# block 1

**Block 1: metal 2**

Scale: 4 px per µm.
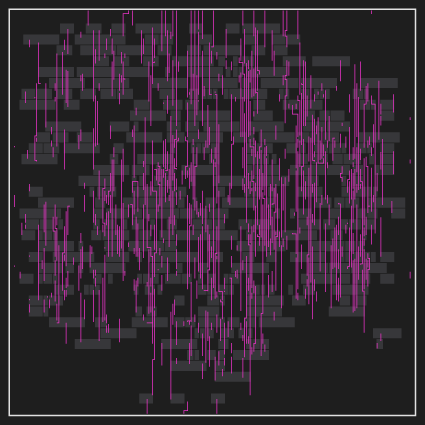

### config.mk
export PLATFORM = sky130hd
export DESIGN_NAME = spi_master_multi_cs_flat
export DESIGN_NICKNAME = d
export VERILOG_FILES = /design/src/rtl/spi_master_multi_cs_if.sv /design/src/rtl/spi_master_multi_cs.sv /design/src/flat_wrapper.sv
export SDC_FILE = /design/constraint.sdc
export NUM_CORES = 1
export LEC_CHECK = 0
export ABC_AREA = 0
export CORE_MARGIN = 2
export CORE_UTILIZATION = 35
export CTS_CLUSTER_DIAMETER = 150
export DETAILED_ROUTE_END_ITERATION = 7
export SETUP_SLACK_MARGIN = 0.2
export SKIP_LAST_GASP = 1
export SYNTH_ARGS = -nofsm -noshare
export SYNTH_HDL_FRONTEND = slang
export SYNTH_SLANG_ARGS = --single-unit
### constraint.sdc
create_clock -name clk -period 2.1 [get_ports clk]
set_input_delay 0.42 -clock clk [delete_from_list [all_inputs] [get_ports clk]]
set_output_delay 0.42 -clock clk [all_outputs]
set_load 0.01 [all_outputs]
### src/rtl/spi_master_multi_cs_if.sv
`timescale 1ns/1ps
// spi_master_multi_cs_if
//   System-side request/response bundle for spi_master_multi_cs.
//   master modport: request logic (drives start/req/spi_mode/cs_sel/
//                   wait_duration/din, observes dout/busy/done_tx/done_rx)
//   slave modport : the SPI master itself (the reverse directions)
//   start          1-cycle request strobe
//   req            0 none, 1 tx, 2 rx, 3 full duplex
//   spi_mode       [1]=CPOL, [0]=CPHA
//   cs_sel         chip-select index
//   wait_duration  post-frame gap in clk cycles
//   din / dout     transmit frame / last received frame
//   busy           transfer in progress
//   done_tx/rx     1-cycle completion pulses
interface spi_master_multi_cs_if #(
  parameter int DATA_W = 8,
  parameter int NUM_CS = 4,
  parameter int WAIT_W = 8
);
  localparam int CS_W = (NUM_CS > 1) ? $clog2(NUM_CS) : 1;

  logic              start;
  logic [1:0]        req;
  logic [1:0]        spi_mode;
  logic [CS_W-1:0]   cs_sel;
  logic [WAIT_W-1:0] wait_duration;
  logic [DATA_W-1:0] din;
  logic [DATA_W-1:0] dout;
  logic              busy;
  logic              done_tx;
  logic              done_rx;

  modport master (
    output start, req, spi_mode, cs_sel, wait_duration, din,
    input  dout, busy, done_tx, done_rx
  );

  modport slave (
    input  start, req, spi_mode, cs_sel, wait_duration, din,
    output dout, busy, done_tx, done_rx
  );
endinterface

### src/rtl/spi_master_multi_cs.sv
`timescale 1ns/1ps
// spi_master_multi_cs
//   SPI master with per-transfer mode (CPOL/CPHA), DATA_W-bit MSB-first
//   frames, NUM_CS chip selects, tx/rx/full-duplex requests and a
//   programmable post-frame gap.
//   Frame sequence: IDLE -> SETUP -> SHIFT -> HOLD -> WAIT -> IDLE.
//   Ports:
//     clk      system clock (posedge)
//     rst_n    asynchronous active-low reset
//     bus      request/response bundle (spi_master_multi_cs_if.slave)
//     sclk     SPI clock, idles at the CPOL of the last accepted request
//     mosi     master out (held 0 when the request has no tx part)
//     miso     master in
//     cs_n     active-low chip selects, at most one low
//     loopback (only with SPI_LOOPBACK_EN) sample mosi instead of miso and
//              keep every cs_n high for the frame
//   Optional feature macro: SPI_LOOPBACK_EN
module spi_master_multi_cs #(
  parameter int DATA_W  = 8,
  parameter int NUM_CS  = 4,
  parameter int CLK_DIV = 28,
  parameter int WAIT_W  = 8
) (
  input  logic                 clk,
  input  logic                 rst_n,
  spi_master_multi_cs_if.slave bus,
  output logic                 sclk,
  output logic                 mosi,
  input  logic                 miso,
`ifdef SPI_LOOPBACK_EN
  input  logic                 loopback,
`endif
  output logic [NUM_CS-1:0]    cs_n
);

  localparam int CS_W   = (NUM_CS > 1) ? $clog2(NUM_CS) : 1;
  localparam int DIV_W  = $clog2(CLK_DIV + 1);
  localparam int EDGE_W = $clog2(2 * DATA_W);

  typedef enum logic [2:0] {
    ST_IDLE,
    ST_SETUP,
    ST_SHIFT,
    ST_HOLD,
    ST_WAIT
  } state_t;

  state_t            state_r;
  logic [DATA_W-1:0] tx_sr_r;
  logic [DATA_W-1:0] rx_sr_r;
  logic [DATA_W-1:0] dout_r;
  logic [1:0]        req_r;
  logic              cpol_r;
  logic              cpha_r;
  logic [CS_W-1:0]   cs_sel_r;
  logic [WAIT_W-1:0] wait_r;
  logic [WAIT_W-1:0] wait_cnt_r;
  logic [DIV_W-1:0]  div_cnt_r;
  logic [EDGE_W-1:0] edge_cnt_r;
  logic              busy_r;
  logic              done_tx_r;
  logic              done_rx_r;
  logic              sclk_r;
  logic              mosi_r;
  logic [NUM_CS-1:0] cs_n_r;

  logic              accept_s;
  logic              sample_s;
  logic              cs_off_s;
  logic [NUM_CS-1:0] cs_low_s;

  // Request acceptance: only from IDLE, with a real request and a valid select.
  assign accept_s = (state_r == ST_IDLE) && bus.start && (bus.req != 2'b00) &&
                    (32'(bus.cs_sel) < NUM_CS);

`ifdef SPI_LOOPBACK_EN
  logic lb_r;

  // Loopback selection is captured with the rest of the request.
  always_ff @(posedge clk or negedge rst_n) begin
    if (!rst_n) begin
      lb_r <= 1'b0;
    end else if (accept_s) begin
      lb_r <= loopback;
    end
  end

  assign sample_s = lb_r ? mosi_r : miso;
  assign cs_off_s = lb_r;
`else
  assign sample_s = miso;
  assign cs_off_s = 1'b0;
`endif

  // Chip-select pattern driven while a frame is on the wire.
  always_comb begin
    cs_low_s = {NUM_CS{1'b1}};
    if (cs_off_s) begin
      cs_low_s = {NUM_CS{1'b1}};
    end else begin
      cs_low_s[cs_sel_r] = 1'b0;
    end
  end

  // Transfer FSM with all pin and handshake outputs registered.
  always_ff @(posedge clk or negedge rst_n) begin
    if (!rst_n) begin
      state_r    <= ST_IDLE;
      tx_sr_r    <= '0;
      rx_sr_r    <= '0;
      dout_r     <= '0;
      req_r      <= 2'b00;
      cpol_r     <= 1'b0;
      cpha_r     <= 1'b0;
      cs_sel_r   <= '0;
      wait_r     <= '0;
      wait_cnt_r <= '0;
      div_cnt_r  <= '0;
      edge_cnt_r <= '0;
      busy_r     <= 1'b0;
      done_tx_r  <= 1'b0;
      done_rx_r  <= 1'b0;
      sclk_r     <= 1'b0;
      mosi_r     <= 1'b0;
      cs_n_r     <= {NUM_CS{1'b1}};
    end else begin
      done_tx_r <= 1'b0;
      done_rx_r <= 1'b0;
      case (state_r)
        ST_IDLE: begin
          if (accept_s) begin
            tx_sr_r    <= bus.din;
            req_r      <= bus.req;
            cpol_r     <= bus.spi_mode[1];
            cpha_r     <= bus.spi_mode[0];
            cs_sel_r   <= bus.cs_sel;
            wait_r     <= bus.wait_duration;
            sclk_r     <= bus.spi_mode[1];
            busy_r     <= 1'b1;
            div_cnt_r  <= '0;
            edge_cnt_r <= '0;
            state_r    <= ST_SETUP;
          end else begin
            sclk_r <= cpol_r;
          end
        end

        // cs_n goes low on the first SETUP cycle; the counter runs to CLK_DIV
        // so the select is asserted for CLK_DIV cycles before SHIFT starts.
        ST_SETUP: begin
          cs_n_r <= cs_low_s;
          if (!cpha_r && req_r[0]) begin
            mosi_r <= tx_sr_r[DATA_W-1];
          end
          if (div_cnt_r == DIV_W'(CLK_DIV)) begin
            div_cnt_r <= '0;
            state_r   <= ST_SHIFT;
          end else begin
            div_cnt_r <= div_cnt_r + DIV_W'(1);
          end
        end

        // Even edge indices are leading edges (CPOL -> !CPOL).
        ST_SHIFT: begin
          if (div_cnt_r == DIV_W'(CLK_DIV - 1)) begin
            div_cnt_r <= '0;
            sclk_r    <= ~sclk_r;
            if (edge_cnt_r[0] == cpha_r) begin
              rx_sr_r <= {rx_sr_r[DATA_W-2:0], sample_s};
            end else begin
              // CPHA=1 presents the current MSB; CPHA=0 already showed it in SETUP.
              if (req_r[0]) begin
                mosi_r <= cpha_r ? tx_sr_r[DATA_W-1] : tx_sr_r[DATA_W-2];
              end
              tx_sr_r <= tx_sr_r << 1;
            end
            if (edge_cnt_r == EDGE_W'(2 * DATA_W - 1)) begin
              state_r <= ST_HOLD;
            end else begin
              edge_cnt_r <= edge_cnt_r + EDGE_W'(1);
            end
          end else begin
            div_cnt_r <= div_cnt_r + DIV_W'(1);
          end
        end

        ST_HOLD: begin
          if (div_cnt_r == DIV_W'(CLK_DIV - 1)) begin
            div_cnt_r  <= '0;
            wait_cnt_r <= '0;
            cs_n_r     <= {NUM_CS{1'b1}};
            mosi_r     <= 1'b0;
            done_tx_r  <= req_r[0];
            done_rx_r  <= req_r[1];
            if (req_r[1]) begin
              dout_r <= rx_sr_r;
            end
            if (wait_r == '0) begin
              busy_r  <= 1'b0;
              state_r <= ST_IDLE;
            end else begin
              state_r <= ST_WAIT;
            end
          end else begin
            div_cnt_r <= div_cnt_r + DIV_W'(1);
          end
        end

        ST_WAIT: begin
          if (wait_cnt_r == wait_r - WAIT_W'(1)) begin
            busy_r  <= 1'b0;
            state_r <= ST_IDLE;
          end else begin
            wait_cnt_r <= wait_cnt_r + WAIT_W'(1);
          end
        end

        default: begin
          busy_r  <= 1'b0;
          cs_n_r  <= {NUM_CS{1'b1}};
          state_r <= ST_IDLE;
        end
      endcase
    end
  end

  assign sclk        = sclk_r;
  assign mosi        = mosi_r;
  assign cs_n        = cs_n_r;
  assign bus.dout    = dout_r;
  assign bus.busy    = busy_r;
  assign bus.done_tx = done_tx_r;
  assign bus.done_rx = done_rx_r;

endmodule

### src/flat_wrapper.sv
// flat-port wrapper written by rule: the top's interface ports become plain ports
module spi_master_multi_cs_flat 
#(
  parameter int DATA_W  = 8,
  parameter int NUM_CS  = 4,
  parameter int CLK_DIV = 28,
  parameter int WAIT_W  = 8
)
  (clk, rst_n, sclk, mosi, miso, cs_n, bus_start, bus_req, bus_spi_mode, bus_cs_sel, bus_wait_duration, bus_din, bus_dout, bus_busy, bus_done_tx, bus_done_rx);
  spi_master_multi_cs_if #(.DATA_W(DATA_W), .NUM_CS(NUM_CS), .WAIT_W(WAIT_W)) bus_i ();
  input  logic clk;
  input  logic rst_n;
  output logic sclk;
  output logic mosi;
  input  logic miso;
  output logic [NUM_CS-1:0] cs_n;
  input wire logic [$bits(bus_i.start)-1:0] bus_start;
  input wire logic [$bits(bus_i.req)-1:0] bus_req;
  input wire logic [$bits(bus_i.spi_mode)-1:0] bus_spi_mode;
  input wire logic [$bits(bus_i.cs_sel)-1:0] bus_cs_sel;
  input wire logic [$bits(bus_i.wait_duration)-1:0] bus_wait_duration;
  input wire logic [$bits(bus_i.din)-1:0] bus_din;
  output wire logic [$bits(bus_i.dout)-1:0] bus_dout;
  output wire logic [$bits(bus_i.busy)-1:0] bus_busy;
  output wire logic [$bits(bus_i.done_tx)-1:0] bus_done_tx;
  output wire logic [$bits(bus_i.done_rx)-1:0] bus_done_rx;
  assign bus_i.start = bus_start;
  assign bus_i.req = bus_req;
  assign bus_i.spi_mode = bus_spi_mode;
  assign bus_i.cs_sel = bus_cs_sel;
  assign bus_i.wait_duration = bus_wait_duration;
  assign bus_i.din = bus_din;
  assign bus_dout = bus_i.dout;
  assign bus_busy = bus_i.busy;
  assign bus_done_tx = bus_i.done_tx;
  assign bus_done_rx = bus_i.done_rx;
  spi_master_multi_cs #(.DATA_W(DATA_W), .NUM_CS(NUM_CS), .CLK_DIV(CLK_DIV), .WAIT_W(WAIT_W)) u_core (.clk(clk), .rst_n(rst_n), .bus(bus_i), .sclk(sclk), .mosi(mosi), .miso(miso), .cs_n(cs_n));
endmodule
# block 2

### config.mk
export PLATFORM = sky130hd
export DESIGN_NAME = y86_pipe_ctrl_unit
export DESIGN_NICKNAME = d
export VERILOG_FILES = /design/src/rtl/y86_pkg.sv /design/src/rtl/pipe_hazard_detect.sv /design/src/rtl/y86_pipe_ctrl_unit.sv
export SDC_FILE = /design/constraint.sdc
export NUM_CORES = 1
export LEC_CHECK = 0
export CORE_MARGIN = 2
export CORE_UTILIZATION = 37
export DETAILED_ROUTE_END_ITERATION = 6
export GPL_ROUTABILITY_DRIVEN = 0
export GPL_TIMING_DRIVEN = 0
export PLACE_DENSITY = 0.82
export SLEW_MARGIN = 20
export SYNTH_ARGS = -nofsm -noshare
export SYNTH_HDL_FRONTEND = slang
export SYNTH_SLANG_ARGS = --single-unit
### constraint.sdc
create_clock -name clk -period 2 [get_ports clk]
set_clock_uncertainty 0.05 [all_clocks]
set_input_delay 0.3 -clock clk [delete_from_list [all_inputs] [get_ports clk]]
set_output_delay 0.3 -clock clk [all_outputs]
set_load 0.1 [all_outputs]
### src/rtl/y86_pkg.sv
// Shared Y86-64 encodings for the pipeline control slice: icodes, register
// sentinel, status codes, control FSM states and the stall/bubble bundle.
package y86_pkg;

  localparam int unsigned Y86_ICODE_W = 4;
  localparam int unsigned Y86_STAT_W  = 3;

  localparam logic [Y86_ICODE_W-1:0] I_HALT   = 4'h0;
  localparam logic [Y86_ICODE_W-1:0] I_NOP    = 4'h1;
  localparam logic [Y86_ICODE_W-1:0] I_RRMOVQ = 4'h2;
  localparam logic [Y86_ICODE_W-1:0] I_IRMOVQ = 4'h3;
  localparam logic [Y86_ICODE_W-1:0] I_RMMOVQ = 4'h4;
  localparam logic [Y86_ICODE_W-1:0] I_MRMOVQ = 4'h5;
  localparam logic [Y86_ICODE_W-1:0] I_OPQ    = 4'h6;
  localparam logic [Y86_ICODE_W-1:0] I_JXX    = 4'h7;
  localparam logic [Y86_ICODE_W-1:0] I_CALL   = 4'h8;
  localparam logic [Y86_ICODE_W-1:0] I_RET    = 4'h9;
  localparam logic [Y86_ICODE_W-1:0] I_PUSHQ  = 4'hA;
  localparam logic [Y86_ICODE_W-1:0] I_POPQ   = 4'hB;

  localparam logic [Y86_STAT_W-1:0] S_AOK = 3'd1;
  localparam logic [Y86_STAT_W-1:0] S_HLT = 3'd2;
  localparam logic [Y86_STAT_W-1:0] S_ADR = 3'd3;
  localparam logic [Y86_STAT_W-1:0] S_INS = 3'd4;

  // Control FSM: normal flow, draining after a memory-stage exception, frozen.
  typedef enum logic [1:0] {
    ST_RUN   = 2'd0,
    ST_DRAIN = 2'd1,
    ST_HALT  = 2'd2
  } ctrl_state_e;

  // Stall/bubble pins for the stage registers plus the CC write permit.
  typedef struct packed {
    logic f_stall;
    logic d_stall;
    logic d_bubble;
    logic e_bubble;
    logic m_bubble;
    logic w_stall;
    logic set_cc_en;
  } ctrl_sig_t;

endpackage

### src/rtl/pipe_hazard_detect.sv
// Combinational hazard detection: load-use, jump mispredict, exceptions
// leaving memory and sitting in writeback. RNONE (all ones) never matches.
module pipe_hazard_detect
  import y86_pkg::*;
#(
  parameter int unsigned REG_W   = 4,
  parameter int unsigned ICODE_W = 4,
  parameter int unsigned STAT_W  = 3
) (
  input  logic [ICODE_W-1:0] E_icode,
  input  logic [REG_W-1:0]   E_dstM,
  input  logic [REG_W-1:0]   d_srcA,
  input  logic [REG_W-1:0]   d_srcB,
  input  logic               e_cnd,
  input  logic [STAT_W-1:0]  m_stat,
  input  logic [STAT_W-1:0]  W_stat,
  output logic               load_use_c,
  output logic               mispred_c,
  output logic               exc_m_c,
  output logic               exc_w_c
);

  localparam logic [REG_W-1:0] RNONE = '1;

  logic is_load;

  // Hazard terms derived straight from the execute/memory/writeback fields.
  always_comb begin
    is_load    = (E_icode == ICODE_W'(I_MRMOVQ)) || (E_icode == ICODE_W'(I_POPQ));
    load_use_c = is_load && (E_dstM != RNONE) &&
                 ((E_dstM == d_srcA) || (E_dstM == d_srcB));
    mispred_c  = (E_icode == ICODE_W'(I_JXX)) && !e_cnd;
    exc_m_c    = (m_stat != STAT_W'(S_AOK));
    exc_w_c    = (W_stat != STAT_W'(S_AOK));
  end

endmodule

### src/rtl/y86_pipe_ctrl_unit.sv
// Pipeline control unit for the 5-stage Y86-64 pipe: stall/bubble decisions,
// counted ret stall window and a RUN/DRAIN/HALT status FSM.
// Optional build macro PIPE_CTRL_PERF_EN adds saturating stall, bubble and
// mispredict counters.
module y86_pipe_ctrl_unit
  import y86_pkg::*;
#(
  parameter int unsigned REG_W     = 4,
  parameter int unsigned ICODE_W   = 4,
  parameter int unsigned STAT_W    = 3,
  parameter int unsigned RET_DEPTH = 3,
  parameter int unsigned CNT_W     = 32
) (
  input  logic               clk,
  input  logic               rst,
  input  logic [ICODE_W-1:0] D_icode,
  input  logic [REG_W-1:0]   d_srcA,
  input  logic [REG_W-1:0]   d_srcB,
  input  logic [ICODE_W-1:0] E_icode,
  input  logic [REG_W-1:0]   E_dstM,
  input  logic               e_cnd,
  input  logic [STAT_W-1:0]  m_stat,
  input  logic [STAT_W-1:0]  W_stat,
  output logic               F_stall,
  output logic               D_stall,
  output logic               D_bubble,
  output logic               E_bubble,
  output logic               M_bubble,
  output logic               W_stall,
  output logic               set_cc_en,
  output logic [STAT_W-1:0]  stat,
  output logic               halted
`ifdef PIPE_CTRL_PERF_EN
  ,
  output logic [CNT_W-1:0]   stall_cnt,
  output logic [CNT_W-1:0]   bubble_cnt,
  output logic [CNT_W-1:0]   mispred_cnt
`endif
);

  localparam int unsigned RC_W = $clog2(RET_DEPTH + 1);

  // Reject configurations the ret window or counters cannot represent.
  if (RET_DEPTH < 1 || CNT_W < 1) begin : g_bad_params
    $error("y86_pipe_ctrl_unit: RET_DEPTH and CNT_W must be >= 1");
  end

  ctrl_state_e       state, next_state;
  logic [RC_W-1:0]   ret_cnt, ret_cnt_d, ret_cnt_dec;
  logic [STAT_W-1:0] stat_d;
  logic              halted_d;
  ctrl_sig_t         ctl;

  logic load_use, mispred, exc_m, exc_w;
  logic ret_hit, ret_act;

  pipe_hazard_detect #(
    .REG_W   (REG_W),
    .ICODE_W (ICODE_W),
    .STAT_W  (STAT_W)
  ) u_hazard (
    .E_icode    (E_icode),
    .E_dstM     (E_dstM),
    .d_srcA     (d_srcA),
    .d_srcB     (d_srcB),
    .e_cnd      (e_cnd),
    .m_stat     (m_stat),
    .W_stat     (W_stat),
    .load_use_c (load_use),
    .mispred_c  (mispred),
    .exc_m_c    (exc_m),
    .exc_w_c    (exc_w)
  );

  // A ret in decode only opens the window once it is not held by a higher hazard.
  always_comb begin
    ret_hit     = (D_icode == ICODE_W'(I_RET)) && !load_use && !mispred;
    ret_act     = (ret_cnt != '0) || ret_hit;
    ret_cnt_dec = (ret_cnt != '0) ? ret_cnt - RC_W'(1) : '0;
  end

  // State, ret counter and architectural status registers.
  always_ff @(posedge clk) begin
    if (rst) begin
      state   <= ST_RUN;
      ret_cnt <= '0;
      stat    <= STAT_W'(S_AOK);
      halted  <= 1'b0;
    end else begin
      state   <= next_state;
      ret_cnt <= ret_cnt_d;
      stat    <= stat_d;
      halted  <= halted_d;
    end
  end

  // Next-state and stall/bubble decode; reset forces a flush pattern.
  always_comb begin
    next_state = state;
    ret_cnt_d  = ret_cnt;
    stat_d     = stat;
    halted_d   = halted;
    ctl        = '0;

    unique case (state)
      ST_RUN: begin
        ctl.f_stall   = load_use || ret_act;
        ctl.d_stall   = load_use;
        ctl.d_bubble  = !load_use && (mispred || ret_act);
        ctl.e_bubble  = load_use || mispred;
        ctl.m_bubble  = exc_m || exc_w;
        ctl.w_stall   = exc_w;
        ctl.set_cc_en = (E_icode == ICODE_W'(I_OPQ)) && !exc_m && !exc_w;
        ret_cnt_d     = (ret_hit && (ret_cnt == '0)) ? RC_W'(RET_DEPTH) : ret_cnt_dec;
        if (exc_w) begin
          next_state = ST_HALT;
          stat_d     = W_stat;
          halted_d   = 1'b1;
        end else if (exc_m) begin
          next_state = ST_DRAIN;
        end
      end
      ST_DRAIN: begin
        ctl.f_stall  = 1'b1;
        ctl.d_bubble = 1'b1;
        ctl.e_bubble = 1'b1;
        ctl.m_bubble = 1'b1;
        ctl.w_stall  = exc_w;
        ret_cnt_d    = ret_cnt_dec;
        if (exc_w) begin
          next_state = ST_HALT;
          stat_d     = W_stat;
          halted_d   = 1'b1;
        end
      end
      ST_HALT: begin
        ctl.f_stall  = 1'b1;
        ctl.d_stall  = 1'b1;
        ctl.w_stall  = 1'b1;
        ctl.e_bubble = 1'b1;
        ctl.m_bubble = 1'b1;
      end
      default: begin
        next_state = ST_RUN;
      end
    endcase

    if (rst) begin
      ctl          = '0;
      ctl.d_bubble = 1'b1;
      ctl.e_bubble = 1'b1;
      ctl.m_bubble = 1'b1;
    end
  end

  assign F_stall   = ctl.f_stall;
  assign D_stall   = ctl.d_stall;
  assign D_bubble  = ctl.d_bubble;
  assign E_bubble  = ctl.e_bubble;
  assign M_bubble  = ctl.m_bubble;
  assign W_stall   = ctl.w_stall;
  assign set_cc_en = ctl.set_cc_en;

`ifdef PIPE_CTRL_PERF_EN
  // Saturating event counters, active only while the pipe is running.
  always_ff @(posedge clk) begin
    if (rst) begin
      stall_cnt   <= '0;
      bubble_cnt  <= '0;
      mispred_cnt <= '0;
    end else if (state == ST_RUN) begin
      if (ctl.f_stall && (stall_cnt != '1))
        stall_cnt <= stall_cnt + CNT_W'(1);
      if ((ctl.d_bubble || ctl.e_bubble) && (bubble_cnt != '1))
        bubble_cnt <= bubble_cnt + CNT_W'(1);
      if (mispred && (mispred_cnt != '1))
        mispred_cnt <= mispred_cnt + CNT_W'(1);
    end
  end
`endif

endmodule

# block 3

File: config.mk
export PLATFORM = sky130hd
export DESIGN_NAME = patch_kernel_loader
export DESIGN_NICKNAME = d
export VERILOG_FILES = /design/src/rtl/patch_kernel_loader.sv
export SDC_FILE = /design/constraint.sdc
export NUM_CORES = 2
export LEC_CHECK = 0
export ABC_AREA = 0
export CAP_MARGIN = 40
export CORE_ASPECT_RATIO = 1.75
export CORE_MARGIN = 5
export CORE_UTILIZATION = 38
export DETAILED_ROUTE_END_ITERATION = 6
export PLACE_DENSITY = 0.58
export SYNTH_ARGS = -nofsm -noshare
export SYNTH_HDL_FRONTEND = slang
export SYNTH_SLANG_ARGS = --single-unit
File: constraint.sdc
create_clock -name bus_clk -period 17.05 [get_ports bus_clk]
set_input_delay 4.2625 -clock bus_clk [delete_from_list [all_inputs] [get_ports bus_clk]]
set_output_delay 4.2625 -clock bus_clk [all_outputs]
set_load 0.1 [all_outputs]
File: src/rtl/patch_kernel_loader.sv
// patch_kernel_loader: drains the host kernel FIFO into a local weight bank,
// then streams patch words tagged with their matching weight and index to
// the patch multiplier over valid/ready. A kernel arriving mid-stream is
// loaded at the next patch boundary, so a partial patch always finishes
// with the weights it started with.
module patch_kernel_loader #(
  parameter int DATA_W     = 32,
  parameter int KERNEL_LEN = 81,
  parameter int IDX_W      = 7,
  parameter int CNT_W      = 16
) (
  input  logic              bus_clk,
  input  logic              bus_rst,
  output logic              kernel_fifo_rd_en,
  input  logic [DATA_W-1:0] kernel_fifo_dout,
  input  logic              kernel_fifo_empty,
  output logic              patch_fifo_rd_en,
  input  logic [DATA_W-1:0] patch_fifo_dout,
  input  logic              patch_fifo_empty,
  output logic              out_valid,
  input  logic              out_ready,
  output logic [DATA_W-1:0] out_patch,
  output logic [DATA_W-1:0] out_weight,
  output logic [IDX_W-1:0]  out_index,
  output logic              out_last,
  output logic              kernel_loaded,
  output logic [CNT_W-1:0]  patch_count
);

  localparam logic [IDX_W-1:0] LAST_IDX = IDX_W'(KERNEL_LEN - 1);
  localparam logic [IDX_W-1:0] LEN_IDX  = IDX_W'(KERNEL_LEN);

  typedef enum logic {S_LOAD, S_STREAM} state_t;

  state_t state, state_next;

  // Kernel load path
  logic [DATA_W-1:0] bank [KERNEL_LEN];
  logic [IDX_W-1:0]  k_issued;   // kernel reads issued during this load
  logic [IDX_W-1:0]  kidx;       // next bank slot to write
  logic              k_rd_q;     // kernel word arrives this cycle

  // Patch stream path
  logic [IDX_W-1:0]  iidx;       // element index of the next patch read
  logic              p_rd_q;     // patch word arrives this cycle
  logic [IDX_W-1:0]  p_idx_q;    // element index of the arriving word

  // 2-entry output skid buffer
  logic [DATA_W-1:0] sb_patch  [2];
  logic [DATA_W-1:0] sb_weight [2];
  logic [IDX_W-1:0]  sb_idx    [2];
  logic              sb_rptr, sb_wptr;
  logic [1:0]        sb_cnt;
  logic              sb_pop;

  logic              kernel_rd, patch_rd, leave_stream;
  logic              hold_at_boundary;
  logic [2:0]        slots_used;

  assign sb_pop           = out_valid && out_ready;
  // A pending kernel only stops patch reads once the current patch is fully requested.
  assign hold_at_boundary = !kernel_fifo_empty && (iidx == '0);
  // Buffer slots still committed after this cycle's pop, counting the read in flight.
  assign slots_used       = {1'b0, sb_cnt} - {2'b00, sb_pop} + {2'b00, p_rd_q};

  // State register
  always_ff @(posedge bus_clk or posedge bus_rst) begin
    if (bus_rst) state <= S_LOAD;
    else         state <= state_next;
  end

  // Next-state and FIFO read strobes
  always_comb begin
    // NOTE: every signal assigned here gets a default first so no path can infer a latch.
    state_next   = state;
    kernel_rd    = 1'b0;
    patch_rd     = 1'b0;
    leave_stream = 1'b0;
    case (state)
      S_LOAD: begin
        kernel_rd = !kernel_fifo_empty && (k_issued < LEN_IDX);
        if (k_rd_q && (kidx == LAST_IDX)) state_next = S_STREAM;
      end
      S_STREAM: begin
        patch_rd = kernel_loaded && !patch_fifo_empty && !hold_at_boundary &&
                   (slots_used < 3'd2);
        if (hold_at_boundary && (sb_cnt == 2'd0) && !p_rd_q) begin
          state_next   = S_LOAD;
          leave_stream = 1'b1;
        end
      end
      default: state_next = S_LOAD;
    endcase
  end

  // A read issued while reset is held would be lost, so strobes are masked by reset.
  assign kernel_fifo_rd_en = kernel_rd && !bus_rst;
  assign patch_fifo_rd_en  = patch_rd && !bus_rst;

  // Kernel load bookkeeping: read count, write index, loaded flag
  always_ff @(posedge bus_clk or posedge bus_rst) begin
    if (bus_rst) begin
      k_rd_q        <= 1'b0;
      k_issued      <= '0;
      kidx          <= '0;
      kernel_loaded <= 1'b0;
    end else begin
      k_rd_q <= kernel_fifo_rd_en;
      if (kernel_fifo_rd_en) k_issued <= k_issued + 1'b1;
      if (k_rd_q) begin
        if (kidx == LAST_IDX) begin
          kidx          <= '0;
          kernel_loaded <= 1'b1;
        end else begin
          kidx <= kidx + 1'b1;
        end
      end
      if (leave_stream) begin
        kernel_loaded <= 1'b0;
        k_issued      <= '0;
      end
    end
  end

  // Weight bank write
  // NOTE: the bank is deliberately not reset; a full kernel load always precedes any read.
  always_ff @(posedge bus_clk) begin
    if (k_rd_q) bank[kidx] <= kernel_fifo_dout;
  end

  // Patch request index, tag pipeline, skid buffer and patch counter
  always_ff @(posedge bus_clk or posedge bus_rst) begin
    if (bus_rst) begin
      iidx        <= '0;
      p_rd_q      <= 1'b0;
      p_idx_q     <= '0;
      sb_rptr     <= 1'b0;
      sb_wptr     <= 1'b0;
      sb_cnt      <= 2'd0;
      patch_count <= '0;
      for (int i = 0; i < 2; i++) begin
        sb_patch[i]  <= '0;
        sb_weight[i] <= '0;
        sb_idx[i]    <= '0;
      end
    end else begin
      p_rd_q <= patch_fifo_rd_en;
      if (patch_fifo_rd_en) begin
        p_idx_q <= iidx;
        iidx    <= (iidx == LAST_IDX) ? '0 : iidx + 1'b1;
      end
      if (p_rd_q) begin
        sb_patch[sb_wptr]  <= patch_fifo_dout;
        sb_weight[sb_wptr] <= bank[p_idx_q];
        sb_idx[sb_wptr]    <= p_idx_q;
        sb_wptr            <= ~sb_wptr;
      end
      if (sb_pop) begin
        sb_rptr <= ~sb_rptr;
        if (sb_idx[sb_rptr] == LAST_IDX) patch_count <= patch_count + 1'b1;
      end
      sb_cnt <= sb_cnt + 2'(p_rd_q) - 2'(sb_pop);
    end
  end

  assign out_valid  = (sb_cnt != 2'd0);
  assign out_patch  = sb_patch[sb_rptr];
  assign out_weight = sb_weight[sb_rptr];
  assign out_index  = sb_idx[sb_rptr];
  assign out_last   = out_valid && (sb_idx[sb_rptr] == LAST_IDX);

endmodule


==> screenshots <==
Clock wiring as the flow saved it.
Plate I
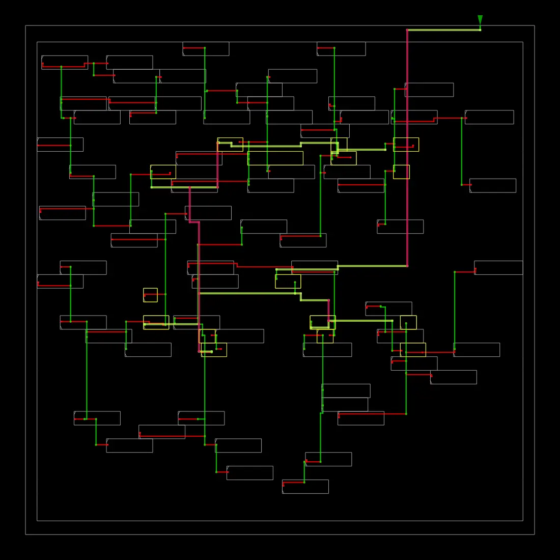
Plate II
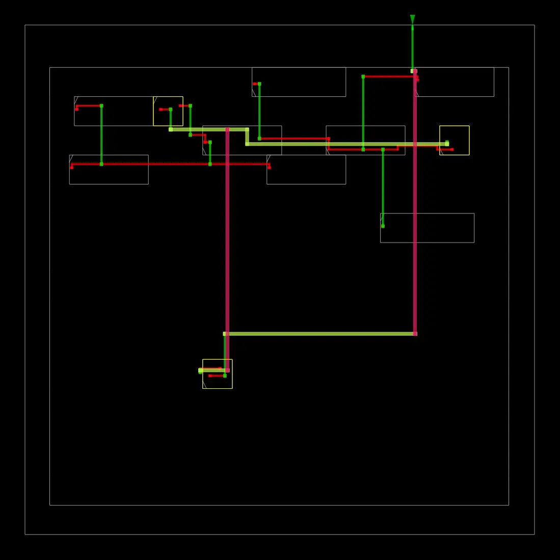
Plate III
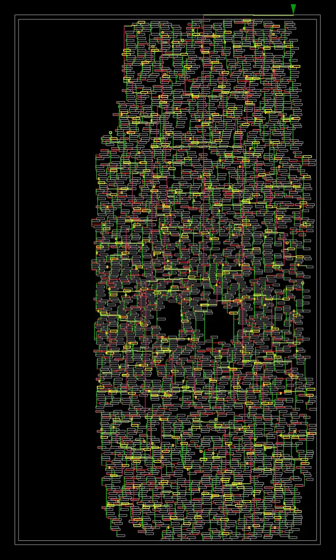
Plate I: block 1
Plate III: block 3
Plate II: block 2
The one with the most sequential cells is Plate III.
The one with the fewest clock buffers is Plate II.

**Block 2: cell classes on the final placement**

Scale: 8 px per µm. Fill, decap, tap and diode cells in gray.
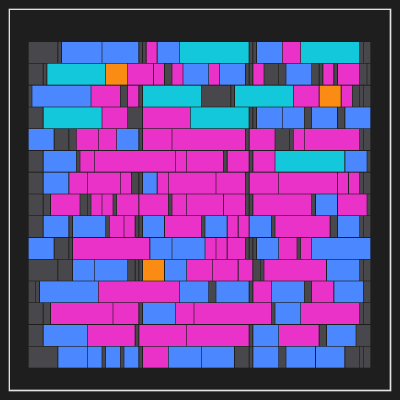
Orange shows clock drivers, cells 3, share of their area 1.5%. Blue shows remaining buffers and delay cells, cells 53, share of their area 35%. Cyan shows sequential cells, cells 8, share of their area 11%. Magenta shows combinational and other logic, cells 77, share of their area 52%.
sequential share of cell area: 0.112
Rows: 15
final core utilization: 0.857
Core Area: 1750 µm²
Design Area, Final: 1500 µm²

==> out/results.ini, block 2 <==
[power]
seq_power_share=0.177
p_sw_mw=0.598

[outcome]
status=finished, violations left
violations=setup timing

[worst_setup_path]
arrival_ns=1.81
start_kind=primary input
critPathRequiredTime_ns=1.65
setup.worst_path.class=in -> out
path_max_fanout=5
setup.worst_path.end_class=primary output

[cts]
clock-sinks=8
cts_resized=135

[finish]
comb_area_frac=0.492
n_all_buffers=53
lay_top_cells=dlygate4sd2_1, nor2_1, buf_4
n_fill_cell=90

[logic_synthesis]
syn_area_um2=699

[timing]
tightest_slew_ns=0.964
fin_ws_ns=-0.160
setup_viol=5

[place]
hpwlAfterDp_mm=1.70

[grt]
grtUsageMet3=0.0830

[route]
dr_wl_met2_mm=1.52
top_layer=met4

## block 2: worst min-delay path by stage
| stage | end | slack (ns) | cells after the start |
|---|---|---|---|
| after floorplan | stat[0] | 0.40 | 2 |
| after global placement | halted | 0.41 | 2 |
| after detailed placement | stat[0] | 0.41 | 2 |
| after CTS | stat[0] | 0.41 | 3 |
| after global routing | halted | 0.46 | 2 |
| final | halted | 0.43 | 2 |
## block 2: through the flow
stage | hold WS [ns] | area, µm² | TNS (ns) | worst slack [ns] | std cells
after global placement | 0.405 | 1200 | -8.99 | -1.51 | 151
after floorplan | 0.398 | 776 | -1.71 | -0.595 | 87
after CTS | 0.410 | 1380 | -0.380 | -0.192 | 160
after detailed placement | 0.414 | 1200 | -9.09 | -1.53 | 151
final | 0.434 | 1500 | -0.477 | -0.160 | 166
after global routing | 0.456 | 1500 | -0.801 | -0.243 | 166
## block 2: worst reg2reg max path, delay by kind of cell (launching register included)
family                     cells  cell delay, ns
and+or+nand+nor                3            0.50
DFF                            1            0.39
AOI/OAI and AO/OA              1            0.23
buffers and inverters          2            0.21
adders and majority gates      1            0.17
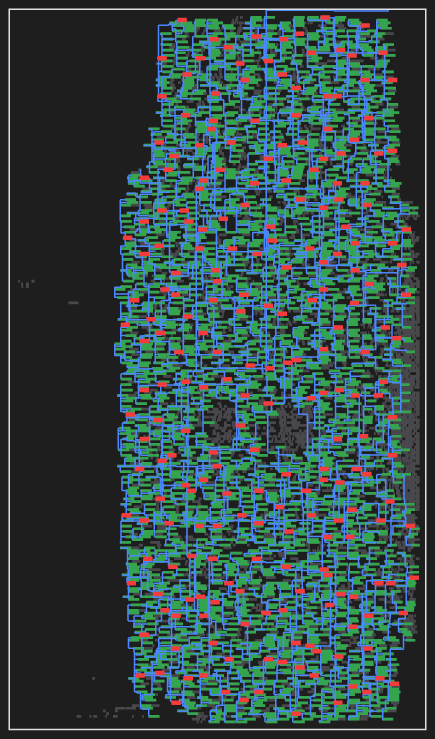
**Above:** block 3 (clock network drawn from the DEF).
Scale: 1 px per µm.
Red shows clock drivers, count 233. Green shows flip-flops, count 2786. Blue shows clock wires, length 31.4 mm.
There are 234 routed clock nets.
worst skew pair latency: 0.89 ns
clk pwr: 5.29 mW
Clock power frac: 0.265

==> out/results.ini, block 3 <==
[outcome]
status=completed

[worst_setup_path]
critical_path.endpoint=patch_fifo_rd_en
path_delay_family=buffers and inverters
worst-path-buf-inv=6
cpPeakStageDelay_ns=0.69
startpoint=out_ready

[route]
drtIter0Drc=6404
wl_per_cell_um=32.3
antenna_left=0

[logic_synthesis]
synthAoiAreaFrac=0.0397
fp_nets=5664
fa_ha_area_frac=0.00110
simple_gate_share=0.0300
syn_area_per_cell_um2=19.5
yosys.area.top_type_share=0.714
yosys.area.top_type=edfxtp_1

[die]
floorplan.core_util=0.381

[place]
pre_cts_ws_ns=4.38

[timing]
clock_skew_ns=0.0387
rsz0062_at_grt=no

[job]
openroad.warnings=29

[finish]
top_regs=bank x2592, sb_patch x64, sb_weight x64
fin_nets=6104
max_flop_register=bank
area_growth_pct=15.4

[grt]
grt_use_total=0.212
grt_pass1_wl_mm=454

[power]
p_leak_nw=40.6

-- block 3: where the power goes --
group          switching (mW)  internal [mW]
clock network            2.43           2.86
registers               0.218           7.69
logic                    4.19           2.54
-- block 3: cell type report --
type | instances | area, µm²
timing repair buffer | 516 | 6180
tap | 3799 | 4750
fill | 24400 | 160000
clock buffer | 297 | 6220
sequential | 2786 | 82700
multi-input combinational | 2468 | 24800
antenna | 4 | 10.0
clock inverter | 126 | 1090
inverter | 21 | 87.6
-- block 3: metal layers --
| layer | vias up | wire [µm] | share of wire | global-route usage |
|---|---|---|---|---|
| met5 | - | 13 | 0.000040 | 0 |
| met4 | 2 | 18100 | 0.056 | 0.101 |
| met3 | 670 | 17700 | 0.055 | 0.0225 |
| met2 | 2334 | 174000 | 0.54 | 0.393 |
| met1 | 30800 | 113000 | 0.35 | 0.244 |
| li1 | 23500 | - | - | - |
-- block 3: layout by cell type, fill, tap and decap left out, drive strengths merged, types with 121 or more instances in the layout --
master         instances
mux4                 431
dfrtp                194
buf                  385
edfxtp              2592
a21oi                121
mux2i                518
clkbuf               297
clkdlybuf4s50        128
nor2                 140
nand2                411
a22oi                227
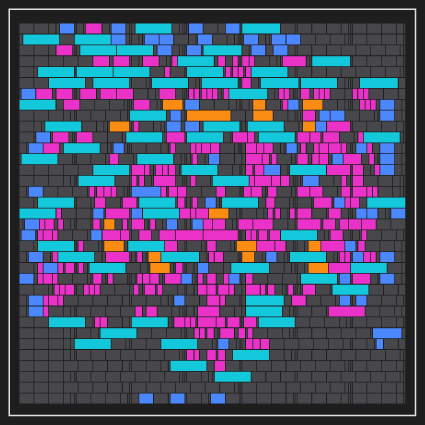
**Above:** block 1 (cell classes on the final placement).
Scale: 4 px per µm. Fill, decap, tap and diode cells in gray.
Magenta shows combinational and other logic, cells 255, share of their area 40%. Cyan shows sequential cells, cells 67, share of their area 39%. Blue shows remaining buffers and delay cells, cells 75, share of their area 16%. Orange shows clock drivers and dummy loads, cells 16, share of their area 4.8%.

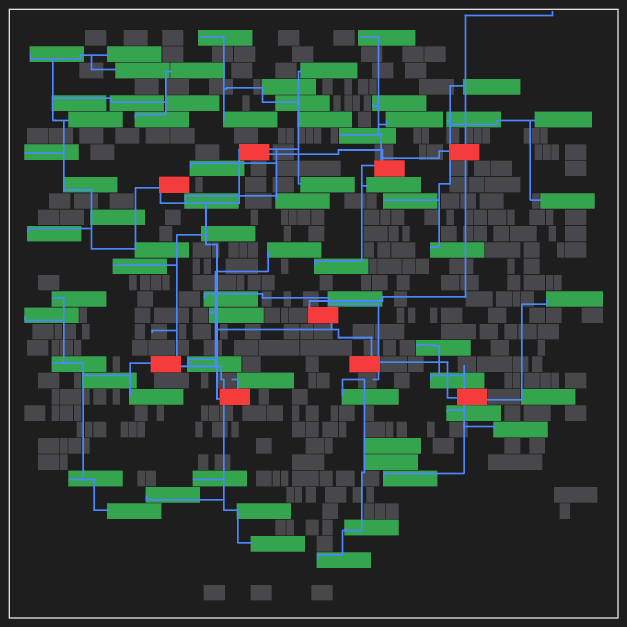
**Above:** block 1 (clock network drawn from the DEF).
Scale: 6 px per µm.
Blue shows clock wires, length 1040 µm. Red shows clock drivers, count 9. Green shows flip-flops, count 67.
Position of the flops: spread over the die.

## Picture notes: 'metal 2' of block 1
The wires run mostly vertical. 367 nets have wire on it. The layer holds 51% of the routed length. The longest straight run is 39.8 µm.

==> out/results.ini, block 1 <==
[grt]
overflow=0
grt_pass1_vias=2553

[finish]
final_common_cell=nand2_1

[outcome]
status=completed

[logic_synthesis]
synthXorXnorAreaFrac=0.0344
synth.most_common_cell=nand2_1
synth-seq-cells=67

[die]
die_area_um2=10200
die_y_um=101

[worst_setup_path]
crit_slowest_cell=or4_4

[power]
seq_power_share=0.382
p_comb_frac=0.413
p_sw_mw=2.22
seq_cell_power_mw=2.16

[timing]
slew_headroom=0.746

-- block 1: final cells by class --
type / instances / area, µm²
inverters: 9 / 33.8
clock buffers: 9 / 124
flip-flops and latches: 67 / 1690
fillers: 882 / 4770
repair buffers: 75 / 696
clock inverters: 7 / 81.3
well taps: 111 / 139
multi-input cells: 246 / 1670
-- block 1: how the worst max path moves through the flow --
stage | cells past startpoint | from | slack [ns] | endpoint
finish | 8 | u_core.wait_r[7] | 0.07 | u_core.wait_cnt_r[7]
global route | 9 | u_core.wait_r[1] | -0.005 | u_core.wait_cnt_r[2]
CTS | 7 | u_core.wait_r[2] | 0.09 | u_core.wait_cnt_r[7]
detailed placement | 7 | bus_start | -0.14 | u_core.tx_sr_r[6]
global placement | 7 | bus_start | -0.04 | u_core.edge_cnt_r[3]
floorplan | 8 | u_core.wait_r[0] | 0.20 | u_core.state_r[2]
-- block 1: repair_timing --
| item | CTS | global route |
|---|---|---|
| hold buffers | 0 | 0 |
| pin swaps | 9 | 10 |
| setup endpoints to repair | 29 | 42 |
| gates cloned | 1 | 0 |
| setup buffers | 4 | 3 |
| resized | 13 | 25 |

# block 4

## config.mk

```make
export PLATFORM = sky130hd
export DESIGN_NAME = alu_seq8_flat
export DESIGN_NICKNAME = d
export VERILOG_FILES = /design/src/rtl/alu_defs_pkg.sv /design/src/rtl/alu_seq8_if.sv /design/src/rtl/alu_seq8.sv /design/src/flat_wrapper.sv
export SDC_FILE = /design/constraint.sdc
export NUM_CORES = 1
export LEC_CHECK = 0
export ABC_AREA = 1
export ABC_CLOCK_PERIOD_IN_PS = 1500
export CAP_MARGIN = 25
export CORE_MARGIN = 4
export CORE_UTILIZATION = 30
export CTS_BUF_LIST = sky130_fd_sc_hd__clkbuf_8
export CTS_CLUSTER_SIZE = 14
export DETAILED_ROUTE_END_ITERATION = 10
export DONT_BUFFER_PORTS = 1
export PLACE_DENSITY_LB_ADDON = 0.12
export SYNTH_ARGS = -nofsm -noshare
export SYNTH_HDL_FRONTEND = slang
export SYNTH_SLANG_ARGS = --single-unit
```

## constraint.sdc

```tcl
create_clock -name clk -period 1.5 [get_ports clk]
set_input_delay 0.375 -clock clk [delete_from_list [all_inputs] [get_ports clk]]
set_output_delay 0.375 -clock clk [all_outputs]
set_load 0.01 [all_outputs]
```

## src/rtl/alu_defs_pkg.sv

```systemverilog
// Shared definitions for the 8-bit command sequencer and the 4-bit ALU it drives.
//   - ALU opcode constants (OP_ADD..OP_XOR, OP_NOP)
//   - Sequencer FSM state encoding
//   - Small opcode classification helpers
package alu_defs_pkg;

  localparam logic [2:0] OP_ADD = 3'b000;
  localparam logic [2:0] OP_SUB = 3'b001;
  localparam logic [2:0] OP_OR  = 3'b010;
  localparam logic [2:0] OP_AND = 3'b011;
  localparam logic [2:0] OP_XOR = 3'b100;
  // Opcode driven while the ALU is idle; the ALU answers 0 for it.
  localparam logic [2:0] OP_NOP = 3'b111;

  typedef enum logic [2:0] {
    S_IDLE = 3'd0,
    S_LO   = 3'd1,
    S_HI   = 3'd2,
    S_FIX  = 3'd3,
    S_DONE = 3'd4
  } state_t;

  function automatic logic op_legal(input logic [2:0] op);
    return (op <= OP_XOR);
  endfunction

  function automatic logic op_arith(input logic [2:0] op);
    return (op == OP_ADD) || (op == OP_SUB);
  endfunction

endpackage

```

## src/rtl/alu_seq8_if.sv

```systemverilog
// Command/response bus of the 8-bit ALU sequencer.
// Handshake: a transfer happens on a rising clk edge where valid and ready
// are both 1. The sender holds valid and its payload stable until that
// edge; ready may be asserted independently of valid.
//   cmd_valid/cmd_ready/cmd_op/cmd_a/cmd_b : command channel (master -> slave)
//   rsp_valid/rsp_ready/rsp_result/rsp_flag : response channel (slave -> master)
interface alu_seq8_if;
  logic       cmd_valid;
  logic       cmd_ready;
  logic [2:0] cmd_op;
  logic [7:0] cmd_a;
  logic [7:0] cmd_b;
  logic       rsp_valid;
  logic       rsp_ready;
  logic [7:0] rsp_result;
  logic       rsp_flag;

  modport master (
    output cmd_valid, cmd_op, cmd_a, cmd_b, rsp_ready,
    input  cmd_ready, rsp_valid, rsp_result, rsp_flag
  );

  modport slave (
    input  cmd_valid, cmd_op, cmd_a, cmd_b, rsp_ready,
    output cmd_ready, rsp_valid, rsp_result, rsp_flag
  );
endinterface

```

## src/rtl/alu_seq8.sv

```systemverilog
// 8-bit command sequencer in front of a 4-bit ALU.
// Takes ADD/SUB/OR/AND/XOR commands on bus, runs the low nibble then the
// high nibble through the external ALU, and for arithmetic adds an extra
// FIX pass that folds the low-nibble carry/borrow into the high nibble.
// Ports:
//   clk, rst            clock, asynchronous active-high reset
//   bus                 command/response bus (slave side)
//   alu_a, alu_b        ALU operands (0 when the ALU is idle)
//   alu_op              ALU opcode (OP_NOP when idle)
//   alu_result,alu_flag ALU answer, combinational from alu_a/alu_b/alu_op
//   dbg_state           current FSM state
// Parameters:
//   NIB       ALU slice width (only 4 supported); data width is 2*NIB
//   FIX_SKIP  1: skip FIX when the low nibble produced no carry/borrow
module alu_seq8
  import alu_defs_pkg::*;
#(
  parameter int NIB      = 4,
  parameter bit FIX_SKIP = 1'b1
) (
  input  logic           clk,
  input  logic           rst,
  alu_seq8_if.slave      bus,
  output logic [NIB-1:0] alu_a,
  output logic [NIB-1:0] alu_b,
  output logic [2:0]     alu_op,
  input  logic [NIB-1:0] alu_result,
  input  logic           alu_flag,
  output state_t         dbg_state
);

  localparam int W = 2 * NIB;

  state_t         state;
  logic [2:0]     op_q;
  logic [W-1:0]   a_q;
  logic [W-1:0]   b_q;
  logic [NIB-1:0] res_lo;
  logic [NIB-1:0] res_hi;
  logic           f_lo;
  logic           f_hi;

  assign dbg_state = state;

  // The ALU drive is registered: each transition loads the operands the
  // next state needs, so alu_result is valid throughout that state.
  always_ff @(posedge clk or posedge rst) begin
    if (rst) begin
      state          <= S_IDLE;
      op_q           <= 3'd0;
      a_q            <= '0;
      b_q            <= '0;
      res_lo         <= '0;
      res_hi         <= '0;
      f_lo           <= 1'b0;
      f_hi           <= 1'b0;
      alu_a          <= '0;
      alu_b          <= '0;
      alu_op         <= OP_NOP;
      bus.cmd_ready  <= 1'b1;
      bus.rsp_valid  <= 1'b0;
      bus.rsp_result <= '0;
      bus.rsp_flag   <= 1'b0;
    end else begin
      unique case (state)
        S_IDLE: begin
          if (bus.cmd_valid) begin
            op_q          <= bus.cmd_op;
            a_q           <= bus.cmd_a;
            b_q           <= bus.cmd_b;
            bus.cmd_ready <= 1'b0;
            if (op_legal(bus.cmd_op)) begin
              state  <= S_LO;
              alu_a  <= bus.cmd_a[NIB-1:0];
              alu_b  <= bus.cmd_b[NIB-1:0];
              alu_op <= bus.cmd_op;
            end else begin
              // Illegal op: answer 0 straight away without touching the ALU.
              state          <= S_DONE;
              res_lo         <= '0;
              res_hi         <= '0;
              f_lo           <= 1'b0;
              f_hi           <= 1'b0;
              bus.rsp_valid  <= 1'b1;
              bus.rsp_result <= '0;
              bus.rsp_flag   <= 1'b0;
            end
          end
        end
        S_LO: begin
          res_lo <= alu_result;
          f_lo   <= alu_flag;
          alu_a  <= a_q[W-1:NIB];
          alu_b  <= b_q[W-1:NIB];
          state  <= S_HI;
        end
        S_HI: begin
          res_hi <= alu_result;
          f_hi   <= alu_flag;
          if (op_arith(op_q) && (f_lo || !FIX_SKIP)) begin
            state <= S_FIX;
            alu_a <= alu_result;
            alu_b <= {{(NIB-1){1'b0}}, f_lo};
          end else begin
            state          <= S_DONE;
            alu_a          <= '0;
            alu_b          <= '0;
            alu_op         <= OP_NOP;
            bus.rsp_valid  <= 1'b1;
            bus.rsp_result <= {alu_result, res_lo};
            bus.rsp_flag   <= op_arith(op_q) ? alu_flag : 1'b0;
          end
        end
        S_FIX: begin
          // Only one of the HI and FIX passes can carry/borrow, so OR is exact.
          res_hi         <= alu_result;
          f_hi           <= f_hi | alu_flag;
          state          <= S_DONE;
          alu_a          <= '0;
          alu_b          <= '0;
          alu_op         <= OP_NOP;
          bus.rsp_valid  <= 1'b1;
          bus.rsp_result <= {alu_result, res_lo};
          bus.rsp_flag   <= f_hi | alu_flag;
        end
        S_DONE: begin
          if (bus.rsp_ready) begin
            state         <= S_IDLE;
            bus.rsp_valid <= 1'b0;
            bus.cmd_ready <= 1'b1;
          end
        end
        default: state <= S_IDLE;
      endcase
    end
  end

endmodule

```

## src/flat_wrapper.sv

```systemverilog
// flat-port wrapper written by rule: the top's interface ports become plain ports
module alu_seq8_flat import alu_defs_pkg::*;
#(
  parameter int NIB      = 4,
  parameter bit FIX_SKIP = 1'b1
)
  (clk, rst, alu_a, alu_b, alu_op, alu_result, alu_flag, dbg_state, bus_cmd_valid, bus_cmd_op, bus_cmd_a, bus_cmd_b, bus_rsp_ready, bus_cmd_ready, bus_rsp_valid, bus_rsp_result, bus_rsp_flag);
  alu_seq8_if bus_i ();
  input  logic clk;
  input  logic rst;
  output logic [NIB-1:0] alu_a;
  output logic [NIB-1:0] alu_b;
  output logic [2:0] alu_op;
  input  logic [NIB-1:0] alu_result;
  input  logic alu_flag;
  output state_t dbg_state;
  input wire logic [$bits(bus_i.cmd_valid)-1:0] bus_cmd_valid;
  input wire logic [$bits(bus_i.cmd_op)-1:0] bus_cmd_op;
  input wire logic [$bits(bus_i.cmd_a)-1:0] bus_cmd_a;
  input wire logic [$bits(bus_i.cmd_b)-1:0] bus_cmd_b;
  input wire logic [$bits(bus_i.rsp_ready)-1:0] bus_rsp_ready;
  output wire logic [$bits(bus_i.cmd_ready)-1:0] bus_cmd_ready;
  output wire logic [$bits(bus_i.rsp_valid)-1:0] bus_rsp_valid;
  output wire logic [$bits(bus_i.rsp_result)-1:0] bus_rsp_result;
  output wire logic [$bits(bus_i.rsp_flag)-1:0] bus_rsp_flag;
  assign bus_i.cmd_valid = bus_cmd_valid;
  assign bus_i.cmd_op = bus_cmd_op;
  assign bus_i.cmd_a = bus_cmd_a;
  assign bus_i.cmd_b = bus_cmd_b;
  assign bus_i.rsp_ready = bus_rsp_ready;
  assign bus_cmd_ready = bus_i.cmd_ready;
  assign bus_rsp_valid = bus_i.rsp_valid;
  assign bus_rsp_result = bus_i.rsp_result;
  assign bus_rsp_flag = bus_i.rsp_flag;
  alu_seq8 #(.NIB(NIB), .FIX_SKIP(FIX_SKIP)) u_core (.clk(clk), .rst(rst), .bus(bus_i), .alu_a(alu_a), .alu_b(alu_b), .alu_op(alu_op), .alu_result(alu_result), .alu_flag(alu_flag), .dbg_state(dbg_state));
endmodule
```

# block 5

<file path="src/rtl/wide_add_seq_pkg.sv">
// Shared definitions for the wide add/sub sequencer: FSM encodings, default
// geometry and the opcode values driven by the issue logic onto the sub input.
package wide_add_seq_pkg;

  typedef enum logic [1:0] {
    ST_IDLE = 2'b00,
    ST_RUN  = 2'b01,
    ST_DONE = 2'b10
  } state_t;

  localparam int CHUNK_DEF  = 16;
  localparam int CHUNKS_DEF = 4;

  localparam logic OP_ADD = 1'b0;
  localparam logic OP_SUB = 1'b1;

  // idx needs at least one bit even when a single slice covers the whole word
  function automatic int idx_width(input int n);
    return (n > 1) ? $clog2(n) : 1;
  endfunction

endpackage

</file>
<file path="src/rtl/wide_add_seq_if.sv">
// Request/result handshake bundle between ALU issue logic, the sequencer
// and writeback.
interface wide_add_seq_if #(parameter int W = 64);
  logic         start_valid;
  logic         start_ready;
  logic [W-1:0] op_a;
  logic [W-1:0] op_b;
  logic         sub;
  logic         res_valid;
  logic         res_ready;
  logic [W-1:0] result;
  logic         cout;
  logic         ovf;
  logic         busy;

  modport master (
    output start_valid, op_a, op_b, sub, res_ready,
    input  start_ready, res_valid, result, cout, ovf, busy
  );

  modport slave (
    input  start_valid, op_a, op_b, sub, res_ready,
    output start_ready, res_valid, result, cout, ovf, busy
  );
endinterface

</file>
<file path="src/rtl/wide_add_seq_cla_chunk_adder.sv">
// CHUNK-bit combinational adder made of cascaded 4-bit carry-lookahead groups.
module cla_chunk_adder #(
  parameter int CHUNK = 16
) (
  output logic [CHUNK-1:0] sum,
  output logic             cOut,
  input  logic [CHUNK-1:0] inA,
  input  logic [CHUNK-1:0] inB,
  input  logic             cIn
);

  localparam int GROUPS = CHUNK / 4;

  logic [GROUPS:0] w_gc;

  assign w_gc[0] = cIn;

  for (genvar gi = 0; gi < GROUPS; gi++) begin : g_cla
    logic [3:0] w_p;
    logic [3:0] w_g;
    logic [3:0] w_c;

    assign w_p = inA[gi*4 +: 4] ^ inB[gi*4 +: 4];
    assign w_g = inA[gi*4 +: 4] & inB[gi*4 +: 4];

    assign w_c[0] = w_gc[gi];
    assign w_c[1] = w_g[0] | (w_p[0] & w_c[0]);
    assign w_c[2] = w_g[1] | (w_p[1] & w_g[0]) | (w_p[1] & w_p[0] & w_c[0]);
    assign w_c[3] = w_g[2] | (w_p[2] & w_g[1]) | (w_p[2] & w_p[1] & w_g[0])
                  | (w_p[2] & w_p[1] & w_p[0] & w_c[0]);
    assign w_gc[gi+1] = w_g[3] | (w_p[3] & w_g[2]) | (w_p[3] & w_p[2] & w_g[1])
                      | (w_p[3] & w_p[2] & w_p[1] & w_g[0]) | ((&w_p) & w_c[0]);

    assign sum[gi*4 +: 4] = w_p ^ w_c;
  end

  assign cOut = w_gc[GROUPS];

endmodule

</file>
<file path="src/rtl/wide_add_seq.sv">
// Multi-cycle W-bit add/sub built by stepping one CHUNK-bit CLA over the word,
// LSB slice first, with a single carry flop between slices.
//
//   state   | meaning
//   --------+--------------------------------------------------------------
//   IDLE    | ready for a request; operands latched on accept
//   RUN     | one slice per cycle, idx = slice being added
//   DONE    | result/cout/ovf held until writeback takes them
//   (2'b11) | illegal, falls back to IDLE
module wide_add_seq
  import wide_add_seq_pkg::*;
#(
  parameter int CHUNK  = CHUNK_DEF,
  parameter int CHUNKS = CHUNKS_DEF
) (
  input  logic          clk,
  input  logic          rst_n,
  wide_add_seq_if.slave bus
);

  localparam int W  = CHUNK * CHUNKS;
  localparam int IW = idx_width(CHUNKS);

  state_t          r_state;
  state_t          w_state_nxt;
  logic [W-1:0]    r_a;
  logic [W-1:0]    r_b;
  logic [W-1:0]    r_result;
  logic [IW-1:0]   r_idx;
  logic            r_carry;
  logic            r_cout;
  logic            r_ovf;

  logic [CHUNK-1:0] w_sl_a;
  logic [CHUNK-1:0] w_sl_b;
  logic [CHUNK-1:0] w_sum;
  logic             w_sl_cout;
  logic             w_accept;
  logic             w_last;
  logic             w_ovf;

  always_comb begin
    w_sl_a = '0;
    w_sl_b = '0;
    for (int i = 0; i < CHUNKS; i++) begin
      if (r_idx == IW'(i)) begin
        w_sl_a = r_a[i*CHUNK +: CHUNK];
        w_sl_b = r_b[i*CHUNK +: CHUNK];
      end
    end
  end

  cla_chunk_adder #(.CHUNK(CHUNK)) u_cla (
    .sum  (w_sum),
    .cOut (w_sl_cout),
    .inA  (w_sl_a),
    .inB  (w_sl_b),
    .cIn  (r_carry)
  );

  assign w_accept = (r_state == ST_IDLE) & bus.start_valid;
  assign w_last   = (r_idx == IW'(CHUNKS - 1));
  // r_b already holds ~B for a subtract, so one rule covers both operations
  assign w_ovf    = (r_a[W-1] == r_b[W-1]) & (w_sum[CHUNK-1] != r_a[W-1]);

  always_ff @(posedge clk or negedge rst_n) begin
    if (!rst_n) r_state <= ST_IDLE;
    else        r_state <= w_state_nxt;
  end

  always_comb begin
    w_state_nxt = r_state;
    case (r_state)
      ST_IDLE: if (bus.start_valid) w_state_nxt = ST_RUN;
      ST_RUN:  if (w_last)          w_state_nxt = ST_DONE;
      ST_DONE: if (bus.res_ready)   w_state_nxt = ST_IDLE;
      default:                      w_state_nxt = ST_IDLE;
    endcase
  end

  always_ff @(posedge clk or negedge rst_n) begin
    if (!rst_n) begin
      r_a      <= '0;
      r_b      <= '0;
      r_result <= '0;
      r_idx    <= '0;
      r_carry  <= 1'b0;
      r_cout   <= 1'b0;
      r_ovf    <= 1'b0;
    end else if (w_accept) begin
      r_a     <= bus.op_a;
      r_b     <= bus.sub ? ~bus.op_b : bus.op_b;
      r_carry <= bus.sub;
      r_idx   <= '0;
    end else if (r_state == ST_RUN) begin
      for (int i = 0; i < CHUNKS; i++) begin
        if (r_idx == IW'(i)) r_result[i*CHUNK +: CHUNK] <= w_sum;
      end
      r_carry <= w_sl_cout;
      if (w_last) begin
        r_cout <= w_sl_cout;
        r_ovf  <= w_ovf;
      end else begin
        r_idx <= r_idx + 1'b1;
      end
    end
  end

  assign bus.start_ready = (r_state == ST_IDLE);
  assign bus.res_valid   = (r_state == ST_DONE);
  assign bus.busy        = (r_state == ST_RUN) | (r_state == ST_DONE);
  assign bus.result      = r_result;
  assign bus.cout        = r_cout;
  assign bus.ovf         = r_ovf;

endmodule

</file>
<file path="src/flat_wrapper.sv">
// flat-port wrapper written by rule: the top's interface ports become plain ports
module wide_add_seq_flat import wide_add_seq_pkg::*;
#(
  parameter int CHUNK  = CHUNK_DEF,
  parameter int CHUNKS = CHUNKS_DEF
)
  (clk, rst_n, bus_start_valid, bus_op_a, bus_op_b, bus_sub, bus_res_ready, bus_start_ready, bus_res_valid, bus_result, bus_cout, bus_ovf, bus_busy);
  wide_add_seq_if #(.W(64)) bus_i ();
  input  logic clk;
  input  logic rst_n;
  input wire logic [$bits(bus_i.start_valid)-1:0] bus_start_valid;
  input wire logic [$bits(bus_i.op_a)-1:0] bus_op_a;
  input wire logic [$bits(bus_i.op_b)-1:0] bus_op_b;
  input wire logic [$bits(bus_i.sub)-1:0] bus_sub;
  input wire logic [$bits(bus_i.res_ready)-1:0] bus_res_ready;
  output wire logic [$bits(bus_i.start_ready)-1:0] bus_start_ready;
  output wire logic [$bits(bus_i.res_valid)-1:0] bus_res_valid;
  output wire logic [$bits(bus_i.result)-1:0] bus_result;
  output wire logic [$bits(bus_i.cout)-1:0] bus_cout;
  output wire logic [$bits(bus_i.ovf)-1:0] bus_ovf;
  output wire logic [$bits(bus_i.busy)-1:0] bus_busy;
  assign bus_i.start_valid = bus_start_valid;
  assign bus_i.op_a = bus_op_a;
  assign bus_i.op_b = bus_op_b;
  assign bus_i.sub = bus_sub;
  assign bus_i.res_ready = bus_res_ready;
  assign bus_start_ready = bus_i.start_ready;
  assign bus_res_valid = bus_i.res_valid;
  assign bus_result = bus_i.result;
  assign bus_cout = bus_i.cout;
  assign bus_ovf = bus_i.ovf;
  assign bus_busy = bus_i.busy;
  wide_add_seq #(.CHUNK(CHUNK), .CHUNKS(CHUNKS)) u_core (.clk(clk), .rst_n(rst_n), .bus(bus_i));
endmodule
</file>
<file path="config.mk">
export PLATFORM = sky130hd
export DESIGN_NAME = wide_add_seq_flat
export DESIGN_NICKNAME = d
export VERILOG_FILES = /design/src/rtl/wide_add_seq_pkg.sv /design/src/rtl/wide_add_seq_if.sv /design/src/rtl/wide_add_seq_cla_chunk_adder.sv /design/src/rtl/wide_add_seq.sv /design/src/flat_wrapper.sv
export SDC_FILE = /design/constraint.sdc
export NUM_CORES = 1
export LEC_CHECK = 0
export CAP_MARGIN = 20
export CORE_MARGIN = 8
export CORE_UTILIZATION = 47
export DETAILED_ROUTE_END_ITERATION = 10
export PLACE_DENSITY = 0.85
export SETUP_SLACK_MARGIN = 0.2
export SYNTH_ARGS = -nofsm -noshare
export SYNTH_HDL_FRONTEND = slang
export SYNTH_SLANG_ARGS = --single-unit
</file>
<file path="constraint.sdc">
create_clock -name clk -period 3.65 [get_ports clk]
set_input_delay 0.73 -clock clk [delete_from_list [all_inputs] [get_ports clk]]
set_output_delay 0.73 -clock clk [all_outputs]
set_load 0.02 [all_outputs]
</file>
# block 6

### src/rtl/dlfloat_result_tx.sv
// dlfloat_result_tx: outbound result transmitter for the DLFloat MAC datapath.
// Buffers 16-bit DLFloat results in a DEPTH-word FIFO and serialises each word
// onto an 8-bit host channel, low byte first, then high byte.
//
// Ports:
//   clk, rst_n        clock, asynchronous active-low reset
//   res_data/valid    result word in; res_ready = FIFO not full
//   tx_byte/valid     byte out to host; tx_ready = host accepts
//   tx_last           high while the high byte is presented
//   tx_oe             bidirectional pad output enable (= tx_valid)
//   fifo_count        words in FIFO, excluding the word being transmitted
//   overflow          sticky drop flag; ovf_clr clears it (set wins)
module dlfloat_result_tx #(
  parameter int unsigned DEPTH = 4
) (
  input  logic                     clk,
  input  logic                     rst_n,
  input  logic [15:0]              res_data,
  input  logic                     res_valid,
  output logic                     res_ready,
  output logic [7:0]               tx_byte,
  output logic                     tx_valid,
  input  logic                     tx_ready,
  output logic                     tx_last,
  output logic                     tx_oe,
  output logic [$clog2(DEPTH):0]   fifo_count,
  output logic                     overflow,
  input  logic                     ovf_clr
);

  localparam int unsigned AW = $clog2(DEPTH);
  localparam int unsigned CW = AW + 1;
  localparam logic [CW-1:0] Full = CW'(DEPTH);

  typedef enum logic [1:0] {StIdle, StLo, StHi} state_e;

  state_e          state_q, state_d;
  logic [15:0]     hold_q, hold_d;
  logic [15:0]     mem_q [DEPTH];
  logic [AW-1:0]   wr_ptr_q, rd_ptr_q;
  logic [CW-1:0]   count_q, count_d;
  logic            overflow_q;
  logic            push, pop, not_empty;

  // Ready comes from the registered count only, so a full FIFO refuses a push
  // even when a pop frees a slot at the same edge.
  assign res_ready = (count_q != Full);
  assign push      = res_valid & res_ready;
  assign not_empty = (count_q != '0);

  always_comb begin
    state_d = state_q;
    hold_d  = hold_q;
    pop     = 1'b0;
    unique case (state_q)
      StIdle: begin
        if (not_empty) begin
          pop     = 1'b1;
          hold_d  = mem_q[rd_ptr_q];
          state_d = StLo;
        end
      end
      StLo: begin
        if (tx_ready) state_d = StHi;
      end
      StHi: begin
        if (tx_ready) begin
          // Reload straight from the FIFO so words stream without a bubble.
          if (not_empty) begin
            pop     = 1'b1;
            hold_d  = mem_q[rd_ptr_q];
            state_d = StLo;
          end else begin
            state_d = StIdle;
          end
        end
      end
      default: state_d = StIdle;
    endcase
  end

  always_comb begin
    count_d = count_q + {{AW{1'b0}}, push} - {{AW{1'b0}}, pop};
  end

  always_ff @(posedge clk or negedge rst_n) begin
    if (!rst_n) begin
      state_q    <= StIdle;
      hold_q     <= '0;
      wr_ptr_q   <= '0;
      rd_ptr_q   <= '0;
      count_q    <= '0;
      overflow_q <= 1'b0;
    end else begin
      state_q <= state_d;
      hold_q  <= hold_d;
      count_q <= count_d;
      if (push) wr_ptr_q <= wr_ptr_q + AW'(1);
      if (pop)  rd_ptr_q <= rd_ptr_q + AW'(1);
      if (res_valid && !res_ready) overflow_q <= 1'b1;
      else if (ovf_clr)            overflow_q <= 1'b0;
    end
  end

  // Storage needs no reset: the pointers and count define what is valid.
  always_ff @(posedge clk) begin
    if (push) mem_q[wr_ptr_q] <= res_data;
  end

  always_comb begin
    tx_byte = 8'h00;
    unique case (state_q)
      StLo:    tx_byte = hold_q[7:0];
      StHi:    tx_byte = hold_q[15:8];
      default: tx_byte = 8'h00;
    endcase
  end

  assign tx_valid   = (state_q != StIdle);
  assign tx_oe      = tx_valid;
  assign tx_last    = (state_q == StHi);
  assign fifo_count = count_q;
  assign overflow   = overflow_q;

endmodule

### config.mk
export PLATFORM = sky130hd
export DESIGN_NAME = dlfloat_result_tx
export DESIGN_NICKNAME = d
export VERILOG_FILES = /design/src/rtl/dlfloat_result_tx.sv
export SDC_FILE = /design/constraint.sdc
export NUM_CORES = 1
export LEC_CHECK = 0
export ABC_AREA = 1
export CAP_MARGIN = 30
export CELL_PAD_IN_SITES_DETAIL_PLACEMENT = 0
export CELL_PAD_IN_SITES_GLOBAL_PLACEMENT = 1
export CORE_AREA = 2 2 132 134
export CTS_CLUSTER_DIAMETER = 80
export DETAILED_ROUTE_END_ITERATION = 8
export DIE_AREA = 0 0 134 136
export PLACE_DENSITY = 0.46
export RECOVER_POWER = 25
export SKIP_LAST_GASP = 1
export SLEW_MARGIN = 20
export SYNTH_ARGS = -nofsm -noshare
export SYNTH_HDL_FRONTEND = slang
export SYNTH_SLANG_ARGS = --single-unit
### constraint.sdc
create_clock -name clk -period 2.7 [get_ports clk]
set_clock_uncertainty 0.2 [all_clocks]
set_input_delay 0.405 -clock clk [delete_from_list [all_inputs] [get_ports clk]]
set_output_delay 0.405 -clock clk [all_outputs]
set_load 0.02 [all_outputs]
# block 7

<file path="src/rtl/procyon_lsu_sq_fwd_pkg.sv">
// Shared types and helpers for the forwarding store queue.
package procyon_lsu_sq_fwd_pkg;

  localparam int unsigned BYTE_WIDTH = 8;

  function automatic int unsigned lane_count(input int unsigned data_width);
    return data_width / BYTE_WIDTH;
  endfunction

  typedef enum logic [1:0] {
    LOOKUP_MISS     = 2'b00,
    LOOKUP_HIT      = 2'b01,
    LOOKUP_CONFLICT = 2'b10
  } lookup_result_t;

endpackage

</file>
<file path="src/rtl/procyon_lsu_sq_fwd_pick.sv">
// Circular youngest-first select: scans downward from i_start and returns the
// first set bit of i_match as a one-hot vector.
module procyon_sq_fwd_pick #(
  parameter int OPTN_SQ_DEPTH = 8
) (
  input  logic [OPTN_SQ_DEPTH-1:0]         i_match,
  input  logic [$clog2(OPTN_SQ_DEPTH)-1:0] i_start,
  output logic [OPTN_SQ_DEPTH-1:0]         o_onehot,
  output logic                             o_found
);

  localparam int IDX_W = $clog2(OPTN_SQ_DEPTH);

  logic [IDX_W-1:0] w_idx;

  always_comb begin
    o_onehot = '0;
    o_found  = 1'b0;
    w_idx    = '0;
    for (int k = 0; k < OPTN_SQ_DEPTH; k++) begin
      w_idx = i_start - IDX_W'(k);
      if (!o_found && i_match[w_idx]) begin
        o_onehot[w_idx] = 1'b1;
        o_found         = 1'b1;
      end
    end
  end

endmodule

</file>
<file path="src/rtl/procyon_lsu_sq_fwd.sv">
// Store queue holding speculative stores in program order, committing on ROB
// retirement, draining to the D$ and forwarding to younger loads.
module procyon_lsu_sq_fwd
  import procyon_lsu_sq_fwd_pkg::*;
#(
  parameter int OPTN_DATA_WIDTH    = 32,
  parameter int OPTN_ADDR_WIDTH    = 32,
  parameter int OPTN_SQ_DEPTH      = 8,
  parameter int OPTN_ROB_IDX_WIDTH = 5,
  localparam int BL           = lane_count(OPTN_DATA_WIDTH),
  localparam int SQ_IDX_WIDTH = $clog2(OPTN_SQ_DEPTH)
) (
  input  logic                          clk,
  input  logic                          n_rst,
  input  logic                          i_flush,
  input  logic                          i_alloc_en,
  input  logic [OPTN_ROB_IDX_WIDTH-1:0] i_alloc_tag,
  input  logic [OPTN_ADDR_WIDTH-1:0]    i_alloc_addr,
  input  logic [OPTN_DATA_WIDTH-1:0]    i_alloc_data,
  input  logic [BL-1:0]                 i_alloc_byte_mask,
  output logic                          o_full,
  output logic [SQ_IDX_WIDTH:0]         o_tail,
  input  logic                          i_rob_retire_en,
  input  logic [OPTN_ROB_IDX_WIDTH-1:0] i_rob_retire_tag,
  output logic                          o_rob_retire_ack,
  output logic                          o_drain_en,
  output logic [OPTN_ADDR_WIDTH-1:0]    o_drain_addr,
  output logic [OPTN_DATA_WIDTH-1:0]    o_drain_data,
  output logic [BL-1:0]                 o_drain_byte_mask,
  input  logic                          i_drain_ack,
  input  logic                          i_lookup_en,
  input  logic [OPTN_ADDR_WIDTH-1:0]    i_lookup_addr,
  input  logic [BL-1:0]                 i_lookup_byte_mask,
  input  logic [SQ_IDX_WIDTH:0]         i_lookup_sq_tail,
  output logic                          o_lookup_valid,
  output logic                          o_lookup_hit,
  output logic                          o_lookup_conflict,
  output logic [OPTN_DATA_WIDTH-1:0]    o_lookup_data
);

  localparam int LANE_BITS = $clog2(BL);

  logic [SQ_IDX_WIDTH:0]         r_head, r_commit, r_tail;
  logic [OPTN_ROB_IDX_WIDTH-1:0] r_tag  [OPTN_SQ_DEPTH];
  logic [OPTN_ADDR_WIDTH-1:0]    r_addr [OPTN_SQ_DEPTH];
  logic [OPTN_DATA_WIDTH-1:0]    r_data [OPTN_SQ_DEPTH];
  logic [BL-1:0]                 r_mask [OPTN_SQ_DEPTH];

  logic                          r_ack;
  logic                          r_lk_valid;
  lookup_result_t                r_lk_result;
  logic [OPTN_DATA_WIDTH-1:0]    r_lk_data;

  logic [SQ_IDX_WIDTH-1:0] w_head_idx, w_commit_idx, w_tail_idx, w_pick_start;
  logic                    w_full, w_alloc, w_commit, w_drain_en, w_drain, w_lk_fire;
  logic [SQ_IDX_WIDTH:0]   w_commit_next, w_count;
  logic [SQ_IDX_WIDTH-1:0] w_off;
  logic [OPTN_SQ_DEPTH-1:0] w_match, w_onehot;
  logic                    w_found;
  logic [BL-1:0]           w_sel_mask;
  logic [OPTN_DATA_WIDTH-1:0] w_sel_data;
  lookup_result_t          w_result;

  assign w_head_idx   = r_head[SQ_IDX_WIDTH-1:0];
  assign w_commit_idx = r_commit[SQ_IDX_WIDTH-1:0];
  assign w_tail_idx   = r_tail[SQ_IDX_WIDTH-1:0];

  assign w_full        = (w_head_idx == w_tail_idx) && (r_head[SQ_IDX_WIDTH] != r_tail[SQ_IDX_WIDTH]);
  assign w_alloc       = i_alloc_en && !w_full && !i_flush;
  assign w_commit      = i_rob_retire_en && (r_commit != r_tail) && (r_tag[w_commit_idx] == i_rob_retire_tag);
  assign w_commit_next = w_commit ? r_commit + 1'b1 : r_commit;
  assign w_drain_en    = (r_head != r_commit);
  assign w_drain       = i_drain_ack && w_drain_en;
  assign w_lk_fire     = i_lookup_en && !i_flush;

  // Flush rolls the tail back onto the commit pointer, keeping any commit made this cycle.
  always_ff @(posedge clk or negedge n_rst) begin
    if (!n_rst) begin
      r_head   <= '0;
      r_commit <= '0;
      r_tail   <= '0;
      r_ack    <= 1'b0;
    end else begin
      if (w_drain) r_head <= r_head + 1'b1;
      r_commit <= w_commit_next;
      if (i_flush)      r_tail <= w_commit_next;
      else if (w_alloc) r_tail <= r_tail + 1'b1;
      r_ack <= w_commit;
    end
  end

  always_ff @(posedge clk or negedge n_rst) begin
    if (!n_rst) begin
      for (int i = 0; i < OPTN_SQ_DEPTH; i++) begin
        r_tag[i]  <= '0;
        r_addr[i] <= '0;
        r_data[i] <= '0;
        r_mask[i] <= '0;
      end
    end else if (w_alloc) begin
      r_tag[w_tail_idx]  <= i_alloc_tag;
      r_addr[w_tail_idx] <= i_alloc_addr;
      r_data[w_tail_idx] <= i_alloc_data;
      r_mask[w_tail_idx] <= i_alloc_byte_mask;
    end
  end

  // A snapshot older than head (its stores already drained) yields an empty search window.
  assign w_count      = i_lookup_sq_tail - r_head;
  assign w_pick_start = i_lookup_sq_tail[SQ_IDX_WIDTH-1:0] - 1'b1;

  always_comb begin
    w_match = '0;
    w_off   = '0;
    for (int i = 0; i < OPTN_SQ_DEPTH; i++) begin
      w_off = SQ_IDX_WIDTH'(i) - w_head_idx;
      w_match[i] = (w_count <= (SQ_IDX_WIDTH+1)'(OPTN_SQ_DEPTH)) &&
                   ({1'b0, w_off} < w_count) &&
                   ((r_addr[i] >> LANE_BITS) == (i_lookup_addr >> LANE_BITS)) &&
                   (|(r_mask[i] & i_lookup_byte_mask));
    end
  end

  procyon_sq_fwd_pick #(
    .OPTN_SQ_DEPTH(OPTN_SQ_DEPTH)
  ) u_pick (
    .i_match  (w_match),
    .i_start  (w_pick_start),
    .o_onehot (w_onehot),
    .o_found  (w_found)
  );

  always_comb begin
    w_sel_mask = '0;
    w_sel_data = '0;
    for (int i = 0; i < OPTN_SQ_DEPTH; i++) begin
      w_sel_mask = w_sel_mask | (r_mask[i] & {BL{w_onehot[i]}});
      w_sel_data = w_sel_data | (r_data[i] & {OPTN_DATA_WIDTH{w_onehot[i]}});
    end
    if (!w_found)
      w_result = LOOKUP_MISS;
    else if ((w_sel_mask & i_lookup_byte_mask) == i_lookup_byte_mask)
      w_result = LOOKUP_HIT;
    else
      w_result = LOOKUP_CONFLICT;
  end

  always_ff @(posedge clk or negedge n_rst) begin
    if (!n_rst) begin
      r_lk_valid  <= 1'b0;
      r_lk_result <= LOOKUP_MISS;
      r_lk_data   <= '0;
    end else begin
      r_lk_valid  <= w_lk_fire;
      r_lk_result <= w_lk_fire ? w_result : LOOKUP_MISS;
      r_lk_data   <= (w_lk_fire && (w_result == LOOKUP_HIT)) ? w_sel_data : '0;
    end
  end

  assign o_full            = w_full;
  assign o_tail            = r_tail;
  assign o_rob_retire_ack  = r_ack;
  assign o_drain_en        = w_drain_en;
  assign o_drain_addr      = r_addr[w_head_idx];
  assign o_drain_data      = r_data[w_head_idx];
  assign o_drain_byte_mask = r_mask[w_head_idx];
  assign o_lookup_valid    = r_lk_valid;
  assign o_lookup_hit      = (r_lk_result == LOOKUP_HIT);
  assign o_lookup_conflict = (r_lk_result == LOOKUP_CONFLICT);
  assign o_lookup_data     = r_lk_data;

endmodule

</file>
<file path="config.mk">
export PLATFORM = sky130hd
export DESIGN_NAME = procyon_lsu_sq_fwd
export DESIGN_NICKNAME = d
export VERILOG_FILES = /design/src/rtl/procyon_lsu_sq_fwd_pkg.sv /design/src/rtl/procyon_lsu_sq_fwd_pick.sv /design/src/rtl/procyon_lsu_sq_fwd.sv
export SDC_FILE = /design/constraint.sdc
export NUM_CORES = 2
export LEC_CHECK = 0
export CAP_MARGIN = 20
export CORE_ASPECT_RATIO = 1.25
export CORE_UTILIZATION = 50
export CTS_CLUSTER_SIZE = 20
export DETAILED_ROUTE_END_ITERATION = 8
export PLACE_DENSITY_LB_ADDON = 0.08
export RECOVER_POWER = 25
export SLEW_MARGIN = 10
export SYNTH_ARGS = -nofsm -noshare
export SYNTH_HDL_FRONTEND = slang
export SYNTH_SLANG_ARGS = --single-unit
</file>
<file path="constraint.sdc">
create_clock -name clk -period 18.77 [get_ports clk]
set_input_delay 3.754 -clock clk [delete_from_list [all_inputs] [get_ports clk]]
set_output_delay 3.754 -clock clk [all_outputs]
set_load 0.1 [all_outputs]
</file>
**Block 4: metal 2**

Scale: 4 px per µm.
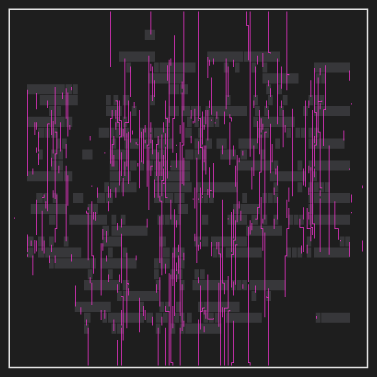
The layer holds 45% of the routed length. The longest straight run is 43.4 µm. The wires run mostly vertical. 212 nets have wire on it.
routed wire length: 5.02 mm
met2 Use GR: 0.224

==> out/results.ini, block 4 <==
[outcome]
status=completed

[route]
drtIter0Drc=52
antenna_left=0

[cts]
clk_latency_ns=0.29
numCtsBuffers=5

[worst_setup_path]
arrival_ns=1.04
startpoint=u_core.dbg_state[2]
critical_path.endpoint=dbg_state[2]

[timing]
max_freq_mhz=708

[finish]
n_fill_cell=672

[logic_synthesis]
synth.most_common_cell=nand2_1
synth-edff-count=0
ys_seq_frac=0.522
synth_cell_types=20

[grt]
use_met1=0.182
grtUsageMet3=0.0396

[hold_path]
hold_class=in -> async

[power]
powerDensity_nw_per_um2=2150

==> block 4: layout make-up <==
cell class / instances / area (µm²) / share of cell area
inverters: 23 / 88.8 / 0.0391
multi-input cells: 183 / 835 / 0.367
well taps: 77 / 96.3 / 0.0424
clock inverters: 2 / 13.8 / 0.00605
repair buffers: 15 / 125 / 0.0550
flip-flops and latches: 41 / 1030 / 0.454
clock buffers: 6 / 82.6 / 0.0363
==> block 4: layer usage <==
metal	up-vias	wire length [µm]	part of all wire
met5	-	0	0
met2	51	2250	0.45
met4	0	59	0.012
met3	6	344	0.069
met1	714	2370	0.47
li1	814	-	-
==> block 4: where the power goes <==
group	total (mW)	switching, mW	internal [mW]
Combinational	2.12	1.36	0.767
Clock	0.770	0.397	0.373
Sequential	2.00	0.406	1.59
Total	4.89	2.16	2.73
==> block 4: state kept, by name, indices dropped and copies added (netlist names), 2 cells and up <==
register / count
u_core.dbg_state: 3
u_core.res_lo: 4
u_core.alu_a: 4
u_core.alu_op: 3
u_core.bus.rsp_result: 8
u_core.op_q: 2
u_core.alu_b: 4
u_core.a_q: 4
u_core.b_q: 4
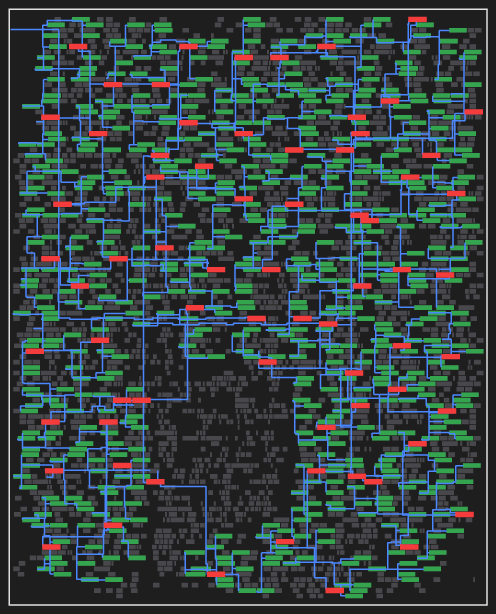
**Above:** block 7 (clock network drawn from the DEF).
Scale: 2 px per µm.
Blue shows clock wires, length 8420 µm. Green shows flip-flops, count 632. Red shows clock drivers, count 70.
Position of the flops: spread over the die.
clock skew: 0.0239 ns
Clock power frac: 0.207
worst skew pair latency: 0.63 ns

==> out/results.ini, block 7 <==
[finish]
seq_share=0.394
flop-count=632

[timing]
setup_viol=0
period_minus_slack_ns=12.08
hold_viol_final=0
fin_ws_ns=6.69
drv_slew=324

[logic_synthesis]
flop_cell=dfrtp_1
yosys-stat-cells=2735
synth-seq-cells=632

[die]
die_x_um=238
coreArea_um2=68500
nWellTaps=926

[grt]
use_met2=0.551
grt_pass1_wl_mm=175
grt_pass1_vias=26300

[route]
viasPerCell=6.53
wl_met1_mm=44.4
num_vias=25200

[worst_setup_path]
crit_top_cell=clkbuf_1

[outcome]
status=finished, violations left
violations=capacitance limit, slew limit

[place]
place_congestion=0.971

[power]
p_leak_nw=17.6

[hold_path]
hold-path-endpoint=r_tag[7]

[job]
max_cap_viol_count=4

[block 7: metrics by stage]
stage | instances | utilization | instance area [µm²]
final | 3856 | 0.586 | 40200
after global routing | 3851 | 0.586 | 40200
after CTS | 3849 | 0.586 | 40200
after detailed placement | 3724 | 0.552 | 37800
after global placement | 3724 | 0.552 | 37800
after floorplan | 2735 | - | 34800
[block 7: where the power goes]
group	total (mW)	internal [mW]	switching, mW
registers	2.20	1.77	0.424
clock network	1.42	0.837	0.579
logic	3.21	1.17	2.05
total	6.83	3.78	3.05
[block 7: sequential cells by signal, indices dropped and copies added (netlist names)]
register          cells
r_data              256
o_lookup_data        32
r_addr              256
r_tag                40
r_commit              4
r_head                4
r_mask               32
r_lk_result           2
o_lookup_valid        1
o_rob_retire_ack      1
o_tail                4
[block 7: cells by family after synthesis]
group / after synthesis
XOR/XNOR: 273
buffers and inverters: 227
multiplexers: 752
AND-OR/OR-AND: 279
AND/OR/NAND/NOR: 553
flip-flops: 632
adder cells (fa/ha/maj): 19
[block 7: critical path, delay by kind of cell]
| family | cells | cell delay, ns |
|---|---|---|
| buffers and inverters | 4 | 8.52 |
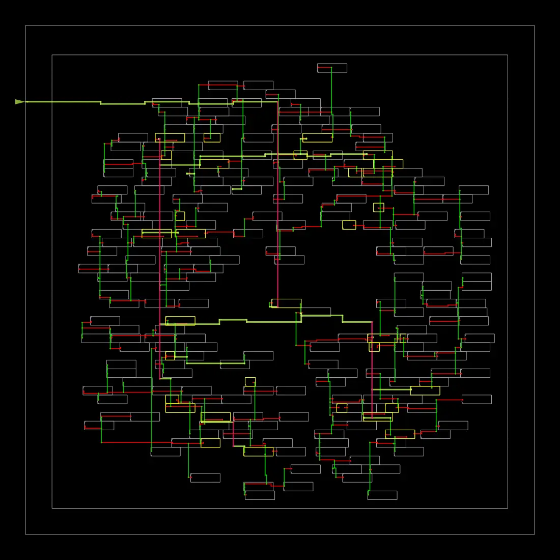
**Above:** block 5 (clock wiring as the flow saved it).
sequential cell count: 199
worst skew pair latency: 0.44 ns
CTS Sinks: 199
clock skew: 0.00998 ns

==> out/results.ini, block 5 <==
[worst_setup_path]
setup.worst_path.end_class=register
critical_path.endpoint=u_core.bus.ovf

[finish]
nonClkBufAreaFrac=0.192
regArea_um2=4980
comb_area_frac=0.352

[route]
viasPerCell=5.38
firstDrtPassIters=7

[die]
die_y_um=159

[timing]
fin_ws_ns=-0.0498
setup_viol=5

[outcome]
violations=setup timing
status=finished, violations left

[cts]
clock_path_buffers=2
numCtsBuffers=17

[power]
p_leak_nw=5.99

[logic_synthesis]
ys_async_sr_fraction=1.00

block 5: power breakdown:
part | switching, mW | leakage (nW) | internal (mW)
Clock | 0.911 | 0.280 | 0.927
Combinational | 4.26 | 3.23 | 3.22
Sequential | 0.682 | 2.48 | 3.26
Total | 5.85 | 5.99 | 7.41
block 5: repair_timing:
action,CTS,global route
pin swaps,21,24
endpoints found under the setup margin,51,51
gates cloned,1,0
setup buffers,15,3
resized,32,63
block 5: through the flow:
step / std cells / hold WS, ns / area [µm²] / util
finish: 1548 / 0.280 / 13100 / 0.651
global route: 1548 / 0.328 / 13100 / 0.651
CTS: 1544 / 0.314 / 12900 / 0.640
detailed placement: 1496 / 0.463 / 12000 / 0.599
global placement: 1496 / 0.457 / 12000 / 0.599
floorplan: 1052 / 0.434 / 9610 / -
block 5: registers in the layout, summed over array words and instances, names as in the netlist:
register / count
u_core.r_b: 64
u_core.r_state: 2
u_core.r_idx: 2
u_core.bus.result: 64
u_core.r_a: 64
u_core.bus.cout: 1
u_core.r_carry: 1
u_core.bus.ovf: 1
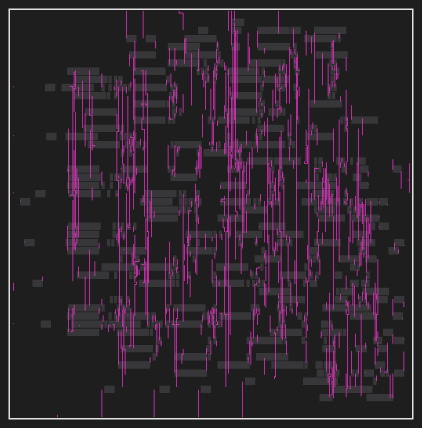
**Above:** block 6 (metal 2).
Scale: 3 px per µm.
The layer holds 45% of the routed length. The layer carries 4260 µm of wire. The wires run mostly vertical.

==> out/results.ini, block 6 <==
[timing]
tightest_slew_ns=1.58
drv_slew=27
setup_viol=0
finalCritPeriodShare=0.946

[route]
drtIter0Drc=89
antenna_left=0
wl_per_cell_um=13.4

[power]
ir_drop_mv=0.395
p_leak_nw=2.36
finalPower_mw=5.74

[place]
place_congestion=0.676

[finish]
clock_buffers=13
area_growth_pct=21.5

[outcome]
violations=capacitance limit, slew limit
status=finished, violations left

[job]
max_cap_viol_count=1

[worst_setup_path]
path_max_fanout=9
timing.rr.start=state_q[0]

[grt]
use_met2=0.179
grt_max_degree=35

block 6: flip-flops by register name, indices dropped and copies added, names as in the netlist:
name / count
overflow: 1
mem_q: 64
state_q: 2
fifo_count: 3
rd_ptr_q: 2
hold_q: 16
wr_ptr_q: 2
block 6: cell families (layout without fill, tap and decap cells):
family          Yosys count  count (layout)  share of synthesized area
compound gates           11              11                     0.0132
simple gates            211             211                      0.219
buf+inv                  99             145                      0.103
fa+ha+maj                12              12                     0.0379
flops                    90              90                      0.619
xor+xnor                  4               4                    0.00843
block 6: critical path, cell delays in order (launching register included):
cell             delay, ns
dfrtp_1               0.43
inv_1                 0.10
ha_1                  0.25
buf_4                 0.21
clkdlybuf4s50_1       0.62
block 6: timing repair:
action	in CTS	in global routing
hold buffers	0	0
resized	8	1
setup endpoints to repair	8	1
endpoints found under the hold margin	0	0
pin swaps	0	0
block 6: power by group through the flow:
stage	Sequential [mW]	Clock [mW]	Combinational (mW)
floorplan	2.11	0	1.70
global route	2.16	1.40	2.68
CTS	2.13	1.35	2.41
global placement	2.15	0	2.42
finish	2.12	1.31	2.32
detailed placement	2.15	0	2.43

==> gallery <==
Ports around the boundary.
panel A
Scale: 3 px per µm. Pins as bars across the die edge, other pins in gray.
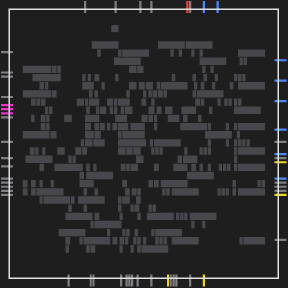
panel B
Scale: 2 px per µm. Pins as bars across the die edge, other pins in gray.
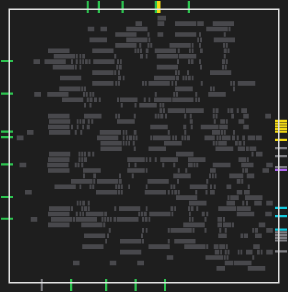
panel C
Scale: 1 px per µm. Pins as bars across the die edge, other pins in gray.
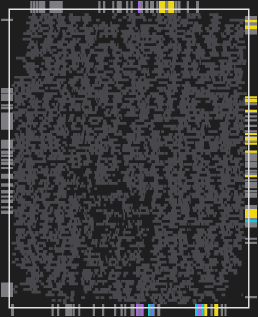
panel D
Scale: 1.5 px per µm. Pins as bars across the die edge, other pins in gray.
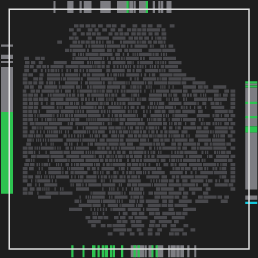
| picture | from |
|---|---|
| panel D | block 5 |
| panel B | block 6 |
| panel C | block 7 |
| panel A | block 4 |

Key to panel B:
Purple shows tx_valid, pins 1, direction output, edge right. Yellow shows tx_byte, pins 8, direction output, edge 6 right, 2 top. Cyan shows fifo_count, pins 3, direction output, edge right. Green shows res_data, pins 16, direction input, edge 7 left, 5 top, 4 bottom.
All pins by edge: 18 right, 7 left, 7 top, 5 bottom.



## Gallery

Metal 2.
picture 1
Scale: 8 px per µm.
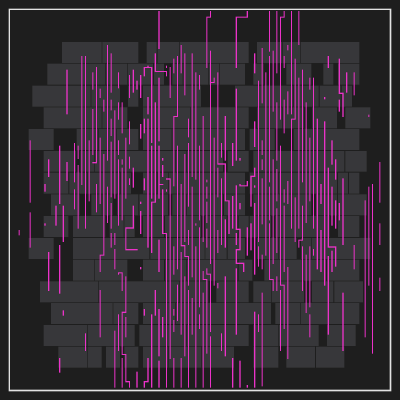
picture 2
Scale: 1 px per µm.
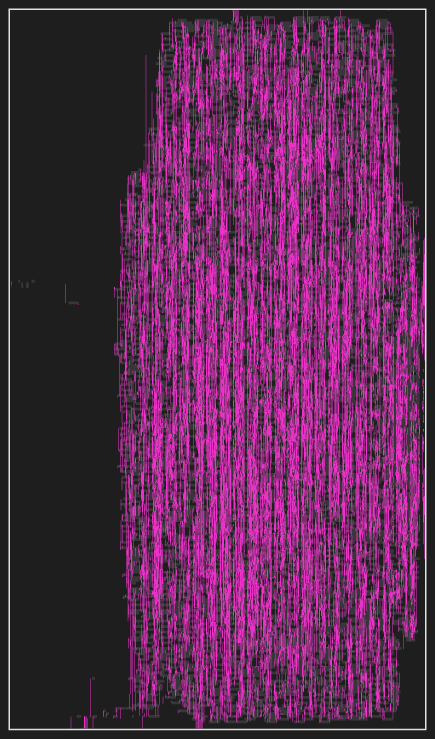
picture 3
Scale: 2 px per µm.
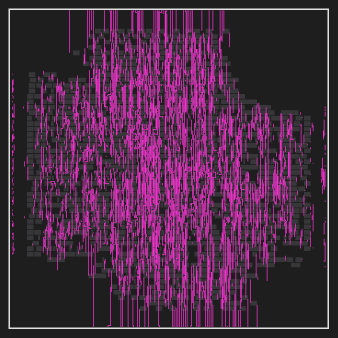
picture 4
Scale: 1 px per µm.
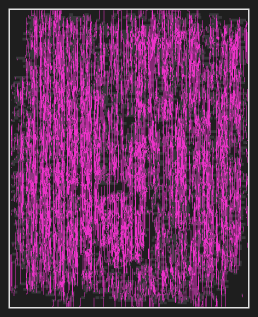
block 3: picture 2
block 7: picture 4
block 5: picture 3
block 2: picture 1
- smallest die: picture 1


## Gallery

Cell classes on the final placement.
image #1
Scale: 1 px per µm. Fill, decap, tap and diode cells in gray.
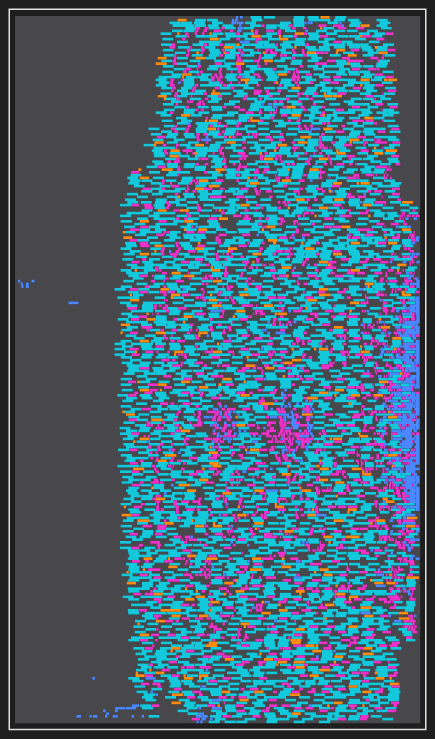
image #2
Scale: 1 px per µm. Fill, decap, tap and diode cells in gray.
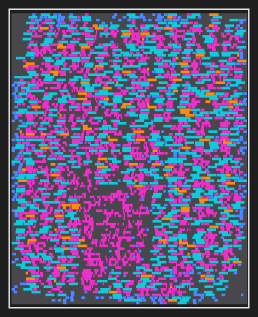
image #3
Scale: 4 px per µm. Fill, decap, tap and diode cells in gray.
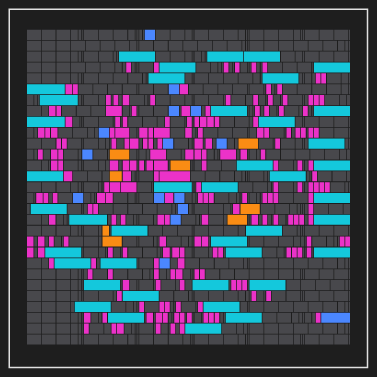
image #4
Scale: 2 px per µm. Fill, decap, tap and diode cells in gray.
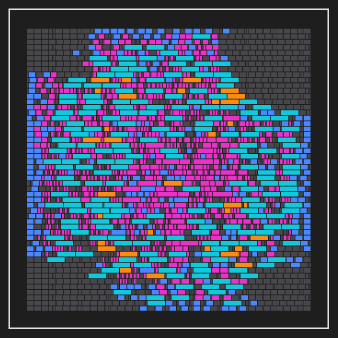
image #5
Scale: 3 px per µm. Fill, decap, tap and diode cells in gray.
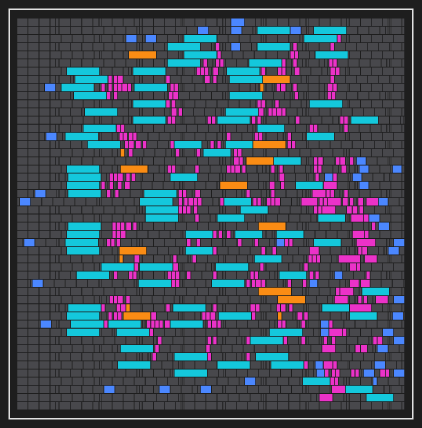
- block 4 = image #3
- block 6 = image #5
- block 5 = image #4
- block 3 = image #1
- block 7 = image #2

Power figures rest on the tool's default switching activity, not on a simulated workload.
